######## sop_pos_selftest_ctrl ########
==> sop_pos_selftest_ctrl/met2.png <==
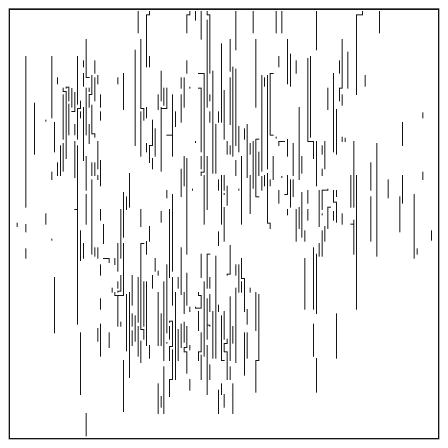
[config.mk]
export PLATFORM = sky130hd
export DESIGN_NAME = sop_pos_selftest_ctrl
export DESIGN_NICKNAME = d
export VERILOG_FILES = /design/src/rtl/sop_pos_selftest_ctrl.sv
export SDC_FILE = /design/constraint.sdc
export NUM_CORES = 1
export LEC_CHECK = 0
export ABC_AREA = 1
export CAP_MARGIN = 20
export CORE_MARGIN = 2
export CORE_UTILIZATION = 41
export DETAILED_ROUTE_END_ITERATION = 10
export GPL_TIMING_DRIVEN = 1
export PLACE_DENSITY_LB_ADDON = 0.3
export SYNTH_ARGS = -nofsm -noshare
export SYNTH_HDL_FRONTEND = slang
export SYNTH_SLANG_ARGS = --single-unit
[constraint.sdc]
create_clock -name clk -period 4.64 [get_ports clk]
set_input_delay 0.696 -clock clk [delete_from_list [all_inputs] [get_ports clk]]
set_output_delay 0.696 -clock clk [all_outputs]
set_load 0.005 [all_outputs]
[src/rtl/sop_pos_selftest_ctrl.sv]
// Self-test sequencer for the 4-input minterm/maxterm function block.
// It sweeps every input vector, lets each one settle, compares the SOP and POS outputs against the reference, and records the results.
module sop_pos_selftest_ctrl #(
  parameter int W             = 4,
  parameter int SETTLE_CYCLES = 4
) (
  input  logic         clk,
  input  logic         rst_n,
  input  logic         start,
  input  logic         abort,
  input  logic [2:0]   fn_out,
  output logic [W-1:0] vec,
  output logic         busy,
  output logic         done,
  output logic         pass,
  output logic         err_min,
  output logic         err_max,
  output logic [W-1:0] fail_vec,
  output logic [W:0]   fail_cnt,
  output logic [1:0]   state_dbg
);

  // Handshake: start and abort are plain levels sampled at each rising edge.
  // A sweep is accepted only when the block is not busy, and abort has priority over start.
  typedef enum logic [1:0] {
    IDLE   = 2'd0,
    SETTLE = 2'd1,
    CHECK  = 2'd2,
    DONE   = 2'd3
  } state_t;

  localparam int          SETTLE_EFF  = (SETTLE_CYCLES < 1) ? 1 : SETTLE_CYCLES;
  localparam logic [7:0]  SETTLE_LAST = 8'(SETTLE_EFF - 1);
  localparam logic [W-1:0] VEC_LAST   = {W{1'b1}};

  state_t     state_q, state_d;
  logic [7:0] cnt;
  logic       m0, m1;

  assign m0        = fn_out[0] ^ fn_out[1];
  assign m1        = fn_out[0] ^ fn_out[2];
  assign pass      = done && (fail_cnt == '0);
  assign state_dbg = state_q;

  always_comb begin
    state_d = state_q;
    case (state_q)
      IDLE, DONE: if (start) state_d = SETTLE;
      SETTLE:     if (cnt == SETTLE_LAST) state_d = CHECK;
      CHECK:      state_d = (vec == VEC_LAST) ? DONE : SETTLE;
      default:    state_d = IDLE;
    endcase
    if (abort) state_d = IDLE;
  end

  always_ff @(posedge clk or negedge rst_n) begin
    if (!rst_n) state_q <= IDLE;
    else        state_q <= state_d;
  end

  always_ff @(posedge clk or negedge rst_n) begin
    if (!rst_n) begin
      vec      <= '0;
      cnt      <= '0;
      busy     <= 1'b0;
      done     <= 1'b0;
      err_min  <= 1'b0;
      err_max  <= 1'b0;
      fail_vec <= '0;
      fail_cnt <= '0;
    end else if (abort) begin
      vec      <= '0;
      cnt      <= '0;
      busy     <= 1'b0;
      done     <= 1'b0;
      err_min  <= 1'b0;
      err_max  <= 1'b0;
      fail_vec <= '0;
      fail_cnt <= '0;
    end else begin
      case (state_q)
        IDLE, DONE: begin
          if (start) begin
            vec      <= '0;
            cnt      <= '0;
            busy     <= 1'b1;
            done     <= 1'b0;
            err_min  <= 1'b0;
            err_max  <= 1'b0;
            fail_vec <= '0;
            fail_cnt <= '0;
          end
        end
        SETTLE: begin
          if (cnt != SETTLE_LAST) cnt <= cnt + 8'd1;
        end
        CHECK: begin
          if (m0) err_min <= 1'b1;
          if (m1) err_max <= 1'b1;
          // A vector that fails both forms counts once; the first failing vector is latched while the count is still zero.
          if (m0 || m1) begin
            fail_cnt <= fail_cnt + 1'b1;
            if (fail_cnt == '0) fail_vec <= vec;
          end
          if (vec == VEC_LAST) begin
            busy <= 1'b0;
            done <= 1'b1;
          end else begin
            vec <= vec + 1'b1;
            cnt <= '0;
          end
        end
        default: ;
      endcase
    end
  end

endmodule

==> impl_metrics.env <==
# yosys + openroad results
export IMPL_slew_viol_final=0
export IMPL_drive_gt1_frac=0.101
export IMPL_num_nonclk_inverters=36
export IMPL_utilization=0.517
export IMPL_fmaxAchievable_ghz=0.417
export IMPL_grt_pass1_wl_mm=6.37
export IMPL_cp_startpoint="fail_cnt[0]$_DFFE_PN0P_"
export IMPL_largest_reg_flops=8
export IMPL_status="finished, final reports clean"
export IMPL_yosysMostFrequentCell="nand2_1"
export IMPL_edf_count=0
export IMPL_startpoint_type="register"
export IMPL_top_register="cnt"
export IMPL_ys_sh_simple=0.397
export IMPL_warnings=29
export IMPL_die_h_um=68.4
export IMPL_cts_buffers=3
export IMPL_drc=0
export IMPL_dp_cells=304
export IMPL_die_x_um=68.4
## Picture notes: sop_pos_selftest_ctrl/met2.png
nets with wire on the layer: 217
longest straight run: 28.6 um
wire length on this layer: 1,660 um
share of all routed wire: 44%

[routing by layer]
layer,global-route usage,vias up
met5,0,-
met4,0.0575,0
met3,0.0263,9
met2,0.279,36
met1,0.251,693
li1,-,795
[cells in the final DEF (no fill, tap or decap)]
cell             synthesis  routed
a21oi_1                  6       6
buf_4                    1       1
clkbuf_8                 0       3
clkdlybuf4s50_1          0      26
clkinv_2                 0       1
dfrtp_1                 27      27
ha_1                     7       7
inv_1                   31      31
inv_2                    3       3
inv_4                    2       2
nand2_1                 54      54
nand2_2                  2       2
nand2_4                  5       5
nand3_1                 30      30
nand3b_2                 1       1
nand4_1                  8       8
nand4_2                  1       1
nor2_1                  22      22
nor2_2                   3       3
nor2_4                   2       2
nor2_8                   1       1
nor3_1                   6       6
nor4_1                   1       1
o21ai_0                  7       7
o21ai_1                  6       6
o21ai_2                  1       1
xnor2_1                  1       1
[power groups by stage]
stage,Clock (mW),Sequential [mW],Combinational [mW]
floorplan,0,0.284,0.195
global placement,0,0.284,0.284
detailed placement,0,0.284,0.287
CTS,0.142,0.280,0.288
global route,0.151,0.283,0.323
finish,0.136,0.279,0.286

######## pc_sequencer ########
==> pc_sequencer/met1.png <==
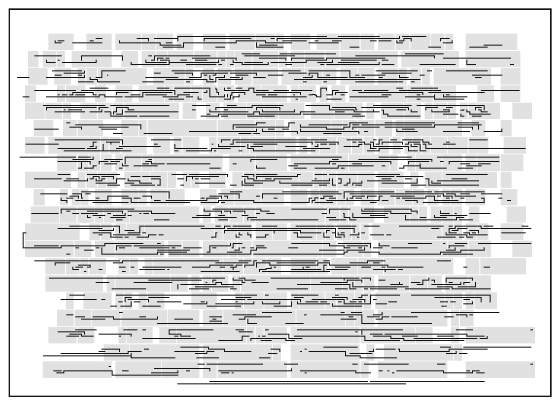
<file path="config.mk">
export PLATFORM = sky130hd
export DESIGN_NAME = pc_sequencer
export DESIGN_NICKNAME = d
export VERILOG_FILES = /design/src/rtl/pc_pkg.sv /design/src/rtl/pc_sequencer_ras.sv /design/src/rtl/pc_sequencer.sv
export SDC_FILE = /design/constraint.sdc
export NUM_CORES = 1
export LEC_CHECK = 0
export ABC_AREA = 1
export CORE_ASPECT_RATIO = 0.7
export CORE_MARGIN = 2
export CORE_UTILIZATION = 48
export DETAILED_ROUTE_END_ITERATION = 8
export PLACE_DENSITY = 0.84
export SETUP_SLACK_MARGIN = 0.3
export SLEW_MARGIN = 20
export SYNTH_ARGS = -nofsm -noshare
export SYNTH_HDL_FRONTEND = slang
export SYNTH_SLANG_ARGS = --single-unit
</file>
<file path="constraint.sdc">
create_clock -name clk -period 1.85 [get_ports clk]
set_input_delay 0.37 -clock clk [delete_from_list [all_inputs] [get_ports clk]]
set_output_delay 0.37 -clock clk [all_outputs]
set_load 0.01 [all_outputs]
</file>
<file path="src/rtl/pc_pkg.sv">
// Shared types for the program-counter sequencer: next-PC source select and
// the fixed-priority decode of the control inputs.
package pc_pkg;

  typedef enum logic [2:0] {
    SEL_HOLD,
    SEL_SEQ,
    SEL_BRANCH,
    SEL_JUMP,
    SEL_CALL,
    SEL_RET
  } pc_sel_e;

  // Priority: stall > ret > call > jump > branch > sequential.
  function automatic pc_sel_e pc_select(input logic en,
                                        input logic ret_valid,
                                        input logic call_valid,
                                        input logic jump_valid,
                                        input logic branch_valid);
    if (!en)               return SEL_HOLD;
    else if (ret_valid)    return SEL_RET;
    else if (call_valid)   return SEL_CALL;
    else if (jump_valid)   return SEL_JUMP;
    else if (branch_valid) return SEL_BRANCH;
    else                   return SEL_SEQ;
  endfunction

endpackage

</file>
<file path="src/rtl/pc_sequencer_ras.sv">
// Circular return-address stack with saturating count and registered
// single-cycle overflow/underflow pulses.
module ras_stack
  import pc_pkg::*;
#(
  parameter int unsigned ADDR_W    = 6,
  parameter int unsigned RAS_DEPTH = 4
) (
  input  logic                             clk,
  input  logic                             rst,
  input  logic                             push_i,
  input  logic                             pop_i,
  input  logic [ADDR_W-1:0]                data_i,
  output logic [ADDR_W-1:0]                top_o,
  output logic [$clog2(RAS_DEPTH+1)-1:0]   count_o,
  output logic                             overflow_o,
  output logic                             underflow_o
);

  localparam int unsigned CNT_W = $clog2(RAS_DEPTH + 1);
  localparam int unsigned PTR_W = (RAS_DEPTH > 1) ? $clog2(RAS_DEPTH) : 1;

  logic [ADDR_W-1:0] mem_q [RAS_DEPTH];
  logic [PTR_W-1:0]  ptr_q, ptr_d, ptr_inc, ptr_dec;
  logic [CNT_W-1:0]  cnt_q, cnt_d;
  logic              ovf_q, ovf_d, unf_q, unf_d;
  logic              full, empty;

  assign full    = (cnt_q == CNT_W'(RAS_DEPTH));
  assign empty   = (cnt_q == '0);
  // ptr_q is the next write slot; the newest entry sits one slot behind it.
  assign ptr_inc = (ptr_q == PTR_W'(RAS_DEPTH - 1)) ? '0 : ptr_q + PTR_W'(1);
  assign ptr_dec = (ptr_q == '0) ? PTR_W'(RAS_DEPTH - 1) : ptr_q - PTR_W'(1);

  always_comb begin
    ptr_d = ptr_q;
    cnt_d = cnt_q;
    ovf_d = 1'b0;
    unf_d = 1'b0;
    if (push_i) begin
      ptr_d = ptr_inc;
      if (full) ovf_d = 1'b1;
      else      cnt_d = cnt_q + CNT_W'(1);
    end else if (pop_i) begin
      if (empty) begin
        unf_d = 1'b1;
      end else begin
        ptr_d = ptr_dec;
        cnt_d = cnt_q - CNT_W'(1);
      end
    end
  end

  always_ff @(posedge clk) begin
    if (rst) begin
      ptr_q <= '0;
      cnt_q <= '0;
      ovf_q <= 1'b0;
      unf_q <= 1'b0;
    end else begin
      ptr_q <= ptr_d;
      cnt_q <= cnt_d;
      ovf_q <= ovf_d;
      unf_q <= unf_d;
    end
  end

  // Writing at a full stack overwrites the oldest entry in place.
  always_ff @(posedge clk) begin
    if (!rst && push_i) mem_q[ptr_q] <= data_i;
  end

  assign top_o       = mem_q[ptr_dec];
  assign count_o     = cnt_q;
  assign overflow_o  = ovf_q;
  assign underflow_o = unf_q;

endmodule

</file>
<file path="src/rtl/pc_sequencer.sv">
// Fetch-stage program counter: stall, relative branch, absolute jump and
// call/return through an internal return-address stack.
module pc_sequencer
  import pc_pkg::*;
#(
  parameter int unsigned ADDR_W     = 6,
  parameter int unsigned STEP       = 1,
  parameter int unsigned RAS_DEPTH  = 4,
  parameter int unsigned RESET_ADDR = 0
) (
  input  logic                           clk,
  input  logic                           rst,
  input  logic                           en,
  input  logic                           branch_valid,
  input  logic [ADDR_W-1:0]              branch_offset,
  input  logic                           jump_valid,
  input  logic                           call_valid,
  input  logic                           ret_valid,
  input  logic [ADDR_W-1:0]              jump_target,
  output logic [ADDR_W-1:0]              pc,
  output logic [ADDR_W-1:0]              pc_next,
  output logic [$clog2(RAS_DEPTH+1)-1:0] ras_count,
  output logic                           ras_overflow,
  output logic                           ras_underflow
);

  pc_sel_e           sel;
  logic [ADDR_W-1:0] pc_q, pc_d, pc_seq, ras_top;

  always_comb sel = pc_select(en, ret_valid, call_valid, jump_valid, branch_valid);

  assign pc_seq = pc_q + ADDR_W'(STEP);

  ras_stack #(
    .ADDR_W   (ADDR_W),
    .RAS_DEPTH(RAS_DEPTH)
  ) u_ras (
    .clk        (clk),
    .rst        (rst),
    .push_i     (sel == SEL_CALL),
    .pop_i      (sel == SEL_RET),
    .data_i     (pc_seq),
    .top_o      (ras_top),
    .count_o    (ras_count),
    .overflow_o (ras_overflow),
    .underflow_o(ras_underflow)
  );

  // Offset is already ADDR_W wide, so plain addition gives sign-extended
  // modulo-2^ADDR_W arithmetic.
  always_comb begin
    pc_d = pc_q;
    unique case (sel)
      SEL_HOLD:   pc_d = pc_q;
      SEL_SEQ:    pc_d = pc_seq;
      SEL_BRANCH: pc_d = pc_q + branch_offset;
      SEL_JUMP:   pc_d = jump_target;
      SEL_CALL:   pc_d = jump_target;
      SEL_RET:    pc_d = (ras_count != '0) ? ras_top : pc_seq;
      default:    pc_d = pc_q;
    endcase
    if (rst) pc_d = ADDR_W'(RESET_ADDR);
  end

  always_ff @(posedge clk) begin
    if (rst) pc_q <= ADDR_W'(RESET_ADDR);
    else     pc_q <= pc_d;
  end

  assign pc      = pc_q;
  assign pc_next = pc_d;

endmodule

</file>
==> impl_metrics.env <==
# yosys + openroad results
export IMPL_min_path_type="in -> reg"
export IMPL_violations="negative setup slack"
export IMPL_worst_slew_pin_slew_ns=0.428
export IMPL_crit_slowest_cell="dfxtp_4"
export IMPL_setup_slack_ns=-0.542
export IMPL_fill_cells=221
export IMPL_r2r_cells=15
export IMPL_endpoint="pc_next[4]"
export IMPL_rsz0062_at_grt="yes"
export IMPL_yosysMostFrequentCell="nand2_1"
export IMPL_crit_buf_inv=2
export IMPL_period_minus_slack_ns=2.39
export IMPL_finClkSkew_ns=0.00836
export IMPL_synthTopCellsByCount="nand2_1, inv_1, nor2_1"
export IMPL_dp_slack_ns=-1.00
export IMPL_vias=2691
export IMPL_synth_cell_types=28
export IMPL_ios=36
export IMPL_largest_cell_class="multi-input combinational cells"
export IMPL_final_setup_viol_count=8
export IMPL_status="complete, but fails checks"
Notes on pc_sequencer/met1.png above:
wire length on this layer: 3,430 um
share of all routed wire: 37%
longest straight run: 35.9 um

==> flip-flops by register name, indices dropped and copies added, names as in the netlist <==
signal	flops
u_ras.mem_q	24
pc	6
u_ras.count_o	3
u_ras.underflow_o	1
u_ras.ptr_q	2
u_ras.overflow_o	1
==> cells in the final DEF, fill, tap and decap left out, types with 4 or more instances in the layout <==
cell type | Yosys | layout
dfxtp_2 | 0 | 5
o21ai_2 | 0 | 4
buf_2 | 1 | 7
buf_4 | 0 | 55
nand3_1 | 28 | 10
a21oi_2 | 1 | 7
o21ai_0 | 18 | 13
edfxtp_1 | 24 | 24
nor2_2 | 2 | 18
inv_1 | 42 | 33
clkdlybuf4s50_1 | 0 | 8
dlygate4sd2_1 | 0 | 17
clkbuf_8 | 0 | 5
nor2_4 | 3 | 7
buf_6 | 2 | 18
dfxtp_4 | 0 | 6
ha_4 | 0 | 7
a21oi_1 | 15 | 9
nor2_1 | 42 | 22
nand2_2 | 1 | 19
nand2_1 | 51 | 31
inv_2 | 5 | 11
nand3_2 | 1 | 16
==> where the power goes <==
part	internal (mW)	switching, mW	leakage [nW]	total, mW
registers	0.924	0.0440	0.331	0.968
clock network	0.397	0.342	0.0518	0.740
logic	0.498	0.607	1.30	1.10

######## ysyx_23060332_ifu ########
### config.mk
export PLATFORM = sky130hd
export DESIGN_NAME = ysyx_23060332_ifu
export DESIGN_NICKNAME = d
export VERILOG_FILES = /design/src/rtl/ysyx_23060332_ifu.sv
export SDC_FILE = /design/constraint.sdc
export NUM_CORES = 1
export LEC_CHECK = 0
export CAP_MARGIN = 25
export CELL_PAD_IN_SITES_DETAIL_PLACEMENT = 1
export CELL_PAD_IN_SITES_GLOBAL_PLACEMENT = 1
export CORE_UTILIZATION = 31
export DETAILED_ROUTE_END_ITERATION = 8
export PLACE_DENSITY = 0.89
export SLEW_MARGIN = 10
export SYNTH_ARGS = -nofsm -noshare
export SYNTH_HDL_FRONTEND = slang
export SYNTH_SLANG_ARGS = --single-unit
### constraint.sdc
create_clock -name clk -period 2 [get_ports clk]
set_clock_uncertainty 0.1 [all_clocks]
set_input_delay 0.4 -clock clk [delete_from_list [all_inputs] [get_ports clk]]
set_output_delay 0.4 -clock clk [all_outputs]
set_load 0.01 [all_outputs]
### src/rtl/ysyx_23060332_ifu.sv
// rtl/ysyx_23060332_ifu.sv - RV32 instruction fetch unit: PC, single-outstanding imem fetch, decode handshake
// Optional YSYX_23060332_IFU_ALIGN_CHECK_EN: misaligned redirect raises sticky misalign_o and halts fetch.
module ysyx_23060332_ifu #(
    parameter int                ADDR_W   = 32,
    parameter logic [ADDR_W-1:0] RESET_PC = 32'h8000_0000
) (
    input  logic              clk,
    input  logic              rst_n,
    output logic              imem_req_valid,
    input  logic              imem_req_ready,
    output logic [ADDR_W-1:0] imem_req_addr,
    input  logic              imem_rsp_valid,
    input  logic [ADDR_W-1:0] imem_rsp_data,
    output logic              inst_valid,
    input  logic              inst_ready,
    output logic [ADDR_W-1:0] inst_o,
    output logic [ADDR_W-1:0] inst_addr_o,
`ifdef YSYX_23060332_IFU_ALIGN_CHECK_EN
    output logic              misalign_o,
`endif
    input  logic              redirect_en,
    input  logic [ADDR_W-1:0] redirect_addr
);

    typedef enum logic [1:0] {
        S_IDLE = 2'd0,
        S_REQ  = 2'd1,
        S_WAIT = 2'd2,
        S_HOLD = 2'd3
    } state_t;

    state_t            r_state;
    state_t            w_state_next;
    logic [ADDR_W-1:0] r_pc;
    logic [ADDR_W-1:0] w_pc_next;
    logic              r_kill;
    logic              w_kill_next;
    logic              w_capture;
    logic [ADDR_W-1:0] r_inst;
    logic [ADDR_W-1:0] r_inst_addr;
    logic [ADDR_W-1:0] w_redir_target;
    logic [ADDR_W-1:0] w_pc_plus4;
    logic              w_req_hs;

    // Low two bits are forced to zero; masking keeps every redirect bit in use.
    assign w_redir_target = redirect_addr & ~{{(ADDR_W-2){1'b0}}, 2'b11};
    assign w_pc_plus4     = r_pc + {{(ADDR_W-3){1'b0}}, 3'b100};
    assign w_req_hs       = (r_state == S_REQ) && imem_req_ready;

`ifdef YSYX_23060332_IFU_ALIGN_CHECK_EN
    logic r_misalign;
    logic w_bad_redir;
    assign w_bad_redir = redirect_en && (redirect_addr[1:0] != 2'b00);
    assign misalign_o  = r_misalign;
`endif

    always_comb begin
        w_state_next = r_state;
        w_pc_next    = r_pc;
        w_kill_next  = r_kill;
        w_capture    = 1'b0;
        case (r_state)
            S_IDLE: begin
                w_state_next = S_REQ;
                if (redirect_en) begin
                    w_pc_next = w_redir_target;
                end
            end
            S_REQ: begin
                if (redirect_en) begin
                    w_pc_next = w_redir_target;
                    if (w_req_hs) begin
                        w_state_next = S_WAIT;
                        w_kill_next  = 1'b1;
                    end
                end else if (w_req_hs) begin
                    w_state_next = S_WAIT;
                end
            end
            S_WAIT: begin
                if (redirect_en) begin
                    w_pc_next = w_redir_target;
                    if (imem_rsp_valid) begin
                        w_state_next = S_REQ;
                        w_kill_next  = 1'b0;
                    end else begin
                        w_kill_next  = 1'b1;
                    end
                end else if (imem_rsp_valid) begin
                    if (r_kill) begin
                        w_state_next = S_REQ;
                        w_kill_next  = 1'b0;
                    end else begin
                        w_state_next = S_HOLD;
                        w_capture    = 1'b1;
                    end
                end
            end
            S_HOLD: begin
                if (redirect_en) begin
                    w_pc_next    = w_redir_target;
                    w_state_next = S_REQ;
                end else if (inst_ready) begin
                    w_pc_next    = w_pc_plus4;
                    w_state_next = S_REQ;
                end
            end
            default: begin
                w_state_next = S_IDLE;
            end
        endcase
`ifdef YSYX_23060332_IFU_ALIGN_CHECK_EN
        // Once halted the unit parks in S_IDLE until reset; late responses are ignored there.
        if (r_misalign || w_bad_redir) begin
            w_state_next = S_IDLE;
            w_capture    = 1'b0;
            w_kill_next  = 1'b0;
        end
`endif
    end

    always_ff @(posedge clk or negedge rst_n) begin
        if (!rst_n) begin
            r_state <= S_IDLE;
        end else begin
            r_state <= w_state_next;
        end
    end

    always_ff @(posedge clk or negedge rst_n) begin
        if (!rst_n) begin
            r_pc        <= RESET_PC;
            r_kill      <= 1'b0;
            r_inst      <= '0;
            r_inst_addr <= '0;
        end else begin
            r_pc   <= w_pc_next;
            r_kill <= w_kill_next;
            if (w_capture) begin
                r_inst      <= imem_rsp_data;
                r_inst_addr <= r_pc;
            end
        end
    end

`ifdef YSYX_23060332_IFU_ALIGN_CHECK_EN
    always_ff @(posedge clk or negedge rst_n) begin
        if (!rst_n) begin
            r_misalign <= 1'b0;
        end else if (w_bad_redir) begin
            r_misalign <= 1'b1;
        end
    end
`endif

    assign imem_req_valid = (r_state == S_REQ);
    assign imem_req_addr  = r_pc;
    assign inst_valid     = (r_state == S_HOLD);
    assign inst_o         = r_inst;
    assign inst_addr_o    = r_inst_addr;

endmodule

==> impl_metrics.env <==
# yosys + openroad results
export IMPL_status="finished, final reports clean"
export IMPL_buf_share=0.306
export IMPL_synth_flops=95
export IMPL_end_kind="output pin"
export IMPL_yosysMostFrequentCell="dfrtp_1"
export IMPL_cts_resized=7
export IMPL_power_frac_seq=0.374
export IMPL_setup_slack_ns=0.0293
export IMPL_dp_cells=772
export IMPL_fmaxAchievable_ghz=0.507
export IMPL_cts_htree_levels=3
export IMPL_final_setup_viol_count=0
export IMPL_seq_area_frac_synth=0.529
export IMPL_worstSetupPathType="reg -> out"
export IMPL_post_dp_cell_area_um2=6780
export IMPL_largest_cell_class="registers"
export IMPL_cts_sinks=95
export IMPL_coreArea_um2=14000
export IMPL_p_int_mw=5.08
export IMPL_crit_fanout=6
export IMPL_pg_clk_mw=1.73
export IMPL_p_seq_mw=2.88
export IMPL_reg2reg_from="r_state[1]$_DFFE_PN0P_"
export IMPL_syn_to_final_growth_pct=57.9
export IMPL_viasPerCell=5.26
export IMPL_tap_cells=180
export IMPL_die_x_um=122
export IMPL_rows=43
export IMPL_largest_reg_flops=32
export IMPL_ys_cells=396
export IMPL_startpoint_type="register"
export IMPL_fill_cells=1527
export IMPL_synthTopCellsByCount="dfrtp_1, mux2_2, a21oi_1, nor2_1, nand2_1"
export IMPL_min_from="inst_o[28]$_DFFE_PN0P_"
export IMPL_syn_inst=396
export IMPL_cts_setup_buffers=0
export IMPL_drtIter0Drc=187
export IMPL_area_leaders="dfrtp_1, mux2_2, a21oi_1"
export IMPL_synth_cell_types=47
export IMPL_wl_per_cell_um=20.0
export IMPL_synth_area_um2=4490
export IMPL_top_area_frac=0.524
export IMPL_cp_slowest_stage_delay_ns=0.55
export IMPL_crit_chain="buf_4 > clkdlybuf4s50_1"
export IMPL_sh_comb_area=0.283
export IMPL_slew_viol_final=0
export IMPL_min_path_type="reg -> reg"
export IMPL_edf_count=0
export IMPL_total_power_mw=7.70
export IMPL_die_h_um=122
export IMPL_leakage_nw=3.07
-- metal layers --
| metal | global-route usage | vias to the layer above | part of all wire |
|---|---|---|---|
| met3 | 0.0400 | 39 | 0.043 |
| met2 | 0.396 | 133 | 0.53 |
| li1 | - | 1874 | - |
| met1 | 0.249 | 2097 | 0.39 |
| met4 | 0.107 | 0 | 0.035 |
| met5 | 0 | - | 0 |
-- logic make-up after synthesis --
kind of cell / synth area share
adders and majority gates: 0.0139
DFF: 0.529
and+or+nand+nor: 0.124
muxes: 0.158
buffers and inverters: 0.0343
other: 0.000835
AOI/OAI and AO/OA: 0.140
-- worst max path at each step --
stage / start / end / slack, ns / cells after the start
floorplan: r_state[0]$_DFFE_PN0P_ / inst_o[0]$_DFFE_PN0P_ / 0.08 / 6
global placement: redirect_en / inst_addr_o[12]$_DFFE_PN0P_ / -0.20 / 5
detailed placement: redirect_en / imem_req_addr[25]$_DFFE_PN0P_ / -0.31 / 6
CTS: imem_req_addr[10]$_DFFE_PN0P_ / imem_req_addr[10] / 0.02 / 2
global route: imem_req_addr[11]$_DFFE_PN0P_ / imem_req_addr[11] / 0.0005 / 2
finish: imem_req_addr[10]$_DFFE_PN0P_ / imem_req_addr[10] / 0.03 / 2
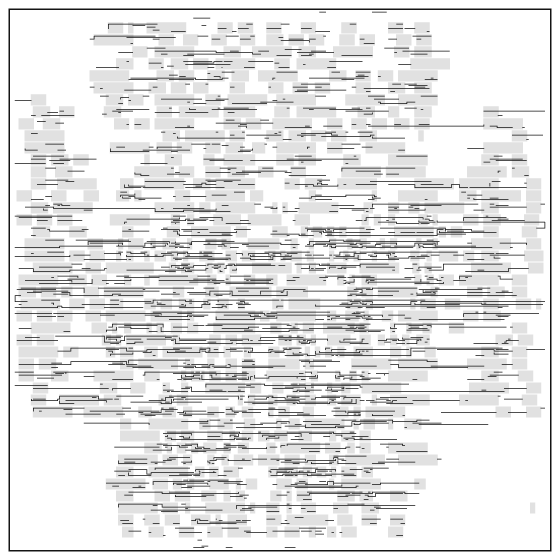
(ysyx_23060332_ifu/met1.png)
longest straight run: 43.7 um
main direction: horizontal
wire length on this layer: 6,190 um
nets with wire on the layer: 600
share of all routed wire: 39%
vias: 4,143
GR Util met1: 0.249

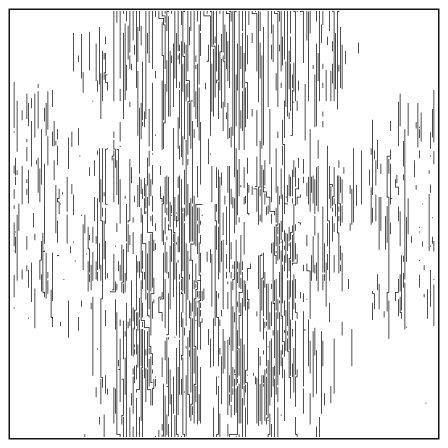
(ysyx_23060332_ifu/met2.png)
nets with wire on the layer: 637
share of all routed wire: 53%
wire length on this layer: 8,330 um
main direction: vertical
longest straight run: 47.3 um


######## prog_ram ########
==> prog_ram/met1.png <==
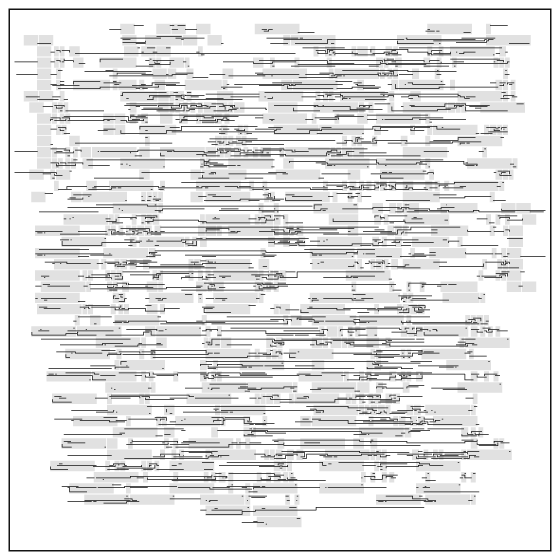
==> prog_ram/met2.png <==
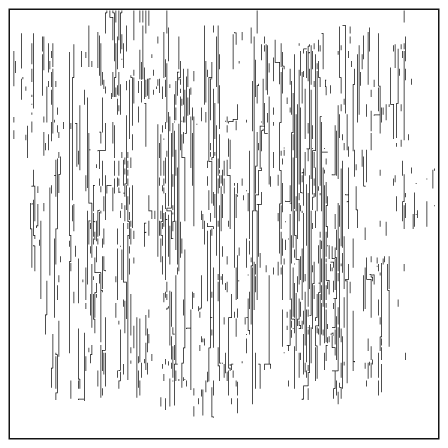
==> prog_ram/met4.png <==
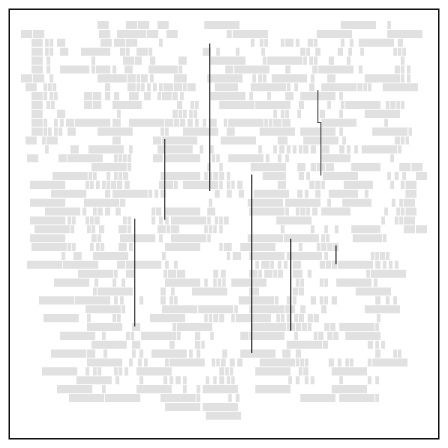
--- src/rtl/prog_ram.sv ---
// prog_ram: parametrised single-port program/data RAM with registered read and a byte-stream loader.
// Ports:
//   clk, reset         rising-edge clock, asynchronous active-high reset
//   addr, din, we      run-mode read/write address, write data, write strobe
//   oe_n, bus_out      active-low output enable; registered read data, 0 when disabled
//   prog_mode          1 = loader owns the write port
//   ld_valid, ld_data  loader stream word, handshaken against ld_ready
//   ld_ready           loader accepts a word this cycle
//   ld_restart         pulse: loader pointer to 0, clear ld_wrap
//   ld_addr, ld_wrap   loader write pointer; sticky wrap flag
//   busy               power-on clear sweep in progress
// Build option: define RAM_CLEAR_EN to zero every word after reset (CLEAR state).
module prog_ram #(
    parameter int DATA_W = 8,
    parameter int ADDR_W = 4
) (
    input  logic              clk,
    input  logic              reset,
    input  logic [ADDR_W-1:0] addr,
    input  logic [DATA_W-1:0] din,
    input  logic              we,
    input  logic              oe_n,
    output logic [DATA_W-1:0] bus_out,
    input  logic              prog_mode,
    input  logic              ld_valid,
    input  logic [DATA_W-1:0] ld_data,
    output logic              ld_ready,
    input  logic              ld_restart,
    output logic [ADDR_W-1:0] ld_addr,
    output logic              ld_wrap,
    output logic              busy
);
    localparam int DEPTH = 2 ** ADDR_W;
`ifdef RAM_CLEAR_EN
    typedef enum logic [1:0] {RUN = 2'd0, LOAD = 2'd1, CLEAR = 2'd2} state_t;
    localparam state_t RESET_ST = CLEAR;
`else
    typedef enum logic [1:0] {RUN = 2'd0, LOAD = 2'd1} state_t;
    localparam state_t RESET_ST = RUN;
`endif
    state_t state_q, state_d;
    logic [ADDR_W-1:0] ld_addr_q, ld_addr_d;
    logic ld_wrap_q, ld_wrap_d;
    logic [DATA_W-1:0] rd_q, rd_d;
    logic [DATA_W-1:0] mem [DEPTH];
    logic hs, mem_we;
    logic [ADDR_W-1:0] mem_wa;
    logic [DATA_W-1:0] mem_wd;
`ifdef RAM_CLEAR_EN
    logic [ADDR_W-1:0] clr_cnt_q, clr_cnt_d;
`endif

    always_ff @(posedge clk or posedge reset) begin
        if (reset) state_q <= RESET_ST;
        else state_q <= state_d;
    end

    // RUN and LOAD both simply follow prog_mode; CLEAR holds until its last word.
    always_comb begin
        state_d = prog_mode ? LOAD : RUN;
`ifdef RAM_CLEAR_EN
        if (state_q == CLEAR && clr_cnt_q != ADDR_W'(DEPTH - 1)) state_d = CLEAR;
`endif
    end

    always_comb begin
        ld_ready = state_q == LOAD;
        hs = ld_valid && ld_ready;
        mem_we = hs || (we && state_q == RUN);
        mem_wa = hs ? ld_addr_q : addr;
        mem_wd = hs ? ld_data : din;
`ifdef RAM_CLEAR_EN
        if (state_q == CLEAR) begin
            mem_we = 1'b1;
            mem_wa = clr_cnt_q;
            mem_wd = '0;
        end
        clr_cnt_d = clr_cnt_q + ADDR_W'(state_q == CLEAR);
`endif
        // Restart wins the pointer even when a word is accepted in the same cycle.
        ld_addr_d = ld_restart ? '0 : ld_addr_q + ADDR_W'(hs);
        ld_wrap_d = !ld_restart && (ld_wrap_q || (hs && &ld_addr_q));
        rd_d = mem[addr];
    end

    always_ff @(posedge clk or posedge reset) begin
        if (reset) begin
            ld_addr_q <= '0;
            ld_wrap_q <= 1'b0;
            rd_q <= '0;
        end else begin
            ld_addr_q <= ld_addr_d;
            ld_wrap_q <= ld_wrap_d;
            rd_q <= rd_d;
        end
    end

`ifdef RAM_CLEAR_EN
    always_ff @(posedge clk or posedge reset) begin
        if (reset) clr_cnt_q <= '0;
        else clr_cnt_q <= clr_cnt_d;
    end
    assign busy = state_q == CLEAR;
`else
    assign busy = 1'b0;
`endif

    // Array is not reset; the read register samples the pre-write contents (read-first).
    always_ff @(posedge clk) begin
        if (mem_we) mem[mem_wa] <= mem_wd;
    end

    assign bus_out = oe_n ? '0 : rd_q;
    assign ld_addr = ld_addr_q;
    assign ld_wrap = ld_wrap_q;
endmodule

--- config.mk ---
export PLATFORM = sky130hd
export DESIGN_NAME = prog_ram
export DESIGN_NICKNAME = d
export VERILOG_FILES = /design/src/rtl/prog_ram.sv
export SDC_FILE = /design/constraint.sdc
export NUM_CORES = 1
export LEC_CHECK = 0
export ABC_AREA = 1
export CAP_MARGIN = 20
export CORE_MARGIN = 3
export CORE_UTILIZATION = 40
export CTS_BUF_LIST = sky130_fd_sc_hd__clkbuf_4
export DETAILED_ROUTE_END_ITERATION = 10
export PLACE_DENSITY_LB_ADDON = 0.05
export SKIP_CTS_REPAIR_TIMING = 1
export SLEW_MARGIN = 20
export SYNTH_ARGS = -nofsm -noshare
export SYNTH_HDL_FRONTEND = slang
export SYNTH_SLANG_ARGS = --single-unit
--- constraint.sdc ---
create_clock -name clk -period 2.6 [get_ports clk]
set_clock_uncertainty 0.15 [all_clocks]
set_input_delay 0.52 -clock clk [delete_from_list [all_inputs] [get_ports clk]]
set_output_delay 0.52 -clock clk [all_outputs]
set_load 0.02 [all_outputs]
==> impl_metrics.env <==
# yosys + openroad results
export IMPL_status="finished, final reports clean"
export IMPL_postSynthAreaPerCell_um2=9.87
export IMPL_pg_comb_mw=0.458
export IMPL_fin_tns_setup_ns=0
export IMPL_pg_clk_mw=1.54
export IMPL_total_power_mw=4.56
export IMPL_dr_pass1_iters=6
export IMPL_drc=0
export IMPL_power_frac_seq=0.563
export IMPL_largest_cell_class="registers"
export IMPL_crit_chain="clkdlybuf4s50_1 > nor2_1 > clkdlybuf4s50_1"
export IMPL_finalInstanceArea_um2=7370
export IMPL_viasPerCell=4.59
export IMPL_switching_share=0.256
export IMPL_r2r_cells=8
export IMPL_synth_cell_types=21
export IMPL_cts_buffers=17
export IMPL_path_clk_slew_ns=0.13
export IMPL_p_sw_mw=1.17
export IMPL_warnings=26
Notes on prog_ram/met1.png above:
share of all routed wire: 48%
nets with wire on the layer: 671

Notes on prog_ram/met2.png above:
wire length on this layer: 6,930 um
longest straight run: 56.0 um
nets with wire on the layer: 480
main direction: vertical
share of all routed wire: 46%

Notes on prog_ram/met4.png above:
nets with wire on the layer: 4
main direction: vertical

==> layout by cell type, fill, tap and decap left out <==
cell             synthesis  final
inv_8                    0      1
ha_1                     1      1
clkinv_4                 0      4
inv_2                    1      2
inv_1                  120    119
nand2_1                200    200
buf_2                   17      1
dfrtp_1                 14     14
o21ai_2                  1      1
buf_4                    6     35
conb_1                   1      1
bufinv_16                0      3
nand3_1                100    100
inv_6                    0      2
clkbuf_4                 0     17
clkinvlp_4               0      4
clkdlybuf4s50_1          0     39
edfxtp_1               128    128
o21ai_0                  4      4
a21oi_2                  1      1
nand2_2                  1      1
buf_12                   0      2
clkinv_2                 0      1
a31oi_1                  1      1
o21ai_1                  1      1
nor2_1                  28     28
a21oi_1                  2      2
nand4_1                  1      1
==> cells by family after synthesis <==
kind of cell | Yosys count | synth area share
AOI/OAI and AO/OA | 10 | 0.00939
adders and majority gates | 1 | 0.00200
buffers and inverters | 150 | 0.0993
DFF | 142 | 0.670
other | 1 | 0.000599
and+or+nand+nor | 330 | 0.219
==> worst max-delay path: cells and delay by family <==
family / cells / cell delay (ns)
buf+inv: 2 / 1.14
simple gates: 1 / 0.15

######## conv_layer_ctrl ########
<file path="config.mk">
export PLATFORM = sky130hd
export DESIGN_NAME = conv_layer_ctrl
export DESIGN_NICKNAME = d
export VERILOG_FILES = /design/src/rtl/conv_layer_ctrl.sv
export SDC_FILE = /design/constraint.sdc
export NUM_CORES = 1
export LEC_CHECK = 0
export CAP_MARGIN = 15
export CORE_AREA = 2 2 680 682
export DETAILED_ROUTE_END_ITERATION = 10
export DIE_AREA = 0 0 682 684
export PLACE_DENSITY = 0.3
export SLEW_MARGIN = 20
export SYNTH_ARGS = -nofsm -noshare
export SYNTH_HDL_FRONTEND = slang
export SYNTH_SLANG_ARGS = --single-unit
</file>
<file path="constraint.sdc">
create_clock -name clk -period 5.95 [get_ports clk]
set_clock_uncertainty 0.15 [all_clocks]
set_input_delay 1.19 -clock clk [delete_from_list [all_inputs] [get_ports clk]]
set_output_delay 1.19 -clock clk [all_outputs]
set_load 0.02 [all_outputs]
</file>
<file path="src/rtl/conv_layer_ctrl.sv">
// Sequences a convolution layer one output channel at a time.
// Each channel: fetch its kernel, load it into the core, let the core settle, then hand off the feature map.
//
// state | meaning
// IDLE  | waiting for start
// FETCH | weight ROM read for current channel
// LOAD  | capture ROM word into core_weights
// EVAL  | core settling, SETTLE cycles
// EMIT  | feature map offered downstream
// DONE  | one-cycle completion pulse
module conv_layer_ctrl #(
    parameter int IC           = 8,
    parameter int OC           = 16,
    parameter int IMG_OUT_SIZE = 28,
    parameter int SETTLE       = 2,
    localparam int CW          = (OC > 1) ? $clog2(OC) : 1
) (
    input  logic                                 clk,
    input  logic                                 rst_n,
    input  logic                                 start,
    output logic                                 busy,
    output logic                                 done,
    output logic                                 wt_rd_en,
    output logic [CW-1:0]                        wt_addr,
    input  logic [IC*9-1:0]                      wt_rdata,
    output logic [IC*9-1:0]                      core_weights,
    input  logic [IMG_OUT_SIZE*IMG_OUT_SIZE-1:0] core_img_out,
    output logic                                 out_valid,
    input  logic                                 out_ready,
    output logic [IMG_OUT_SIZE*IMG_OUT_SIZE-1:0] out_data,
    output logic [CW-1:0]                        out_ch
);
    localparam int KW = IC * 9;
    localparam int PW = IMG_OUT_SIZE * IMG_OUT_SIZE;

    localparam logic [2:0] S_IDLE  = 3'd0;
    localparam logic [2:0] S_FETCH = 3'd1;
    localparam logic [2:0] S_LOAD  = 3'd2;
    localparam logic [2:0] S_EVAL  = 3'd3;
    localparam logic [2:0] S_EMIT  = 3'd4;
    localparam logic [2:0] S_DONE  = 3'd5;

    logic [2:0]    state_q, state_d;
    logic [CW-1:0] ch_q, ch_d;
    logic [3:0]    settle_q, settle_d;
    logic [KW-1:0] core_weights_q, core_weights_d;
    logic [PW-1:0] out_data_q, out_data_d;
    logic [CW-1:0] out_ch_q, out_ch_d;

    always_comb begin
        state_d        = state_q;
        ch_d           = ch_q;
        settle_d       = settle_q;
        core_weights_d = core_weights_q;
        out_data_d     = out_data_q;
        out_ch_d       = out_ch_q;
        case (state_q)
            S_IDLE: begin
                if (start) begin
                    ch_d    = '0;
                    state_d = S_FETCH;
                end
            end
            S_FETCH: state_d = S_LOAD;
            S_LOAD: begin
                core_weights_d = wt_rdata;
                settle_d       = '0;
                state_d        = S_EVAL;
            end
            S_EVAL: begin
                // Snapshot on the last settle cycle so the core has had SETTLE full cycles.
                if (settle_q == 4'(SETTLE - 1)) begin
                    out_data_d = core_img_out;
                    out_ch_d   = ch_q;
                    state_d    = S_EMIT;
                end else begin
                    settle_d = settle_q + 4'd1;
                end
            end
            S_EMIT: begin
                if (out_ready) begin
                    if (ch_q == CW'(OC - 1)) begin
                        state_d = S_DONE;
                    end else begin
                        ch_d    = ch_q + CW'(1);
                        state_d = S_FETCH;
                    end
                end
            end
            S_DONE:  state_d = S_IDLE;
            default: state_d = S_IDLE;
        endcase
    end

    always_ff @(posedge clk or negedge rst_n) begin
        if (!rst_n) begin
            state_q        <= S_IDLE;
            ch_q           <= '0;
            settle_q       <= '0;
            core_weights_q <= '0;
            out_data_q     <= '0;
            out_ch_q       <= '0;
        end else begin
            state_q        <= state_d;
            ch_q           <= ch_d;
            settle_q       <= settle_d;
            core_weights_q <= core_weights_d;
            out_data_q     <= out_data_d;
            out_ch_q       <= out_ch_d;
        end
    end

    assign busy         = (state_q != S_IDLE);
    assign done         = (state_q == S_DONE);
    assign wt_rd_en     = (state_q == S_FETCH);
    assign wt_addr      = ch_q;
    assign out_valid    = (state_q == S_EMIT);
    assign core_weights = core_weights_q;
    assign out_data     = out_data_q;
    assign out_ch       = out_ch_q;

endmodule

</file>
==> impl_metrics.env <==
# yosys + openroad results
export IMPL_min_path_type="in -> async"
export IMPL_synthTopCellsByCount="dfrtp_1, mux2_2, mux2_4"
export IMPL_relSlewSlack=0.336
export IMPL_required_ns=4.61
export IMPL_startpoint_type="register"
export IMPL_end_kind="output pin"
export IMPL_final_setup_viol_count=0
export IMPL_grt_pass1_vias=27156
export IMPL_synth_cell_types=35
export IMPL_cp_depth=2
export IMPL_period_minus_slack_ns=4.48
export IMPL_syn_nets=2747
export IMPL_grt_pass1_wl_mm=355
export IMPL_synth_chip_area_um2=34200
export IMPL_fill_cells=51178
export IMPL_wl_met3_mm=38.2
export IMPL_dp_cells=9701
export IMPL_final_nets=4555
export IMPL_drt_wl_total_mm=289
export IMPL_ys_flop_type="dfrtp_1"
export IMPL_coreArea_um2=459000
export IMPL_wl_per_cell_um=29.0
export IMPL_cts_tree="built"
export IMPL_cp_startpoint="state_q[2]$_DFFE_PN0P_"
export IMPL_seq_area_frac_synth=0.638
export IMPL_reg2reg_from="state_q[2]$_DFFE_PN0P_"
export IMPL_syn_to_final_growth_pct=85.7
export IMPL_cts_setup_buffers=0
export IMPL_tap_cells=6149
export IMPL_dr_pass1_iters=4
export IMPL_clockRootBuffer="clkbuf_16"
export IMPL_use_met1=0.120
export IMPL_cp_slowest_stage_delay_ns=0.99
export IMPL_lay_top_cells="clkdlybuf4s50_1, dfrtp_1, mux2_2, mux2_4, clkbuf_16"
export IMPL_crit_buf_inv=1
export IMPL_leakage_nw=25.3
export IMPL_crit_family="buffers and inverters"
export IMPL_largest_reg_flops=784
export IMPL_p_sw_mw=16.0
export IMPL_r2r_cells=5
export IMPL_fin_tns_setup_ns=0
export IMPL_p_int_mw=23.3
export IMPL_num_nonclk_inverters=3
export IMPL_crit_chain="nor3b_1 > clkdlybuf4s50_1"
export IMPL_cts_sinks=871
export IMPL_num_antenna_cells=61
export IMPL_die_area_um2=466000
export IMPL_maxCapViolations=0
export IMPL_cts_buffers=138
export IMPL_sh_comb_area=0.182
export IMPL_status="finished, final reports clean"
metrics by stage:
step            util  hold WS, ns  setup slack (ns)  power, mW  instance area [um^2]
5_1_grt        0.138        0.222              1.32       41.2                 63300
6_report       0.138        0.238              1.47       39.2                 63400
3_5_place_dp   0.128        0.341              2.20       31.5                 58800
4_1_cts        0.138        0.190              1.23       40.5                 63300
3_3_place_gp   0.128        0.341              2.20       31.6                 58800
2_1_floorplan      -        0.366              3.45       19.2                 34200
power by group through the flow:
stage          registers, mW  logic [mW]  clock network (mW)
2_1_floorplan           14.3        4.92                   0
3_3_place_gp            11.2        20.4                   0
3_5_place_dp            11.3        20.3                   0
4_1_cts                 11.2        20.4                8.92
5_1_grt                 11.6        20.6                9.07
6_report                11.2        19.6                8.46
kinds of logic (layout without fill, tap and decap cells):
group | after synthesis | after routing | share of synthesized area
buffers and inverters | 101 | 2001 | 0.0241
multiplexers | 863 | 863 | 0.328
other | 0 | 61 | 0
adder cells (fa/ha/maj) | 3 | 3 | 0.00110
AND/OR/NAND/NOR | 27 | 27 | 0.00480
AND-OR/OR-AND | 19 | 19 | 0.00363
flip-flops | 871 | 871 | 0.638
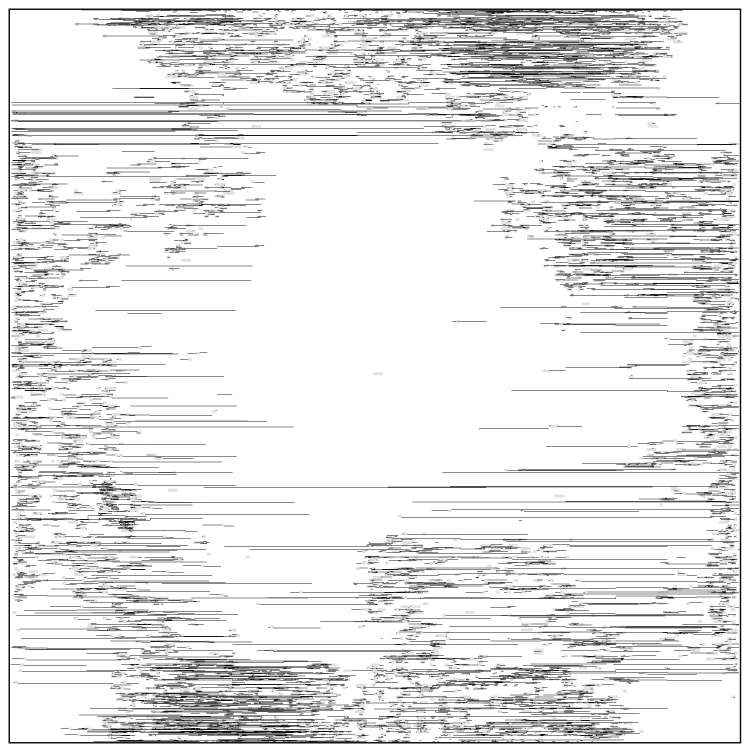
(conv_layer_ctrl/met1.png)
nets with wire on the layer: 4,175
longest straight run: 440 um
wire length on this layer: 99.5 mm
main direction: horizontal

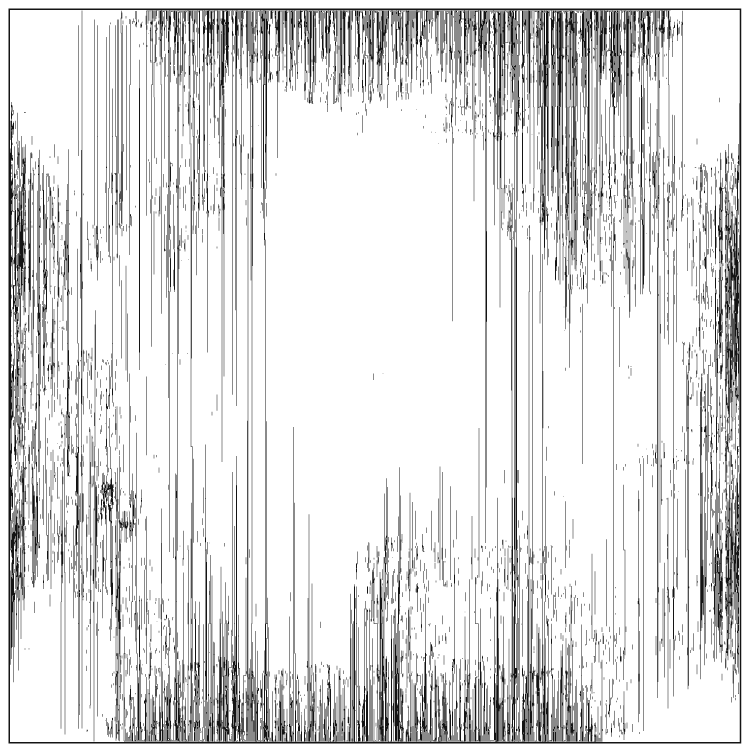
(conv_layer_ctrl/met2.png)
longest straight run: 496 um
main direction: vertical
wire length on this layer: 144 mm
nets with wire on the layer: 4,315


######## oled_frame_streamer ########
==> src/rtl/oled_pkg.sv <==
// Shared constants, state encoding and command-preamble helper for the SSD1331 frame streamer.
// Latency: n/a (constants and a pure function only).
// Backpressure: n/a.
package oled_pkg;

  localparam int OLED_WIDTH  = 96;
  localparam int OLED_HEIGHT = 64;

  // SSD1331 window-setup opcodes
  localparam logic [7:0] CMD_SET_COL = 8'h15;
  localparam logic [7:0] CMD_SET_ROW = 8'h75;

  // RGB565 colours used by the pattern generators
  localparam logic [15:0] RED   = 16'hF800;
  localparam logic [15:0] BLACK = 16'h0000;

  localparam int PREAMBLE_BYTES = 6;

  typedef enum logic [1:0] {
    ST_IDLE,
    ST_CMD,
    ST_PIX,
    ST_GAP
  } state_t;

  // Byte idx of the column/row window preamble: full-screen window 0..width-1, 0..height-1.
  function automatic logic [7:0] preamble_byte(input logic [2:0] idx,
                                               input int         width,
                                               input int         height);
    logic [7:0] b;
    case (idx)
      3'd0:    b = CMD_SET_COL;
      3'd1:    b = 8'h00;
      3'd2:    b = 8'(width - 1);
      3'd3:    b = CMD_SET_ROW;
      3'd4:    b = 8'h00;
      default: b = 8'(height - 1);
    endcase
    return b;
  endfunction

endpackage

==> src/rtl/spi_shifter.sv <==
// SPI mode-3 word serialiser: shifts an 8- or 16-bit word MSB first, 2*CLK_DIV cycles per bit.
// Latency: first bit (sclk low, sdin valid) on the cycle after load; word_done on the word's last cycle.
// Backpressure: none; load on the word_done cycle gives back-to-back words with no idle bits.
// Ports: clock, reset_n; load/wide/word (start a word, wide=16-bit else word[7:0]);
//        sclk, sdin (SPI pins); word_done (last cycle of the current word's final high half).
module spi_shifter
  import oled_pkg::*;
#(
  parameter int CLK_DIV = 4
) (
  input  logic        clock,
  input  logic        reset_n,
  input  logic        load,
  input  logic        wide,
  input  logic [15:0] word,
  output logic        sclk,
  output logic        sdin,
  output logic        word_done
);

  localparam int             DW       = (CLK_DIV > 1) ? $clog2(CLK_DIV) : 1;
  localparam logic [DW-1:0]  DIV_LAST = DW'(CLK_DIV - 1);

  logic [15:0]   sreg;
  logic [3:0]    bit_cnt;
  logic [DW-1:0] div_cnt;
  logic          active;

  // The outgoing bit always sits at sreg[15]; bytes are loaded left-aligned.
  assign sdin      = sreg[15];
  assign word_done = active && sclk && (div_cnt == DIV_LAST) && (bit_cnt == 4'd0);

  always_ff @(posedge clock or negedge reset_n) begin
    if (!reset_n) begin
      sreg    <= '0;
      bit_cnt <= '0;
      div_cnt <= '0;
      sclk    <= 1'b1;
      active  <= 1'b0;
    end else if (load) begin
      sreg    <= wide ? word : {word[7:0], 8'h00};
      bit_cnt <= wide ? 4'd15 : 4'd7;
      div_cnt <= '0;
      sclk    <= 1'b0;
      active  <= 1'b1;
    end else if (active) begin
      if (div_cnt == DIV_LAST) begin
        div_cnt <= '0;
        if (!sclk) begin
          sclk <= 1'b1;
        end else if (bit_cnt == 4'd0) begin
          // Word finished with nothing queued: park with sclk high and sdin low.
          active <= 1'b0;
          sreg   <= '0;
        end else begin
          sreg    <= {sreg[14:0], 1'b0};
          bit_cnt <= bit_cnt - 4'd1;
          sclk    <= 1'b0;
        end
      end else begin
        div_cnt <= div_cnt + DW'(1);
      end
    end
  end

endmodule

==> src/rtl/oled_frame_streamer.sv <==
// Scans x/y over the panel, captures RGB565 from the generator and streams window preamble + frame over SPI.
// Latency: cs_n falls the cycle after enable is seen in IDLE; pixel captured at each word start, x/y advance next cycle.
// Backpressure: none; enable is only sampled in IDLE, a started frame always runs to completion.
// Ports: clock, reset_n, enable, pixel_data (in); x, y, frame_begin, frame_done, busy, cs_n, sclk, sdin, d_cn (out).
module oled_frame_streamer
  import oled_pkg::*;
#(
  parameter int CLK_DIV    = 4,
  parameter int GAP_CYCLES = 4,
  parameter int WIDTH      = OLED_WIDTH,
  parameter int HEIGHT     = OLED_HEIGHT
) (
  input  logic        clock,
  input  logic        reset_n,
  input  logic        enable,
  input  logic [15:0] pixel_data,
  output logic [6:0]  x,
  output logic [5:0]  y,
  output logic        frame_begin,
  output logic        frame_done,
  output logic        busy,
  output logic        cs_n,
  output logic        sclk,
  output logic        sdin,
  output logic        d_cn
);

  localparam logic [13:0]    PIX_LAST = 14'(WIDTH * HEIGHT - 1);
  localparam logic [6:0]     X_LAST   = 7'(WIDTH - 1);
  localparam logic [5:0]     Y_LAST   = 6'(HEIGHT - 1);
  localparam logic [2:0]     BYTE_LAST = 3'(PREAMBLE_BYTES - 1);
  localparam int             GW       = (GAP_CYCLES > 1) ? $clog2(GAP_CYCLES) : 1;
  localparam logic [GW-1:0]  GAP_LAST = GW'(GAP_CYCLES - 1);

  state_t        state_q, state_d;
  logic [2:0]    byte_idx;
  logic [13:0]   pix_idx;
  logic [GW-1:0] gap_cnt;

  logic          sh_load, sh_wide, word_done;
  logic [15:0]   sh_word;
  logic          capture;
  logic          begin_d, done_d;
  logic          frame_begin_q, frame_done_q, d_cn_q;

  spi_shifter #(.CLK_DIV(CLK_DIV)) u_shifter (
    .clock     (clock),
    .reset_n   (reset_n),
    .load      (sh_load),
    .wide      (sh_wide),
    .word      (sh_word),
    .sclk      (sclk),
    .sdin      (sdin),
    .word_done (word_done)
  );

  // Next word is loaded on the final cycle of the current one, so bits run back-to-back
  // from the first preamble bit to the last pixel bit.
  always_comb begin
    state_d = state_q;
    sh_load = 1'b0;
    sh_wide = 1'b0;
    sh_word = '0;
    begin_d = 1'b0;
    done_d  = 1'b0;
    case (state_q)
      ST_IDLE: begin
        if (enable) begin
          state_d = ST_CMD;
          sh_load = 1'b1;
          sh_word = {8'h00, preamble_byte(3'd0, WIDTH, HEIGHT)};
          begin_d = 1'b1;
        end
      end
      ST_CMD: begin
        if (word_done) begin
          sh_load = 1'b1;
          if (byte_idx == BYTE_LAST) begin
            state_d = ST_PIX;
            sh_wide = 1'b1;
            sh_word = pixel_data;
          end else begin
            sh_word = {8'h00, preamble_byte(byte_idx + 3'd1, WIDTH, HEIGHT)};
          end
        end
      end
      ST_PIX: begin
        if (word_done) begin
          if (pix_idx == PIX_LAST) begin
            state_d = ST_GAP;
            done_d  = 1'b1;
          end else begin
            sh_load = 1'b1;
            sh_wide = 1'b1;
            sh_word = pixel_data;
          end
        end
      end
      ST_GAP: begin
        if (gap_cnt == GAP_LAST) begin
          state_d = ST_IDLE;
        end
      end
      default: state_d = ST_IDLE;
    endcase
  end

  assign capture = sh_load && sh_wide;

  always_ff @(posedge clock or negedge reset_n) begin
    if (!reset_n) begin
      state_q       <= ST_IDLE;
      byte_idx      <= '0;
      pix_idx       <= '0;
      gap_cnt       <= '0;
      x             <= '0;
      y             <= '0;
      frame_begin_q <= 1'b0;
      frame_done_q  <= 1'b0;
      d_cn_q        <= 1'b0;
    end else begin
      state_q       <= state_d;
      frame_begin_q <= begin_d;
      frame_done_q  <= done_d;

      if (state_q == ST_IDLE) begin
        byte_idx <= '0;
      end else if ((state_q == ST_CMD) && word_done) begin
        byte_idx <= byte_idx + 3'd1;
      end

      // pix_idx names the word currently in the shifter
      if (capture) begin
        pix_idx <= (state_q == ST_CMD) ? 14'd0 : pix_idx + 14'd1;
      end

      gap_cnt <= (state_q == ST_GAP) ? gap_cnt + GW'(1) : '0;

      // x/y point at the next pixel to capture; after the last one they wrap to (0,0),
      // which is also what the next frame's first capture needs.
      if (capture) begin
        if (x == X_LAST) begin
          x <= '0;
          y <= (y == Y_LAST) ? 6'd0 : y + 6'd1;
        end else begin
          x <= x + 7'd1;
        end
      end

      // d_cn switches only at word boundaries, i.e. right after an sclk high half.
      if (capture && (state_q == ST_CMD)) begin
        d_cn_q <= 1'b1;
      end else if (done_d) begin
        d_cn_q <= 1'b0;
      end
    end
  end

  assign cs_n        = !((state_q == ST_CMD) || (state_q == ST_PIX));
  assign busy        = (state_q != ST_IDLE);
  assign frame_begin = frame_begin_q;
  assign frame_done  = frame_done_q;
  assign d_cn        = d_cn_q;

endmodule

==> config.mk <==
export PLATFORM = sky130hd
export DESIGN_NAME = oled_frame_streamer
export DESIGN_NICKNAME = d
export VERILOG_FILES = /design/src/rtl/oled_pkg.sv /design/src/rtl/spi_shifter.sv /design/src/rtl/oled_frame_streamer.sv
export SDC_FILE = /design/constraint.sdc
export NUM_CORES = 1
export LEC_CHECK = 0
export CAP_MARGIN = 30
export CORE_ASPECT_RATIO = 0.75
export CORE_MARGIN = 10
export CORE_UTILIZATION = 30
export CTS_BUF_LIST = sky130_fd_sc_hd__clkbuf_16
export CTS_CLUSTER_DIAMETER = 40
export DETAILED_ROUTE_END_ITERATION = 7
export SLEW_MARGIN = 0
export SYNTH_ARGS = -nofsm -noshare
export SYNTH_HDL_FRONTEND = slang
export SYNTH_SLANG_ARGS = --single-unit
==> constraint.sdc <==
create_clock -name clock -period 7.99 [get_ports clock]
set_clock_uncertainty 0.2 [all_clocks]
set_input_delay 2.397 -clock clock [delete_from_list [all_inputs] [get_ports clock]]
set_output_delay 2.397 -clock clock [all_outputs]
set_load 0.02 [all_outputs]
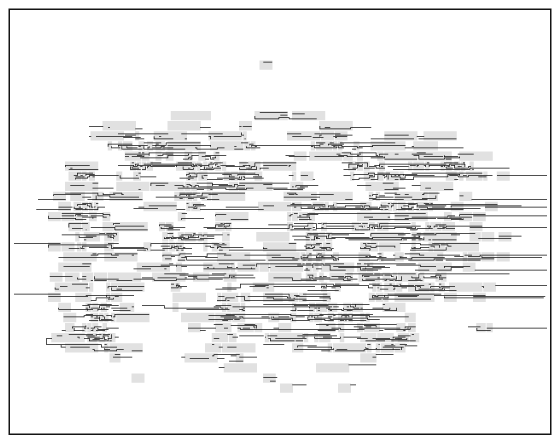
(oled_frame_streamer/met1.png)
wire length on this layer: 4,540 um
share of all routed wire: 50%
main direction: horizontal

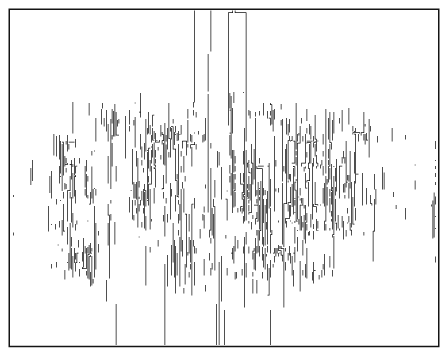
(oled_frame_streamer/met2.png)
main direction: vertical
share of all routed wire: 41%
longest straight run: 43.7 um
vias: 3,009
final wirelength: 9.12 mm

==> impl_metrics.env <==
# yosys + openroad results
export IMPL_comb_cells=285
export IMPL_total_power_mw=0.737
export IMPL_rows=34
export IMPL_edf_count=0
export IMPL_hold_slack_ns=0.240
export IMPL_slew_viol_final=0
export IMPL_track_usage=0.113
export IMPL_logic_family="AND-OR/OR-AND gates"
export IMPL_top_area_frac=0.423
export IMPL_num_nonclk_inverters=13
export IMPL_fill_cells=1176
export IMPL_syn_to_final_growth_pct=23.1
export IMPL_crit_buf_inv=3
export IMPL_routabilityCongestion=0.851
export IMPL_finalInstanceArea_um2=4360
export IMPL_grt_pass1_vias=2875
export IMPL_worst_slew_pin_slew_ns=0.889
export IMPL_flop_area_um2=1530
export IMPL_clockBufferDepth=2
export IMPL_dpl_hpwl_mm=6.52
export IMPL_ys_sh_mux=0.0236
export IMPL_logic_area_um2=1890
export IMPL_dp_cells=560
export IMPL_synth_cell_types=64
export IMPL_hold_viol=0
export IMPL_fin_cells=576
export IMPL_num_antenna_cells=0
export IMPL_floorplanUtilization=0.306
export IMPL_ios=39
export IMPL_ctsHoldBuffers=0
export IMPL_ant_nets=0
export IMPL_drtIter0Drc=359
export IMPL_critPathArrivalTime_ns=2.16
export IMPL_status="finished, final reports clean"
export IMPL_wl_per_cell_um=15.8
export IMPL_top_area_cell="dfrtp_1"
export IMPL_synth_warnings=0
export IMPL_min_path_type="reg -> reg"
export IMPL_cts_tree="built"
export IMPL_overflow=0
power by group:
group          internal (mW)  total [mW]  leakage [nW]  switching [mW]
combinational        0.00917      0.0190         0.873         0.00984
clock                  0.269       0.407         0.162           0.139
sequential             0.310       0.311         0.796        0.000474
total                  0.588       0.737          1.83           0.149
path summary, 6_finish.rpt:
check | from | depth (start not counted) | end | slack, ns
worst max-delay path | state_q[0]$_DFFE_PN0P_ | 4 | cs_n | 3.23
worst min-delay path | gap_cnt[0]$_DFF_PN0_ | 1 | gap_cnt[0]$_DFF_PN0_ | 0.24
worst max register to register | state_q[1]$_DFFE_PN0P_ | 7 | pix_idx[8]$_DFFE_PN0P_ | 4.23
worst min register to register | gap_cnt[0]$_DFF_PN0_ | 1 | gap_cnt[0]$_DFF_PN0_ | 0.24
max in group asynchronous | reset_n | 2 | byte_idx[0]$_DFFE_PN0P_ | 5.02
min in group asynchronous | reset_n | 2 | frame_begin$_DFF_PN0_ | 2.02
per-layer routing:
layer  routed length, um  track usage
met5                   0            0
met4                 121       0.0356
met3                 727       0.0430
met2                3730        0.158
met1                4540        0.156

######## pxs_score_ctrl ########
--- config.mk ---
export PLATFORM = sky130hd
export DESIGN_NAME = pxs_score_ctrl
export DESIGN_NICKNAME = d
export VERILOG_FILES = /design/src/rtl/pxs_score_ctrl.sv
export SDC_FILE = /design/constraint.sdc
export NUM_CORES = 1
export LEC_CHECK = 0
export CORE_MARGIN = 5
export CORE_UTILIZATION = 52
export CTS_CLUSTER_DIAMETER = 200
export CTS_CLUSTER_SIZE = 8
export DETAILED_ROUTE_END_ITERATION = 6
export HOLD_SLACK_MARGIN = 0.02
export PLACE_DENSITY = 0.83
export SETUP_SLACK_MARGIN = 0.2
export SYNTH_ARGS = -nofsm -noshare
export SYNTH_HDL_FRONTEND = slang
export SYNTH_SLANG_ARGS = --single-unit
--- constraint.sdc ---
create_clock -name px_clk -period 3.94 [get_ports px_clk]
set_input_delay 0.985 -clock px_clk [delete_from_list [all_inputs] [get_ports px_clk]]
set_output_delay 0.985 -clock px_clk [all_outputs]
set_load 0.01 [all_outputs]
--- src/rtl/pxs_score_ctrl.sv ---
// pxs_score_ctrl: pong score keeping, serve/play/game-over sequencing and score blinking
module pxs_score_ctrl #(
  parameter int WIN_SCORE    = 11,
  parameter int SERVE_FRAMES = 60,
  parameter int BLINK_FRAMES = 30
) (
  input  logic       px_clk,
  input  logic       reset,
  input  logic       vs_i,
  input  logic       start,
  input  logic       point_l,
  input  logic       point_r,
  output logic [3:0] score_l_tens,
  output logic [3:0] score_l_units,
  output logic [3:0] score_r_tens,
  output logic [3:0] score_r_units,
  output logic       digits_en,
  output logic       play,
  output logic       serve,
  output logic [1:0] winner
);
  typedef enum logic [1:0] {IDLE, SERVE, PLAY, OVER} state_t;
  state_t     state;
  logic       vs_q;
  logic [6:0] cnt;
  logic       tick;
  logic [3:0] nl_t, nl_u, nr_t, nr_u;
  logic       win_l, win_r;

  function automatic logic [7:0] bcd_inc(input logic [3:0] t, input logic [3:0] u);
    return (t == 4'd9 && u == 4'd9) ? {t, u} : (u == 4'd9) ? {t + 4'd1, 4'd0} : {t, u + 4'd1};
  endfunction

  assign tick = vs_i & ~vs_q;

  // Next BCD score per player and whether that score wins the game
  always_comb begin
    {nl_t, nl_u} = bcd_inc(score_l_tens, score_l_units);
    {nr_t, nr_u} = bcd_inc(score_r_tens, score_r_units);
    win_l = (8'(nl_t) * 8'd10 + 8'(nl_u)) == 8'(WIN_SCORE);
    win_r = (8'(nr_t) * 8'd10 + 8'(nr_u)) == 8'(WIN_SCORE);
  end

  // Game FSM with frame counting, scoring and registered outputs
  always_ff @(posedge px_clk) begin
    if (reset) begin
      state         <= IDLE;
      vs_q          <= 1'b0;
      cnt           <= 7'd0;
      score_l_tens  <= 4'd0;
      score_l_units <= 4'd0;
      score_r_tens  <= 4'd0;
      score_r_units <= 4'd0;
      digits_en     <= 1'b1;
      play          <= 1'b0;
      serve         <= 1'b0;
      winner        <= 2'b00;
    end else begin
      vs_q  <= vs_i;
      serve <= 1'b0;
      case (state)
        IDLE: if (start) begin
          state <= SERVE;
          cnt   <= 7'd0;
        end
        SERVE: if (tick) begin
          if (cnt == 7'(SERVE_FRAMES - 1)) begin
            state <= PLAY;
            serve <= 1'b1;
            play  <= 1'b1;
            cnt   <= 7'd0;
          end else cnt <= cnt + 7'd1;
        end
        PLAY: if (point_l) begin
          {score_l_tens, score_l_units} <= {nl_t, nl_u};
          play  <= 1'b0;
          cnt   <= 7'd0;
          state <= win_l ? OVER : SERVE;
          if (win_l) winner <= 2'b01;
        end else if (point_r) begin
          {score_r_tens, score_r_units} <= {nr_t, nr_u};
          play  <= 1'b0;
          cnt   <= 7'd0;
          state <= win_r ? OVER : SERVE;
          if (win_r) winner <= 2'b10;
        end
        OVER: if (start) begin
          state         <= SERVE;
          cnt           <= 7'd0;
          score_l_tens  <= 4'd0;
          score_l_units <= 4'd0;
          score_r_tens  <= 4'd0;
          score_r_units <= 4'd0;
          winner        <= 2'b00;
          digits_en     <= 1'b1;
        end else if (tick) begin
          if (cnt == 7'(BLINK_FRAMES - 1)) begin
            digits_en <= ~digits_en;
            cnt       <= 7'd0;
          end else cnt <= cnt + 7'd1;
        end
      endcase
    end
  end
endmodule

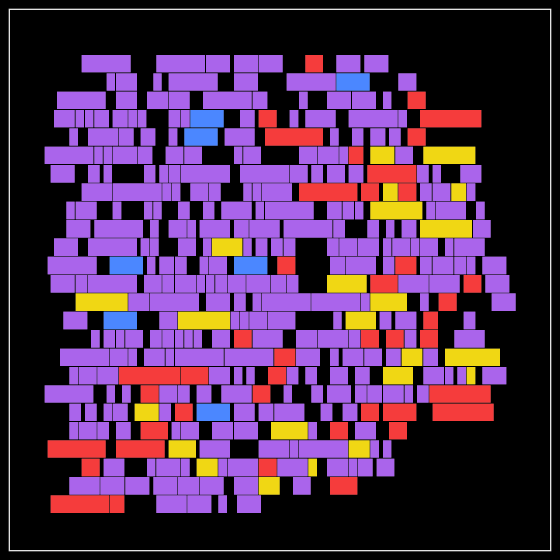
(pxs_score_ctrl/drive_strength.png)
| colour | size | cells | share | most used |
|---|---|---|---|---|
| purple | drive 1 or less | 294 | 80% | nor2_1 |
| yellow | drive 2 | 23 | 6.3% | dfxtp_2 |
| blue | drive 6 and up | 7 | 1.9% | clkbuf_8 |
| red | drive 3 to 4 | 42 | 11% | buf_4 |
Final Cell Area: 3270 um^2
Worst Slack Setup Final: 0.323 ns

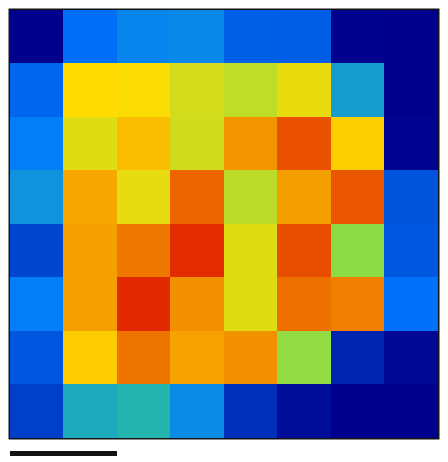
(pxs_score_ctrl/density.png)
Scale bar: 20 um. 8 x 8 tiles, from dark blue (low) to red (high), 0 to 100% covered.
densest ninth of the die: centre
emptiest ninth of the die: lower right
tiles over 75% full: 34%
fullest tile: 95%
fp util: 0.536
Core Box Area: 4750 um^2

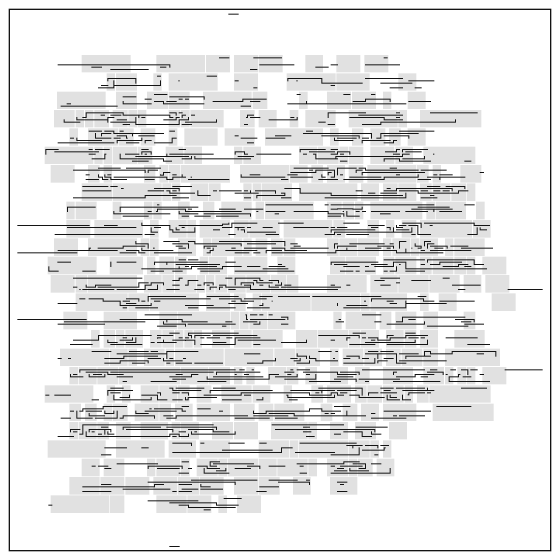
(pxs_score_ctrl/met1.png)
longest straight run: 23.0 um
main direction: horizontal
share of all routed wire: 43%
wire length on this layer: 2,790 um
nets with wire on the layer: 370

==> impl_metrics.env <==
# yosys + openroad results
export IMPL_status="finished, final reports clean"
export IMPL_viasPerCell=5.88
export IMPL_p_seq_mw=0.360
export IMPL_critPathArrivalTime_ns=3.80
export IMPL_fin_cells=433
export IMPL_edf_count=0
export IMPL_met3_usage=0.0406
export IMPL_syn_to_final_growth_pct=28.1
export IMPL_clkbuf_count=7
export IMPL_dpl_hpwl_mm=4.70
export IMPL_crit_buf_inv=3
export IMPL_grt_util_met2=0.362
export IMPL_slew_viol_final=0
export IMPL_ctsHoldBuffers=0
export IMPL_ys_flop_type="dfxtp_1"
export IMPL_postSynthAreaPerCell_um2=8.04
export IMPL_routabilityCongestion=0.920
export IMPL_logic_area_um2=1900
export IMPL_syn_inst=317
export IMPL_cts_sinks=31
export IMPL_post_dp_cell_area_um2=2930
export IMPL_maxCapViolations=0
export IMPL_grt_pass1_vias=2363
export IMPL_final_setup_viol_count=0
export IMPL_area_leaders="dfxtp_1, ha_1, nor2_1"
export IMPL_synth_area_um2=2550
export IMPL_p_clk_frac=0.293
export IMPL_dp_cells=410
export IMPL_crit_path_frequent_cell="ha_4"
export IMPL_cts_tree="built"
export IMPL_startpoint_type="register"
export IMPL_dr_pass1_iters=5
export IMPL_largest_cell_class="multi-input combinational cells"
export IMPL_ant_nets=0
export IMPL_final_clk_cell_share=0.0318
export IMPL_leakage_nw=1.35
export IMPL_crit_family="adder cells"
export IMPL_path_clk_slew_ns=0.07
export IMPL_ys_cells=317
export IMPL_end_kind="register"
export IMPL_top_usage_layer="met2"
export IMPL_drtIter0Drc=155
worst max path at each step:
stage	start	end	slack, ns
4_1_cts	score_l_units[1]$_SDFFE_PP0P_	winner[1]$_SDFFE_PP0P_	0.20
3_3_place_gp	score_l_tens[1]$_SDFFE_PP0P_	winner[1]$_SDFFE_PP0P_	0.16
6_report	score_r_units[1]$_SDFFE_PP0P_	winner[1]$_SDFFE_PP0P_	0.32
5_1_grt	score_r_units[1]$_SDFFE_PP0P_	winner[0]$_SDFFE_PP0P_	0.16
3_5_place_dp	score_l_units[1]$_SDFFE_PP0P_	winner[1]$_SDFFE_PP0P_	0.04
2_1_floorplan	score_l_units[1]$_SDFFE_PP0P_	winner[1]$_SDFFE_PP0P_	0.22
kinds of logic after synthesis:
logic type	count (synthesis)	synth area share
compound gates	82	0.220
flops	31	0.243
xor+xnor	15	0.0515
fa+ha+maj	33	0.174
simple gates	118	0.247
buf+inv	35	0.0515
mux	3	0.0128
stage by stage:
stage	utilization	setup slack (ns)	hold WS [ns]
3_5_place_dp	0.617	0.0400	0.525
2_1_floorplan	-	0.218	0.502
4_1_cts	0.649	0.200	0.547
3_3_place_gp	0.617	0.160	0.503
5_1_grt	0.687	0.165	0.574
6_report	0.687	0.323	0.549

######## aes_round_ctrl ########
==> aes_round_ctrl/met1.png <==
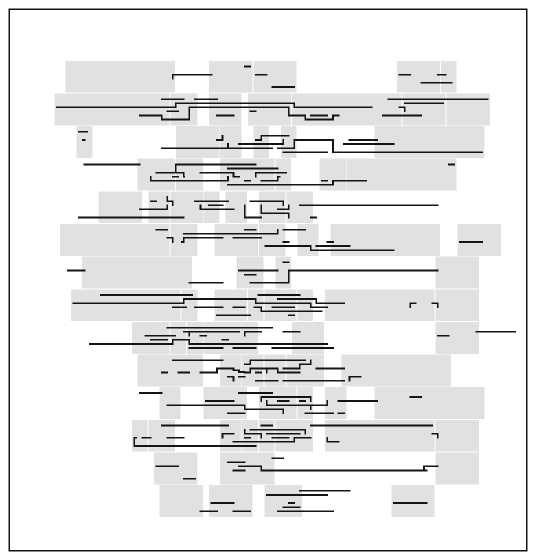
==> aes_round_ctrl/density.png <==
Scale bar: 10 um. 9 x 9 tiles, from dark blue (low) to red (high), 0 to 100% covered.
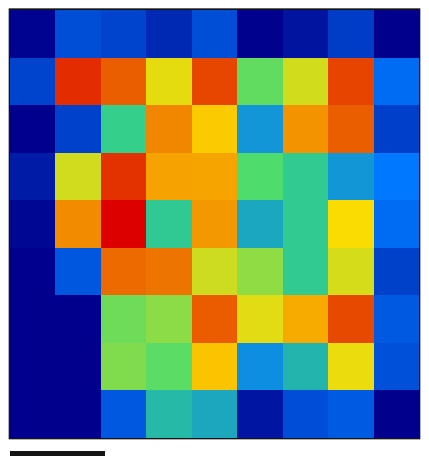
### src/rtl/aes_round_ctrl.sv
// Iterative AES encryption sequencer: steps a shared round datapath through
// key addition, NR-1 full rounds and the final round, fetching one round key per step.
module aes_round_ctrl #(
  parameter int unsigned NR = 10
) (
  input  logic       clk,
  input  logic       rst,
  input  logic       in_valid,
  output logic       in_ready,
  output logic       load_en,
  output logic       rk_req,
  output logic [3:0] rk_idx,
  input  logic       rk_ack,
  output logic       state_en,
  output logic [1:0] path_sel,
  output logic       out_valid,
  input  logic       out_ready,
  output logic       busy,
  output logic [3:0] round
);

  localparam int unsigned RW = 4;
  localparam logic [RW-1:0] NR_L = RW'(NR);

  localparam logic [1:0] SEL_ARK   = 2'b00;
  localparam logic [1:0] SEL_FULL  = 2'b01;
  localparam logic [1:0] SEL_FINAL = 2'b10;

  typedef enum logic [1:0] {
    S_IDLE,
    S_KEYREQ,
    S_EXEC,
    S_DONE
  } state_e;

  state_e        state_q, state_d;
  logic [RW-1:0] round_q, round_d;
  logic          in_ready_q, in_ready_d;
  logic          rk_req_q, rk_req_d;
  logic [RW-1:0] rk_idx_q, rk_idx_d;
  logic          state_en_q, state_en_d;
  logic [1:0]    path_sel_q, path_sel_d;
  logic          out_valid_q, out_valid_d;
  logic          busy_q, busy_d;

  // Next state, then outputs decoded from the next state so they are flopped yet Moore.
  always_comb begin
    state_d = state_q;
    round_d = round_q;
    case (state_q)
      S_IDLE: begin
        if (in_valid) begin
          state_d = S_KEYREQ;
          round_d = '0;
        end
      end
      S_KEYREQ: begin
        if (rk_ack) state_d = S_EXEC;
      end
      S_EXEC: begin
        if (round_q == NR_L) begin
          state_d = S_DONE;
        end else begin
          state_d = S_KEYREQ;
          round_d = round_q + RW'(1);
        end
      end
      S_DONE: begin
        if (out_ready) begin
          state_d = S_IDLE;
          round_d = '0;
        end
      end
      default: begin
        state_d = S_IDLE;
        round_d = '0;
      end
    endcase

    in_ready_d  = (state_d == S_IDLE);
    busy_d      = (state_d != S_IDLE);
    rk_req_d    = (state_d == S_KEYREQ);
    rk_idx_d    = round_d;
    state_en_d  = (state_d == S_EXEC);
    out_valid_d = (state_d == S_DONE);
    path_sel_d  = SEL_ARK;
    if (state_d == S_EXEC) begin
      if (round_d == '0)        path_sel_d = SEL_ARK;
      else if (round_d == NR_L) path_sel_d = SEL_FINAL;
      else                      path_sel_d = SEL_FULL;
    end
  end

  always_ff @(posedge clk or posedge rst) begin
    if (rst) begin
      state_q     <= S_IDLE;
      round_q     <= '0;
      in_ready_q  <= 1'b1;
      busy_q      <= 1'b0;
      rk_req_q    <= 1'b0;
      rk_idx_q    <= '0;
      state_en_q  <= 1'b0;
      path_sel_q  <= SEL_ARK;
      out_valid_q <= 1'b0;
    end else begin
      state_q     <= state_d;
      round_q     <= round_d;
      in_ready_q  <= in_ready_d;
      busy_q      <= busy_d;
      rk_req_q    <= rk_req_d;
      rk_idx_q    <= rk_idx_d;
      state_en_q  <= state_en_d;
      path_sel_q  <= path_sel_d;
      out_valid_q <= out_valid_d;
    end
  end

  // Capture strobe is the input handshake itself; held low while reset is applied.
  assign load_en   = in_valid & in_ready_q & ~rst;
  assign in_ready  = in_ready_q;
  assign busy      = busy_q;
  assign rk_req    = rk_req_q;
  assign rk_idx    = rk_idx_q;
  assign state_en  = state_en_q;
  assign path_sel  = path_sel_q;
  assign out_valid = out_valid_q;
  assign round     = round_q;

endmodule

### config.mk
export PLATFORM = sky130hd
export DESIGN_NAME = aes_round_ctrl
export DESIGN_NICKNAME = d
export VERILOG_FILES = /design/src/rtl/aes_round_ctrl.sv
export SDC_FILE = /design/constraint.sdc
export NUM_CORES = 1
export LEC_CHECK = 0
export CAP_MARGIN = 20
export CORE_AREA = 2 2 41 43
export CTS_CLUSTER_DIAMETER = 100
export DETAILED_ROUTE_END_ITERATION = 12
export DIE_AREA = 0 0 43 45
export PLACE_DENSITY = 0.77
export SETUP_SLACK_MARGIN = 0.15
export SLEW_MARGIN = 20
export SYNTH_ARGS = -nofsm -noshare
export SYNTH_HDL_FRONTEND = slang
export SYNTH_SLANG_ARGS = --single-unit
export TNS_END_PERCENT = 5
### constraint.sdc
create_clock -name clk -period 4.58 [get_ports clk]
set_input_delay 0.458 -clock clk [delete_from_list [all_inputs] [get_ports clk]]
set_output_delay 0.458 -clock clk [all_outputs]
set_load 0.005 [all_outputs]
==> impl_metrics.env <==
# yosys + openroad results
export IMPL_die_area_um2=1940
export IMPL_synth_cell_types=30
export IMPL_ys_sh_aoi=0.177
export IMPL_ios=21
export IMPL_num_antenna_cells=0
export IMPL_synth_flops=13
export IMPL_period_minus_slack_ns=2.42
export IMPL_synth_warnings=0
export IMPL_crit_fanout=14
export IMPL_cp_slowest_stage_delay_ns=0.51
export IMPL_ir_drop_v=0.000263
export IMPL_relSlewSlack=0.681
export IMPL_ys_cells=65
export IMPL_async_flop_share=1.00
export IMPL_dpl_hpwl_um=947
export IMPL_startpoint_type="primary input"
export IMPL_coreArea_um2=1470
export IMPL_io_buffers=20
export IMPL_rows=14
export IMPL_final_setup_viol_count=0
export IMPL_ys_flop_type="dfrtp_1"
export IMPL_worstSetupPathType="in -> out"
export IMPL_hold_slack_ns=0.495
export IMPL_p_clk_frac=0.153
export IMPL_yosys_area_share_adder=0.0382
export IMPL_combPwrFrac=0.422
export IMPL_required_ns=4.12
export IMPL_dp_cells=95
export IMPL_ys_sh_mux=0
export IMPL_crit_chain="clkdlybuf4s50_1 > inv_1 > and3_1 > clkdlybuf4s50_1"
export IMPL_seq_cell_share=0.382
export IMPL_met1_length_um=561
export IMPL_clockBufferDepth=2
export IMPL_top_usage_layer="met2"
export IMPL_overflow=0
export IMPL_reg2reg_from="rk_idx[0]$_DFF_PP0_"
export IMPL_fin_tns_setup_ns=0
export IMPL_insertion_delay_ns=0.27
export IMPL_edf_count=0
export IMPL_p_per_area_nw_per_um2=529
export IMPL_grt_pass1_vias=479
export IMPL_setup_slack_ns=2.16
export IMPL_die_x_um=43
export IMPL_grt_max_degree=15
export IMPL_die_h_um=45
export IMPL_flop_area_um2=327
export IMPL_power_frac_seq=0.425
export IMPL_wl_per_cell_um=13.0
export IMPL_drc=0
export IMPL_final_nets=91
export IMPL_viasPerCell=5.25
export IMPL_cts_buffers=3
export IMPL_crit_buf_inv=3
export IMPL_maxCapViolations=0
export IMPL_warnings=27
export IMPL_switching_share=0.349
export IMPL_n_all_buffers=20
export IMPL_crit_path_frequent_cell="clkdlybuf4s50_1"
export IMPL_cts_sinks=13
export IMPL_syn_inst=65
export IMPL_status="finished, final reports clean"
export IMPL_r2r_end="path_sel[1]$_DFF_PP0_"
export IMPL_dr_pass1_iters=4
## Picture notes: aes_round_ctrl/met1.png
main direction: horizontal
nets with wire on the layer: 79
share of all routed wire: 44%
longest straight run: 13.8 um
wire length on this layer: 561 um
GR Util met1: 0.198
vias: 520

## Picture notes: aes_round_ctrl/density.png
tiles over 75% full: 25%
emptiest ninth of the die: lower left
nearly empty tiles: 16%
fullest tile: 100%
densest ninth of the die: centre
mean over tiles: 43%

==> cells in the final DEF (no fill, tap or decap) <==
cell / instances
and4_1: 1
a21oi_1: 3
nor4b_1: 1
dfstp_2: 1
clkdlybuf4s50_1: 20
or2_1: 1
ha_1: 2
nor2_2: 1
nand2b_1: 2
nor2_1: 4
a22oi_2: 1
nor3_1: 1
or3_1: 2
a221oi_2: 1
o21ai_0: 1
inv_1: 8
dfrtp_1: 12
clkbuf_1: 1
a31oi_1: 1
o21ai_1: 3
o32ai_1: 1
and3_1: 1
xnor2_1: 1
a21boi_1: 2
a311oi_1: 1
nand3_1: 2
clkbuf_4: 3
o31a_1: 1
o22ai_1: 1
nand2_1: 3
==> power groups by stage <==
stage | clock network (mW) | registers [mW] | logic [mW]
after floorplan | 0 | 0.184 | 0.117
after global placement | 0 | 0.194 | 0.185
after detailed placement | 0 | 0.196 | 0.189
after CTS | 0.0712 | 0.193 | 0.192
after global routing | 0.0772 | 0.201 | 0.210
final | 0.0691 | 0.193 | 0.191
==> registers in the layout, summed over array words and instances (netlist names) <==
register,flops
state_en,1
out_valid,1
busy,1
state_q,2
path_sel,2
in_ready,1
rk_req,1
rk_idx,4

######## register_file ########
==> register_file/met4.png <==
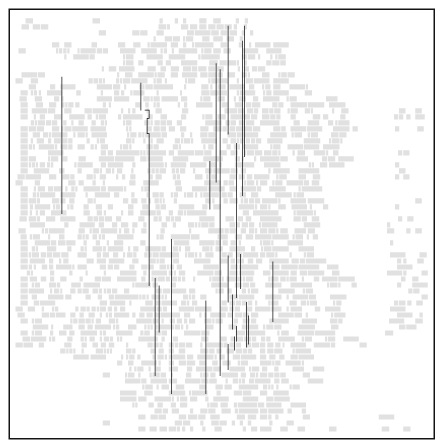
==> register_file/met2.png <==
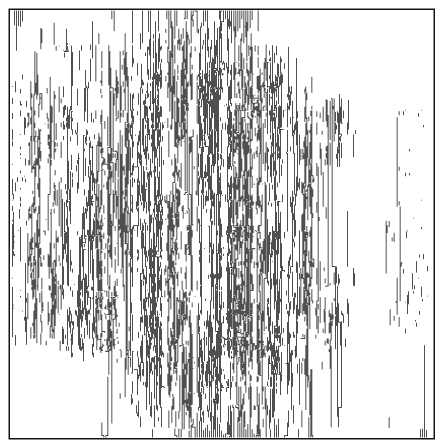
===== src/rtl/register_file.sv =====
// ============================================================================
// register_file : sixteen-bit datapath register bank (AR, DR, PC, IR, R1-R7, AC)
//                 with common write bus, priority read bus and ALU operand taps.
// Revision 1.0
// ============================================================================
`default_nettype none

module register_file (
    input  logic        clk,
    input  logic        rst,
    input  logic        MEMREAD,
    input  logic        WAR,
    input  logic        WDR,
    input  logic        WPC,
    input  logic        WIR,
    input  logic        WR1,
    input  logic        WR2,
    input  logic        WR3,
    input  logic        WR4,
    input  logic        WR5,
    input  logic        WR6,
    input  logic        WR7,
    input  logic        WAC,
    input  logic        RAR,
    input  logic        RDR,
    input  logic        RPC,
    input  logic        RIR,
    input  logic        RR1,
    input  logic        RR2,
    input  logic        RR3,
    input  logic        RR4,
    input  logic        RR5,
    input  logic        RR6,
    input  logic        RR7,
    input  logic        RAC,
    input  logic        LDALUIR,
    input  logic        LDALUIDX,
    input  logic        LDALUIDY,
    input  logic        LDALUR1,
    input  logic        LDALUR5,
    input  logic        LDALUAC,
    input  logic        RSTR1,
    input  logic        RSTR2,
    input  logic        RSTR3,
    input  logic        RSTR4,
    input  logic        RSTR5,
    input  logic        RSTR6,
    input  logic        RSTR7,
    input  logic        R2INC,
    input  logic        PCINC,
    input  logic [2:0]  ALUMUX,
    input  logic [15:0] INSIN,
    input  logic [15:0] DIN,
    input  logic [15:0] BIN,
    output logic [15:0] DMADDR,
    output logic [15:0] IMADDR,
    output logic [15:0] DOUT,
    output logic [15:0] ACOUT,
    output logic [15:0] ALUOUT,
    output logic [15:0] BOUT,
    output logic [15:0] IROUT
);

    localparam logic [2:0] c_SEL_IR  = 3'b001;
    localparam logic [2:0] c_SEL_IDX = 3'b010;
    localparam logic [2:0] c_SEL_IDY = 3'b011;
    localparam logic [2:0] c_SEL_R1  = 3'b100;
    localparam logic [2:0] c_SEL_R5  = 3'b101;

    logic [15:0] ar_q, ar_d;
    logic [15:0] dr_q, dr_d;
    logic [15:0] pc_q, pc_d;
    logic [15:0] ir_q, ir_d;
    logic [15:0] ac_q, ac_d;
    logic [15:0] rn_q [1:7];
    logic [15:0] rn_d [1:7];

    logic [7:1] w_rn_wr;
    logic [7:1] w_rn_clr;
    logic [7:1] w_rn_rd;

    assign w_rn_wr  = {WR7, WR6, WR5, WR4, WR3, WR2, WR1};
    assign w_rn_clr = {RSTR7, RSTR6, RSTR5, RSTR4, RSTR3, RSTR2, RSTR1};
    assign w_rn_rd  = {RR7, RR6, RR5, RR4, RR3, RR2, RR1};

    // Per-register priority: clear, then load, then increment, else hold.
    always_comb begin
        ar_d = ar_q;
        dr_d = dr_q;
        pc_d = pc_q;
        ir_d = ir_q;
        ac_d = ac_q;
        if (WAR)          ar_d = BIN;
        if (MEMREAD)      dr_d = DIN;
        else if (WDR)     dr_d = BIN;
        if (WPC)          pc_d = BIN;
        else if (PCINC)   pc_d = pc_q + 16'd1;
        if (WIR)          ir_d = INSIN;
        if (WAC)          ac_d = BIN;
        for (int n = 1; n <= 7; n++) begin
            rn_d[n] = rn_q[n];
            if (w_rn_clr[n])
                rn_d[n] = 16'h0000;
            else if (w_rn_wr[n])
                rn_d[n] = BIN;
            else if (n == 2 && R2INC)
                rn_d[n] = rn_q[n] + 16'd1;
        end
    end

    always_ff @(posedge clk) begin
        if (rst) begin
            ar_q <= 16'h0000;
            dr_q <= 16'h0000;
            pc_q <= 16'h0000;
            ir_q <= 16'h0000;
            ac_q <= 16'h0000;
            for (int n = 1; n <= 7; n++)
                rn_q[n] <= 16'h0000;
        end else begin
            ar_q <= ar_d;
            dr_q <= dr_d;
            pc_q <= pc_d;
            ir_q <= ir_d;
            ac_q <= ac_d;
            for (int n = 1; n <= 7; n++)
                rn_q[n] <= rn_d[n];
        end
    end

    assign DMADDR = ar_q;
    assign IMADDR = pc_q;
    assign DOUT   = dr_q;
    assign IROUT  = ir_q;
    assign ACOUT  = LDALUAC ? ac_q : 16'h0000;

    always_comb begin
        BOUT = 16'h0000;
        if      (RAR)        BOUT = ar_q;
        else if (RDR)        BOUT = dr_q;
        else if (RPC)        BOUT = pc_q;
        else if (RIR)        BOUT = ir_q;
        else if (w_rn_rd[1]) BOUT = rn_q[1];
        else if (w_rn_rd[2]) BOUT = rn_q[2];
        else if (w_rn_rd[3]) BOUT = rn_q[3];
        else if (w_rn_rd[4]) BOUT = rn_q[4];
        else if (w_rn_rd[5]) BOUT = rn_q[5];
        else if (w_rn_rd[6]) BOUT = rn_q[6];
        else if (w_rn_rd[7]) BOUT = rn_q[7];
        else if (RAC)        BOUT = ac_q;
    end

    // R3 and R4 double as the IDX and IDY index registers.
    always_comb begin
        ALUOUT = 16'h0000;
        case (ALUMUX)
            c_SEL_IR:  if (LDALUIR)  ALUOUT = ir_q;
            c_SEL_IDX: if (LDALUIDX) ALUOUT = rn_q[3];
            c_SEL_IDY: if (LDALUIDY) ALUOUT = rn_q[4];
            c_SEL_R1:  if (LDALUR1)  ALUOUT = rn_q[1];
            c_SEL_R5:  if (LDALUR5)  ALUOUT = rn_q[5];
            default:   ALUOUT = 16'h0000;
        endcase
    end

endmodule

`default_nettype wire


===== config.mk =====
export PLATFORM = sky130hd
export DESIGN_NAME = register_file
export DESIGN_NICKNAME = d
export VERILOG_FILES = /design/src/rtl/register_file.sv
export SDC_FILE = /design/constraint.sdc
export NUM_CORES = 1
export LEC_CHECK = 0
export CELL_PAD_IN_SITES_DETAIL_PLACEMENT = 0
export CELL_PAD_IN_SITES_GLOBAL_PLACEMENT = 1
export CORE_AREA = 2 2 190 192
export DETAILED_ROUTE_END_ITERATION = 8
export DIE_AREA = 0 0 192 194
export PLACE_DENSITY = 0.74
export SYNTH_ARGS = -nofsm -noshare
export SYNTH_HDL_FRONTEND = slang
export SYNTH_SLANG_ARGS = --single-unit

===== constraint.sdc =====
create_clock -name clk -period 2 [get_ports clk]
set_clock_uncertainty 0.2 [all_clocks]
set_input_delay 0.3 -clock clk [delete_from_list [all_inputs] [get_ports clk]]
set_output_delay 0.3 -clock clk [all_outputs]
set_load 0.005 [all_outputs]

==> impl_metrics.env <==
# yosys + openroad results
export IMPL_ys_flop_type="dfxtp_1"
export IMPL_top_power_group="sequential cells"
export IMPL_crit_slowest_cell="or4_1"
export IMPL_flop_area_um2=3940
export IMPL_seq_area_frac_synth=0.382
export IMPL_slew_viol_final=0
export IMPL_io_buffers=204
export IMPL_ant_nets=0
export IMPL_period_used=1.21
export IMPL_fmaxAchievable_ghz=0.413
export IMPL_crit_chain="buf_8 > or2_4 > buf_6 > or4_1 > o32a_1 > a21oi_2 > buf_2"
export IMPL_grt_pass1_vias=10390
export IMPL_cts_buffers=17
export IMPL_hold_slack_ns=0.112
export IMPL_p_seq_mw=4.15
export IMPL_setup_slack_ns=-0.420
export IMPL_drtIter0Drc=689
export IMPL_whs_path_depth=4
export IMPL_top_register="rn_q"
export IMPL_lay_top_cells="nor2_1, buf_4, mux2i_1, clkdlybuf4s50_1, dfxtp_1"
export IMPL_drive_gt1_frac=0.288
export IMPL_combPwrFrac=0.218
export IMPL_edf_count=0
export IMPL_status="complete, but fails checks"
export IMPL_r2r_end="IMADDR[12]$_SDFFE_PP0P_"
export IMPL_ir_drop_v=0.000368
export IMPL_fill_cells=3541
export IMPL_final_setup_viol_count=27
export IMPL_cts_htree_levels=4
export IMPL_violations="negative setup slack"
export IMPL_synth_warnings=0
export IMPL_top_area_frac=0.382
export IMPL_critPathArrivalTime_ns=1.92
export IMPL_final_nets=1649
export IMPL_end_kind="output pin"
export IMPL_pg_clk_mw=3.52
export IMPL_yosysMostFrequentCell="nor2_1"
export IMPL_synth_cell_types=41
export IMPL_fin_cells=2028
export IMPL_overflow=0
export IMPL_syn_to_final_growth_pct=53.1
export IMPL_layout_top_cell="nor2_1"
export IMPL_min_from="rst"
export IMPL_utilization=0.438
export IMPL_ys_cells=1203
export IMPL_largest_reg_flops=112
export IMPL_warnings=29
About register_file/met4.png:
share of all routed wire: 2.3%
main direction: vertical
vias: 10,466
final wirelength: 41.4 mm

About register_file/met2.png:
wire length on this layer: 19,900 um
longest straight run: 77.5 um
main direction: vertical
share of all routed wire: 48%
nets with wire on the layer: 1,371
met2 usage: 0.367

[worst max-delay path by stage]
stage               slack, ns  cells after the start  from        to
global placement        -1.09                      6   RR4  BOUT[13]
CTS                     -0.40                      7   RR4   BOUT[5]
floorplan               -0.07                      7   RR4  BOUT[10]
detailed placement      -1.13                      6   RR4  BOUT[15]
finish                  -0.42                      7   RR5  BOUT[13]
global route            -0.44                      7   RR5  BOUT[13]
[logic make-up after synthesis]
| family | after synthesis | synth area share |
|---|---|---|
| flops | 192 | 0.382 |
| mux | 164 | 0.163 |
| buf+inv | 159 | 0.0628 |
| fa+ha+maj | 2 | 0.00248 |
| simple gates | 425 | 0.197 |
| xor+xnor | 26 | 0.0226 |
| compound gates | 235 | 0.171 |
[layout make-up]
cell class,instances,share of cell area
inverter,41,0.00998
antenna,1,0.000162
sequential,192,0.256
clock buffer,20,0.0296
clock inverter,11,0.00844
multi-input combinational,853,0.381
timing repair buffer,449,0.277
tap,461,0.0374
[routing by layer]
metal / wire [um] / global-route usage
met3: 2730 / 0.0436
met2: 19900 / 0.367
met4: 934 / 0.0647
met1: 17900 / 0.282
met5: 0 / 0


==> gallery <==
M2 wires.
image #1
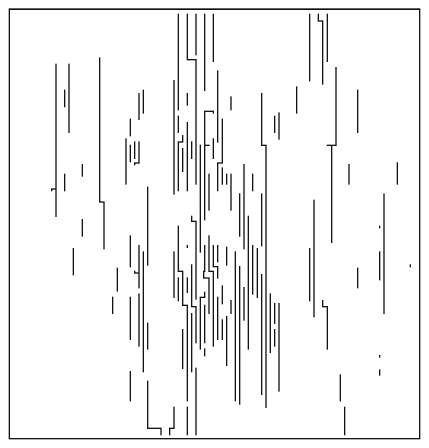
image #2
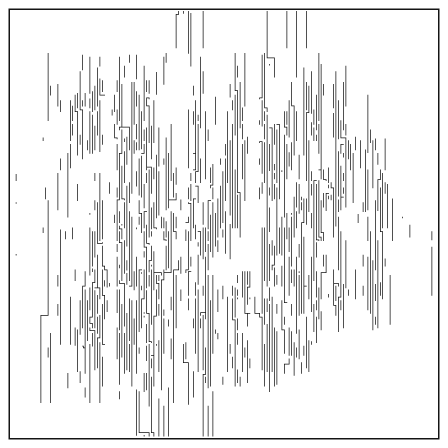
image #3
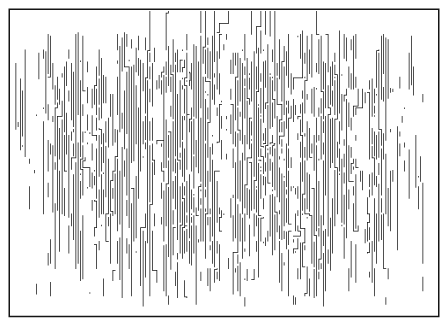
- pc_sequencer = image #3
- aes_round_ctrl = image #1
- pxs_score_ctrl = image #2

Key to image #2:
nets with wire on the layer: 352
longest straight run: 32.0 um
main direction: vertical


==> screenshots <==
M4 wires.
Plate I
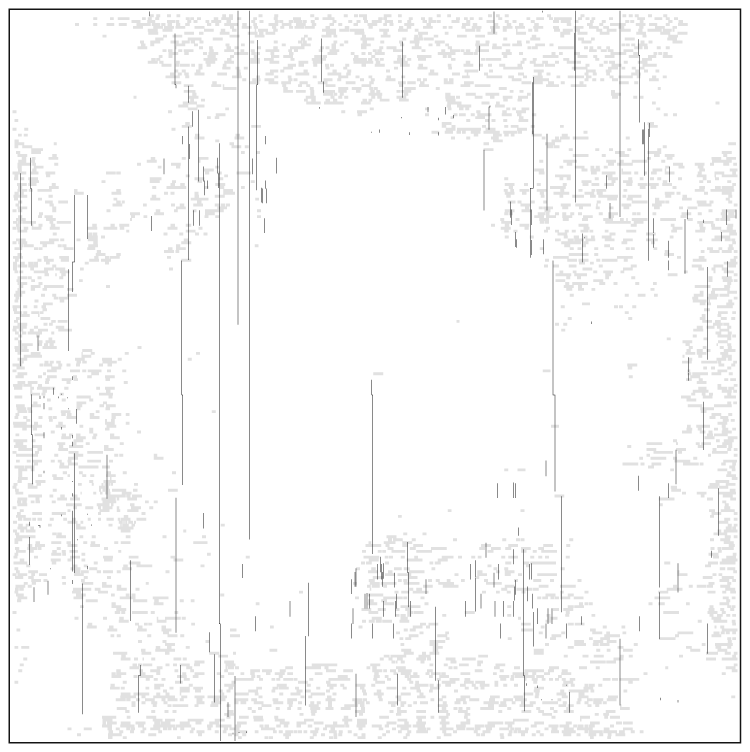
Plate II
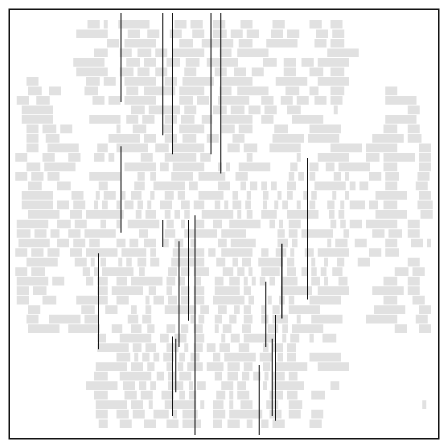
Plate III
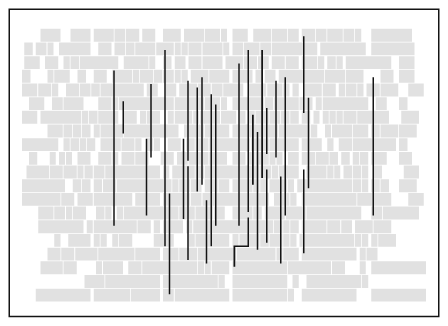
Plate IV
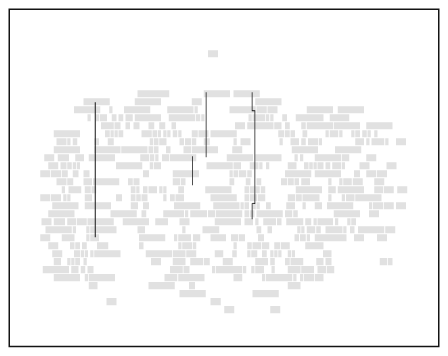
Plate IV -> oled_frame_streamer
Plate I -> conv_layer_ctrl
Plate III -> pc_sequencer
Plate II -> ysyx_23060332_ifu

Power is estimated from default activity; no workload was simulated.
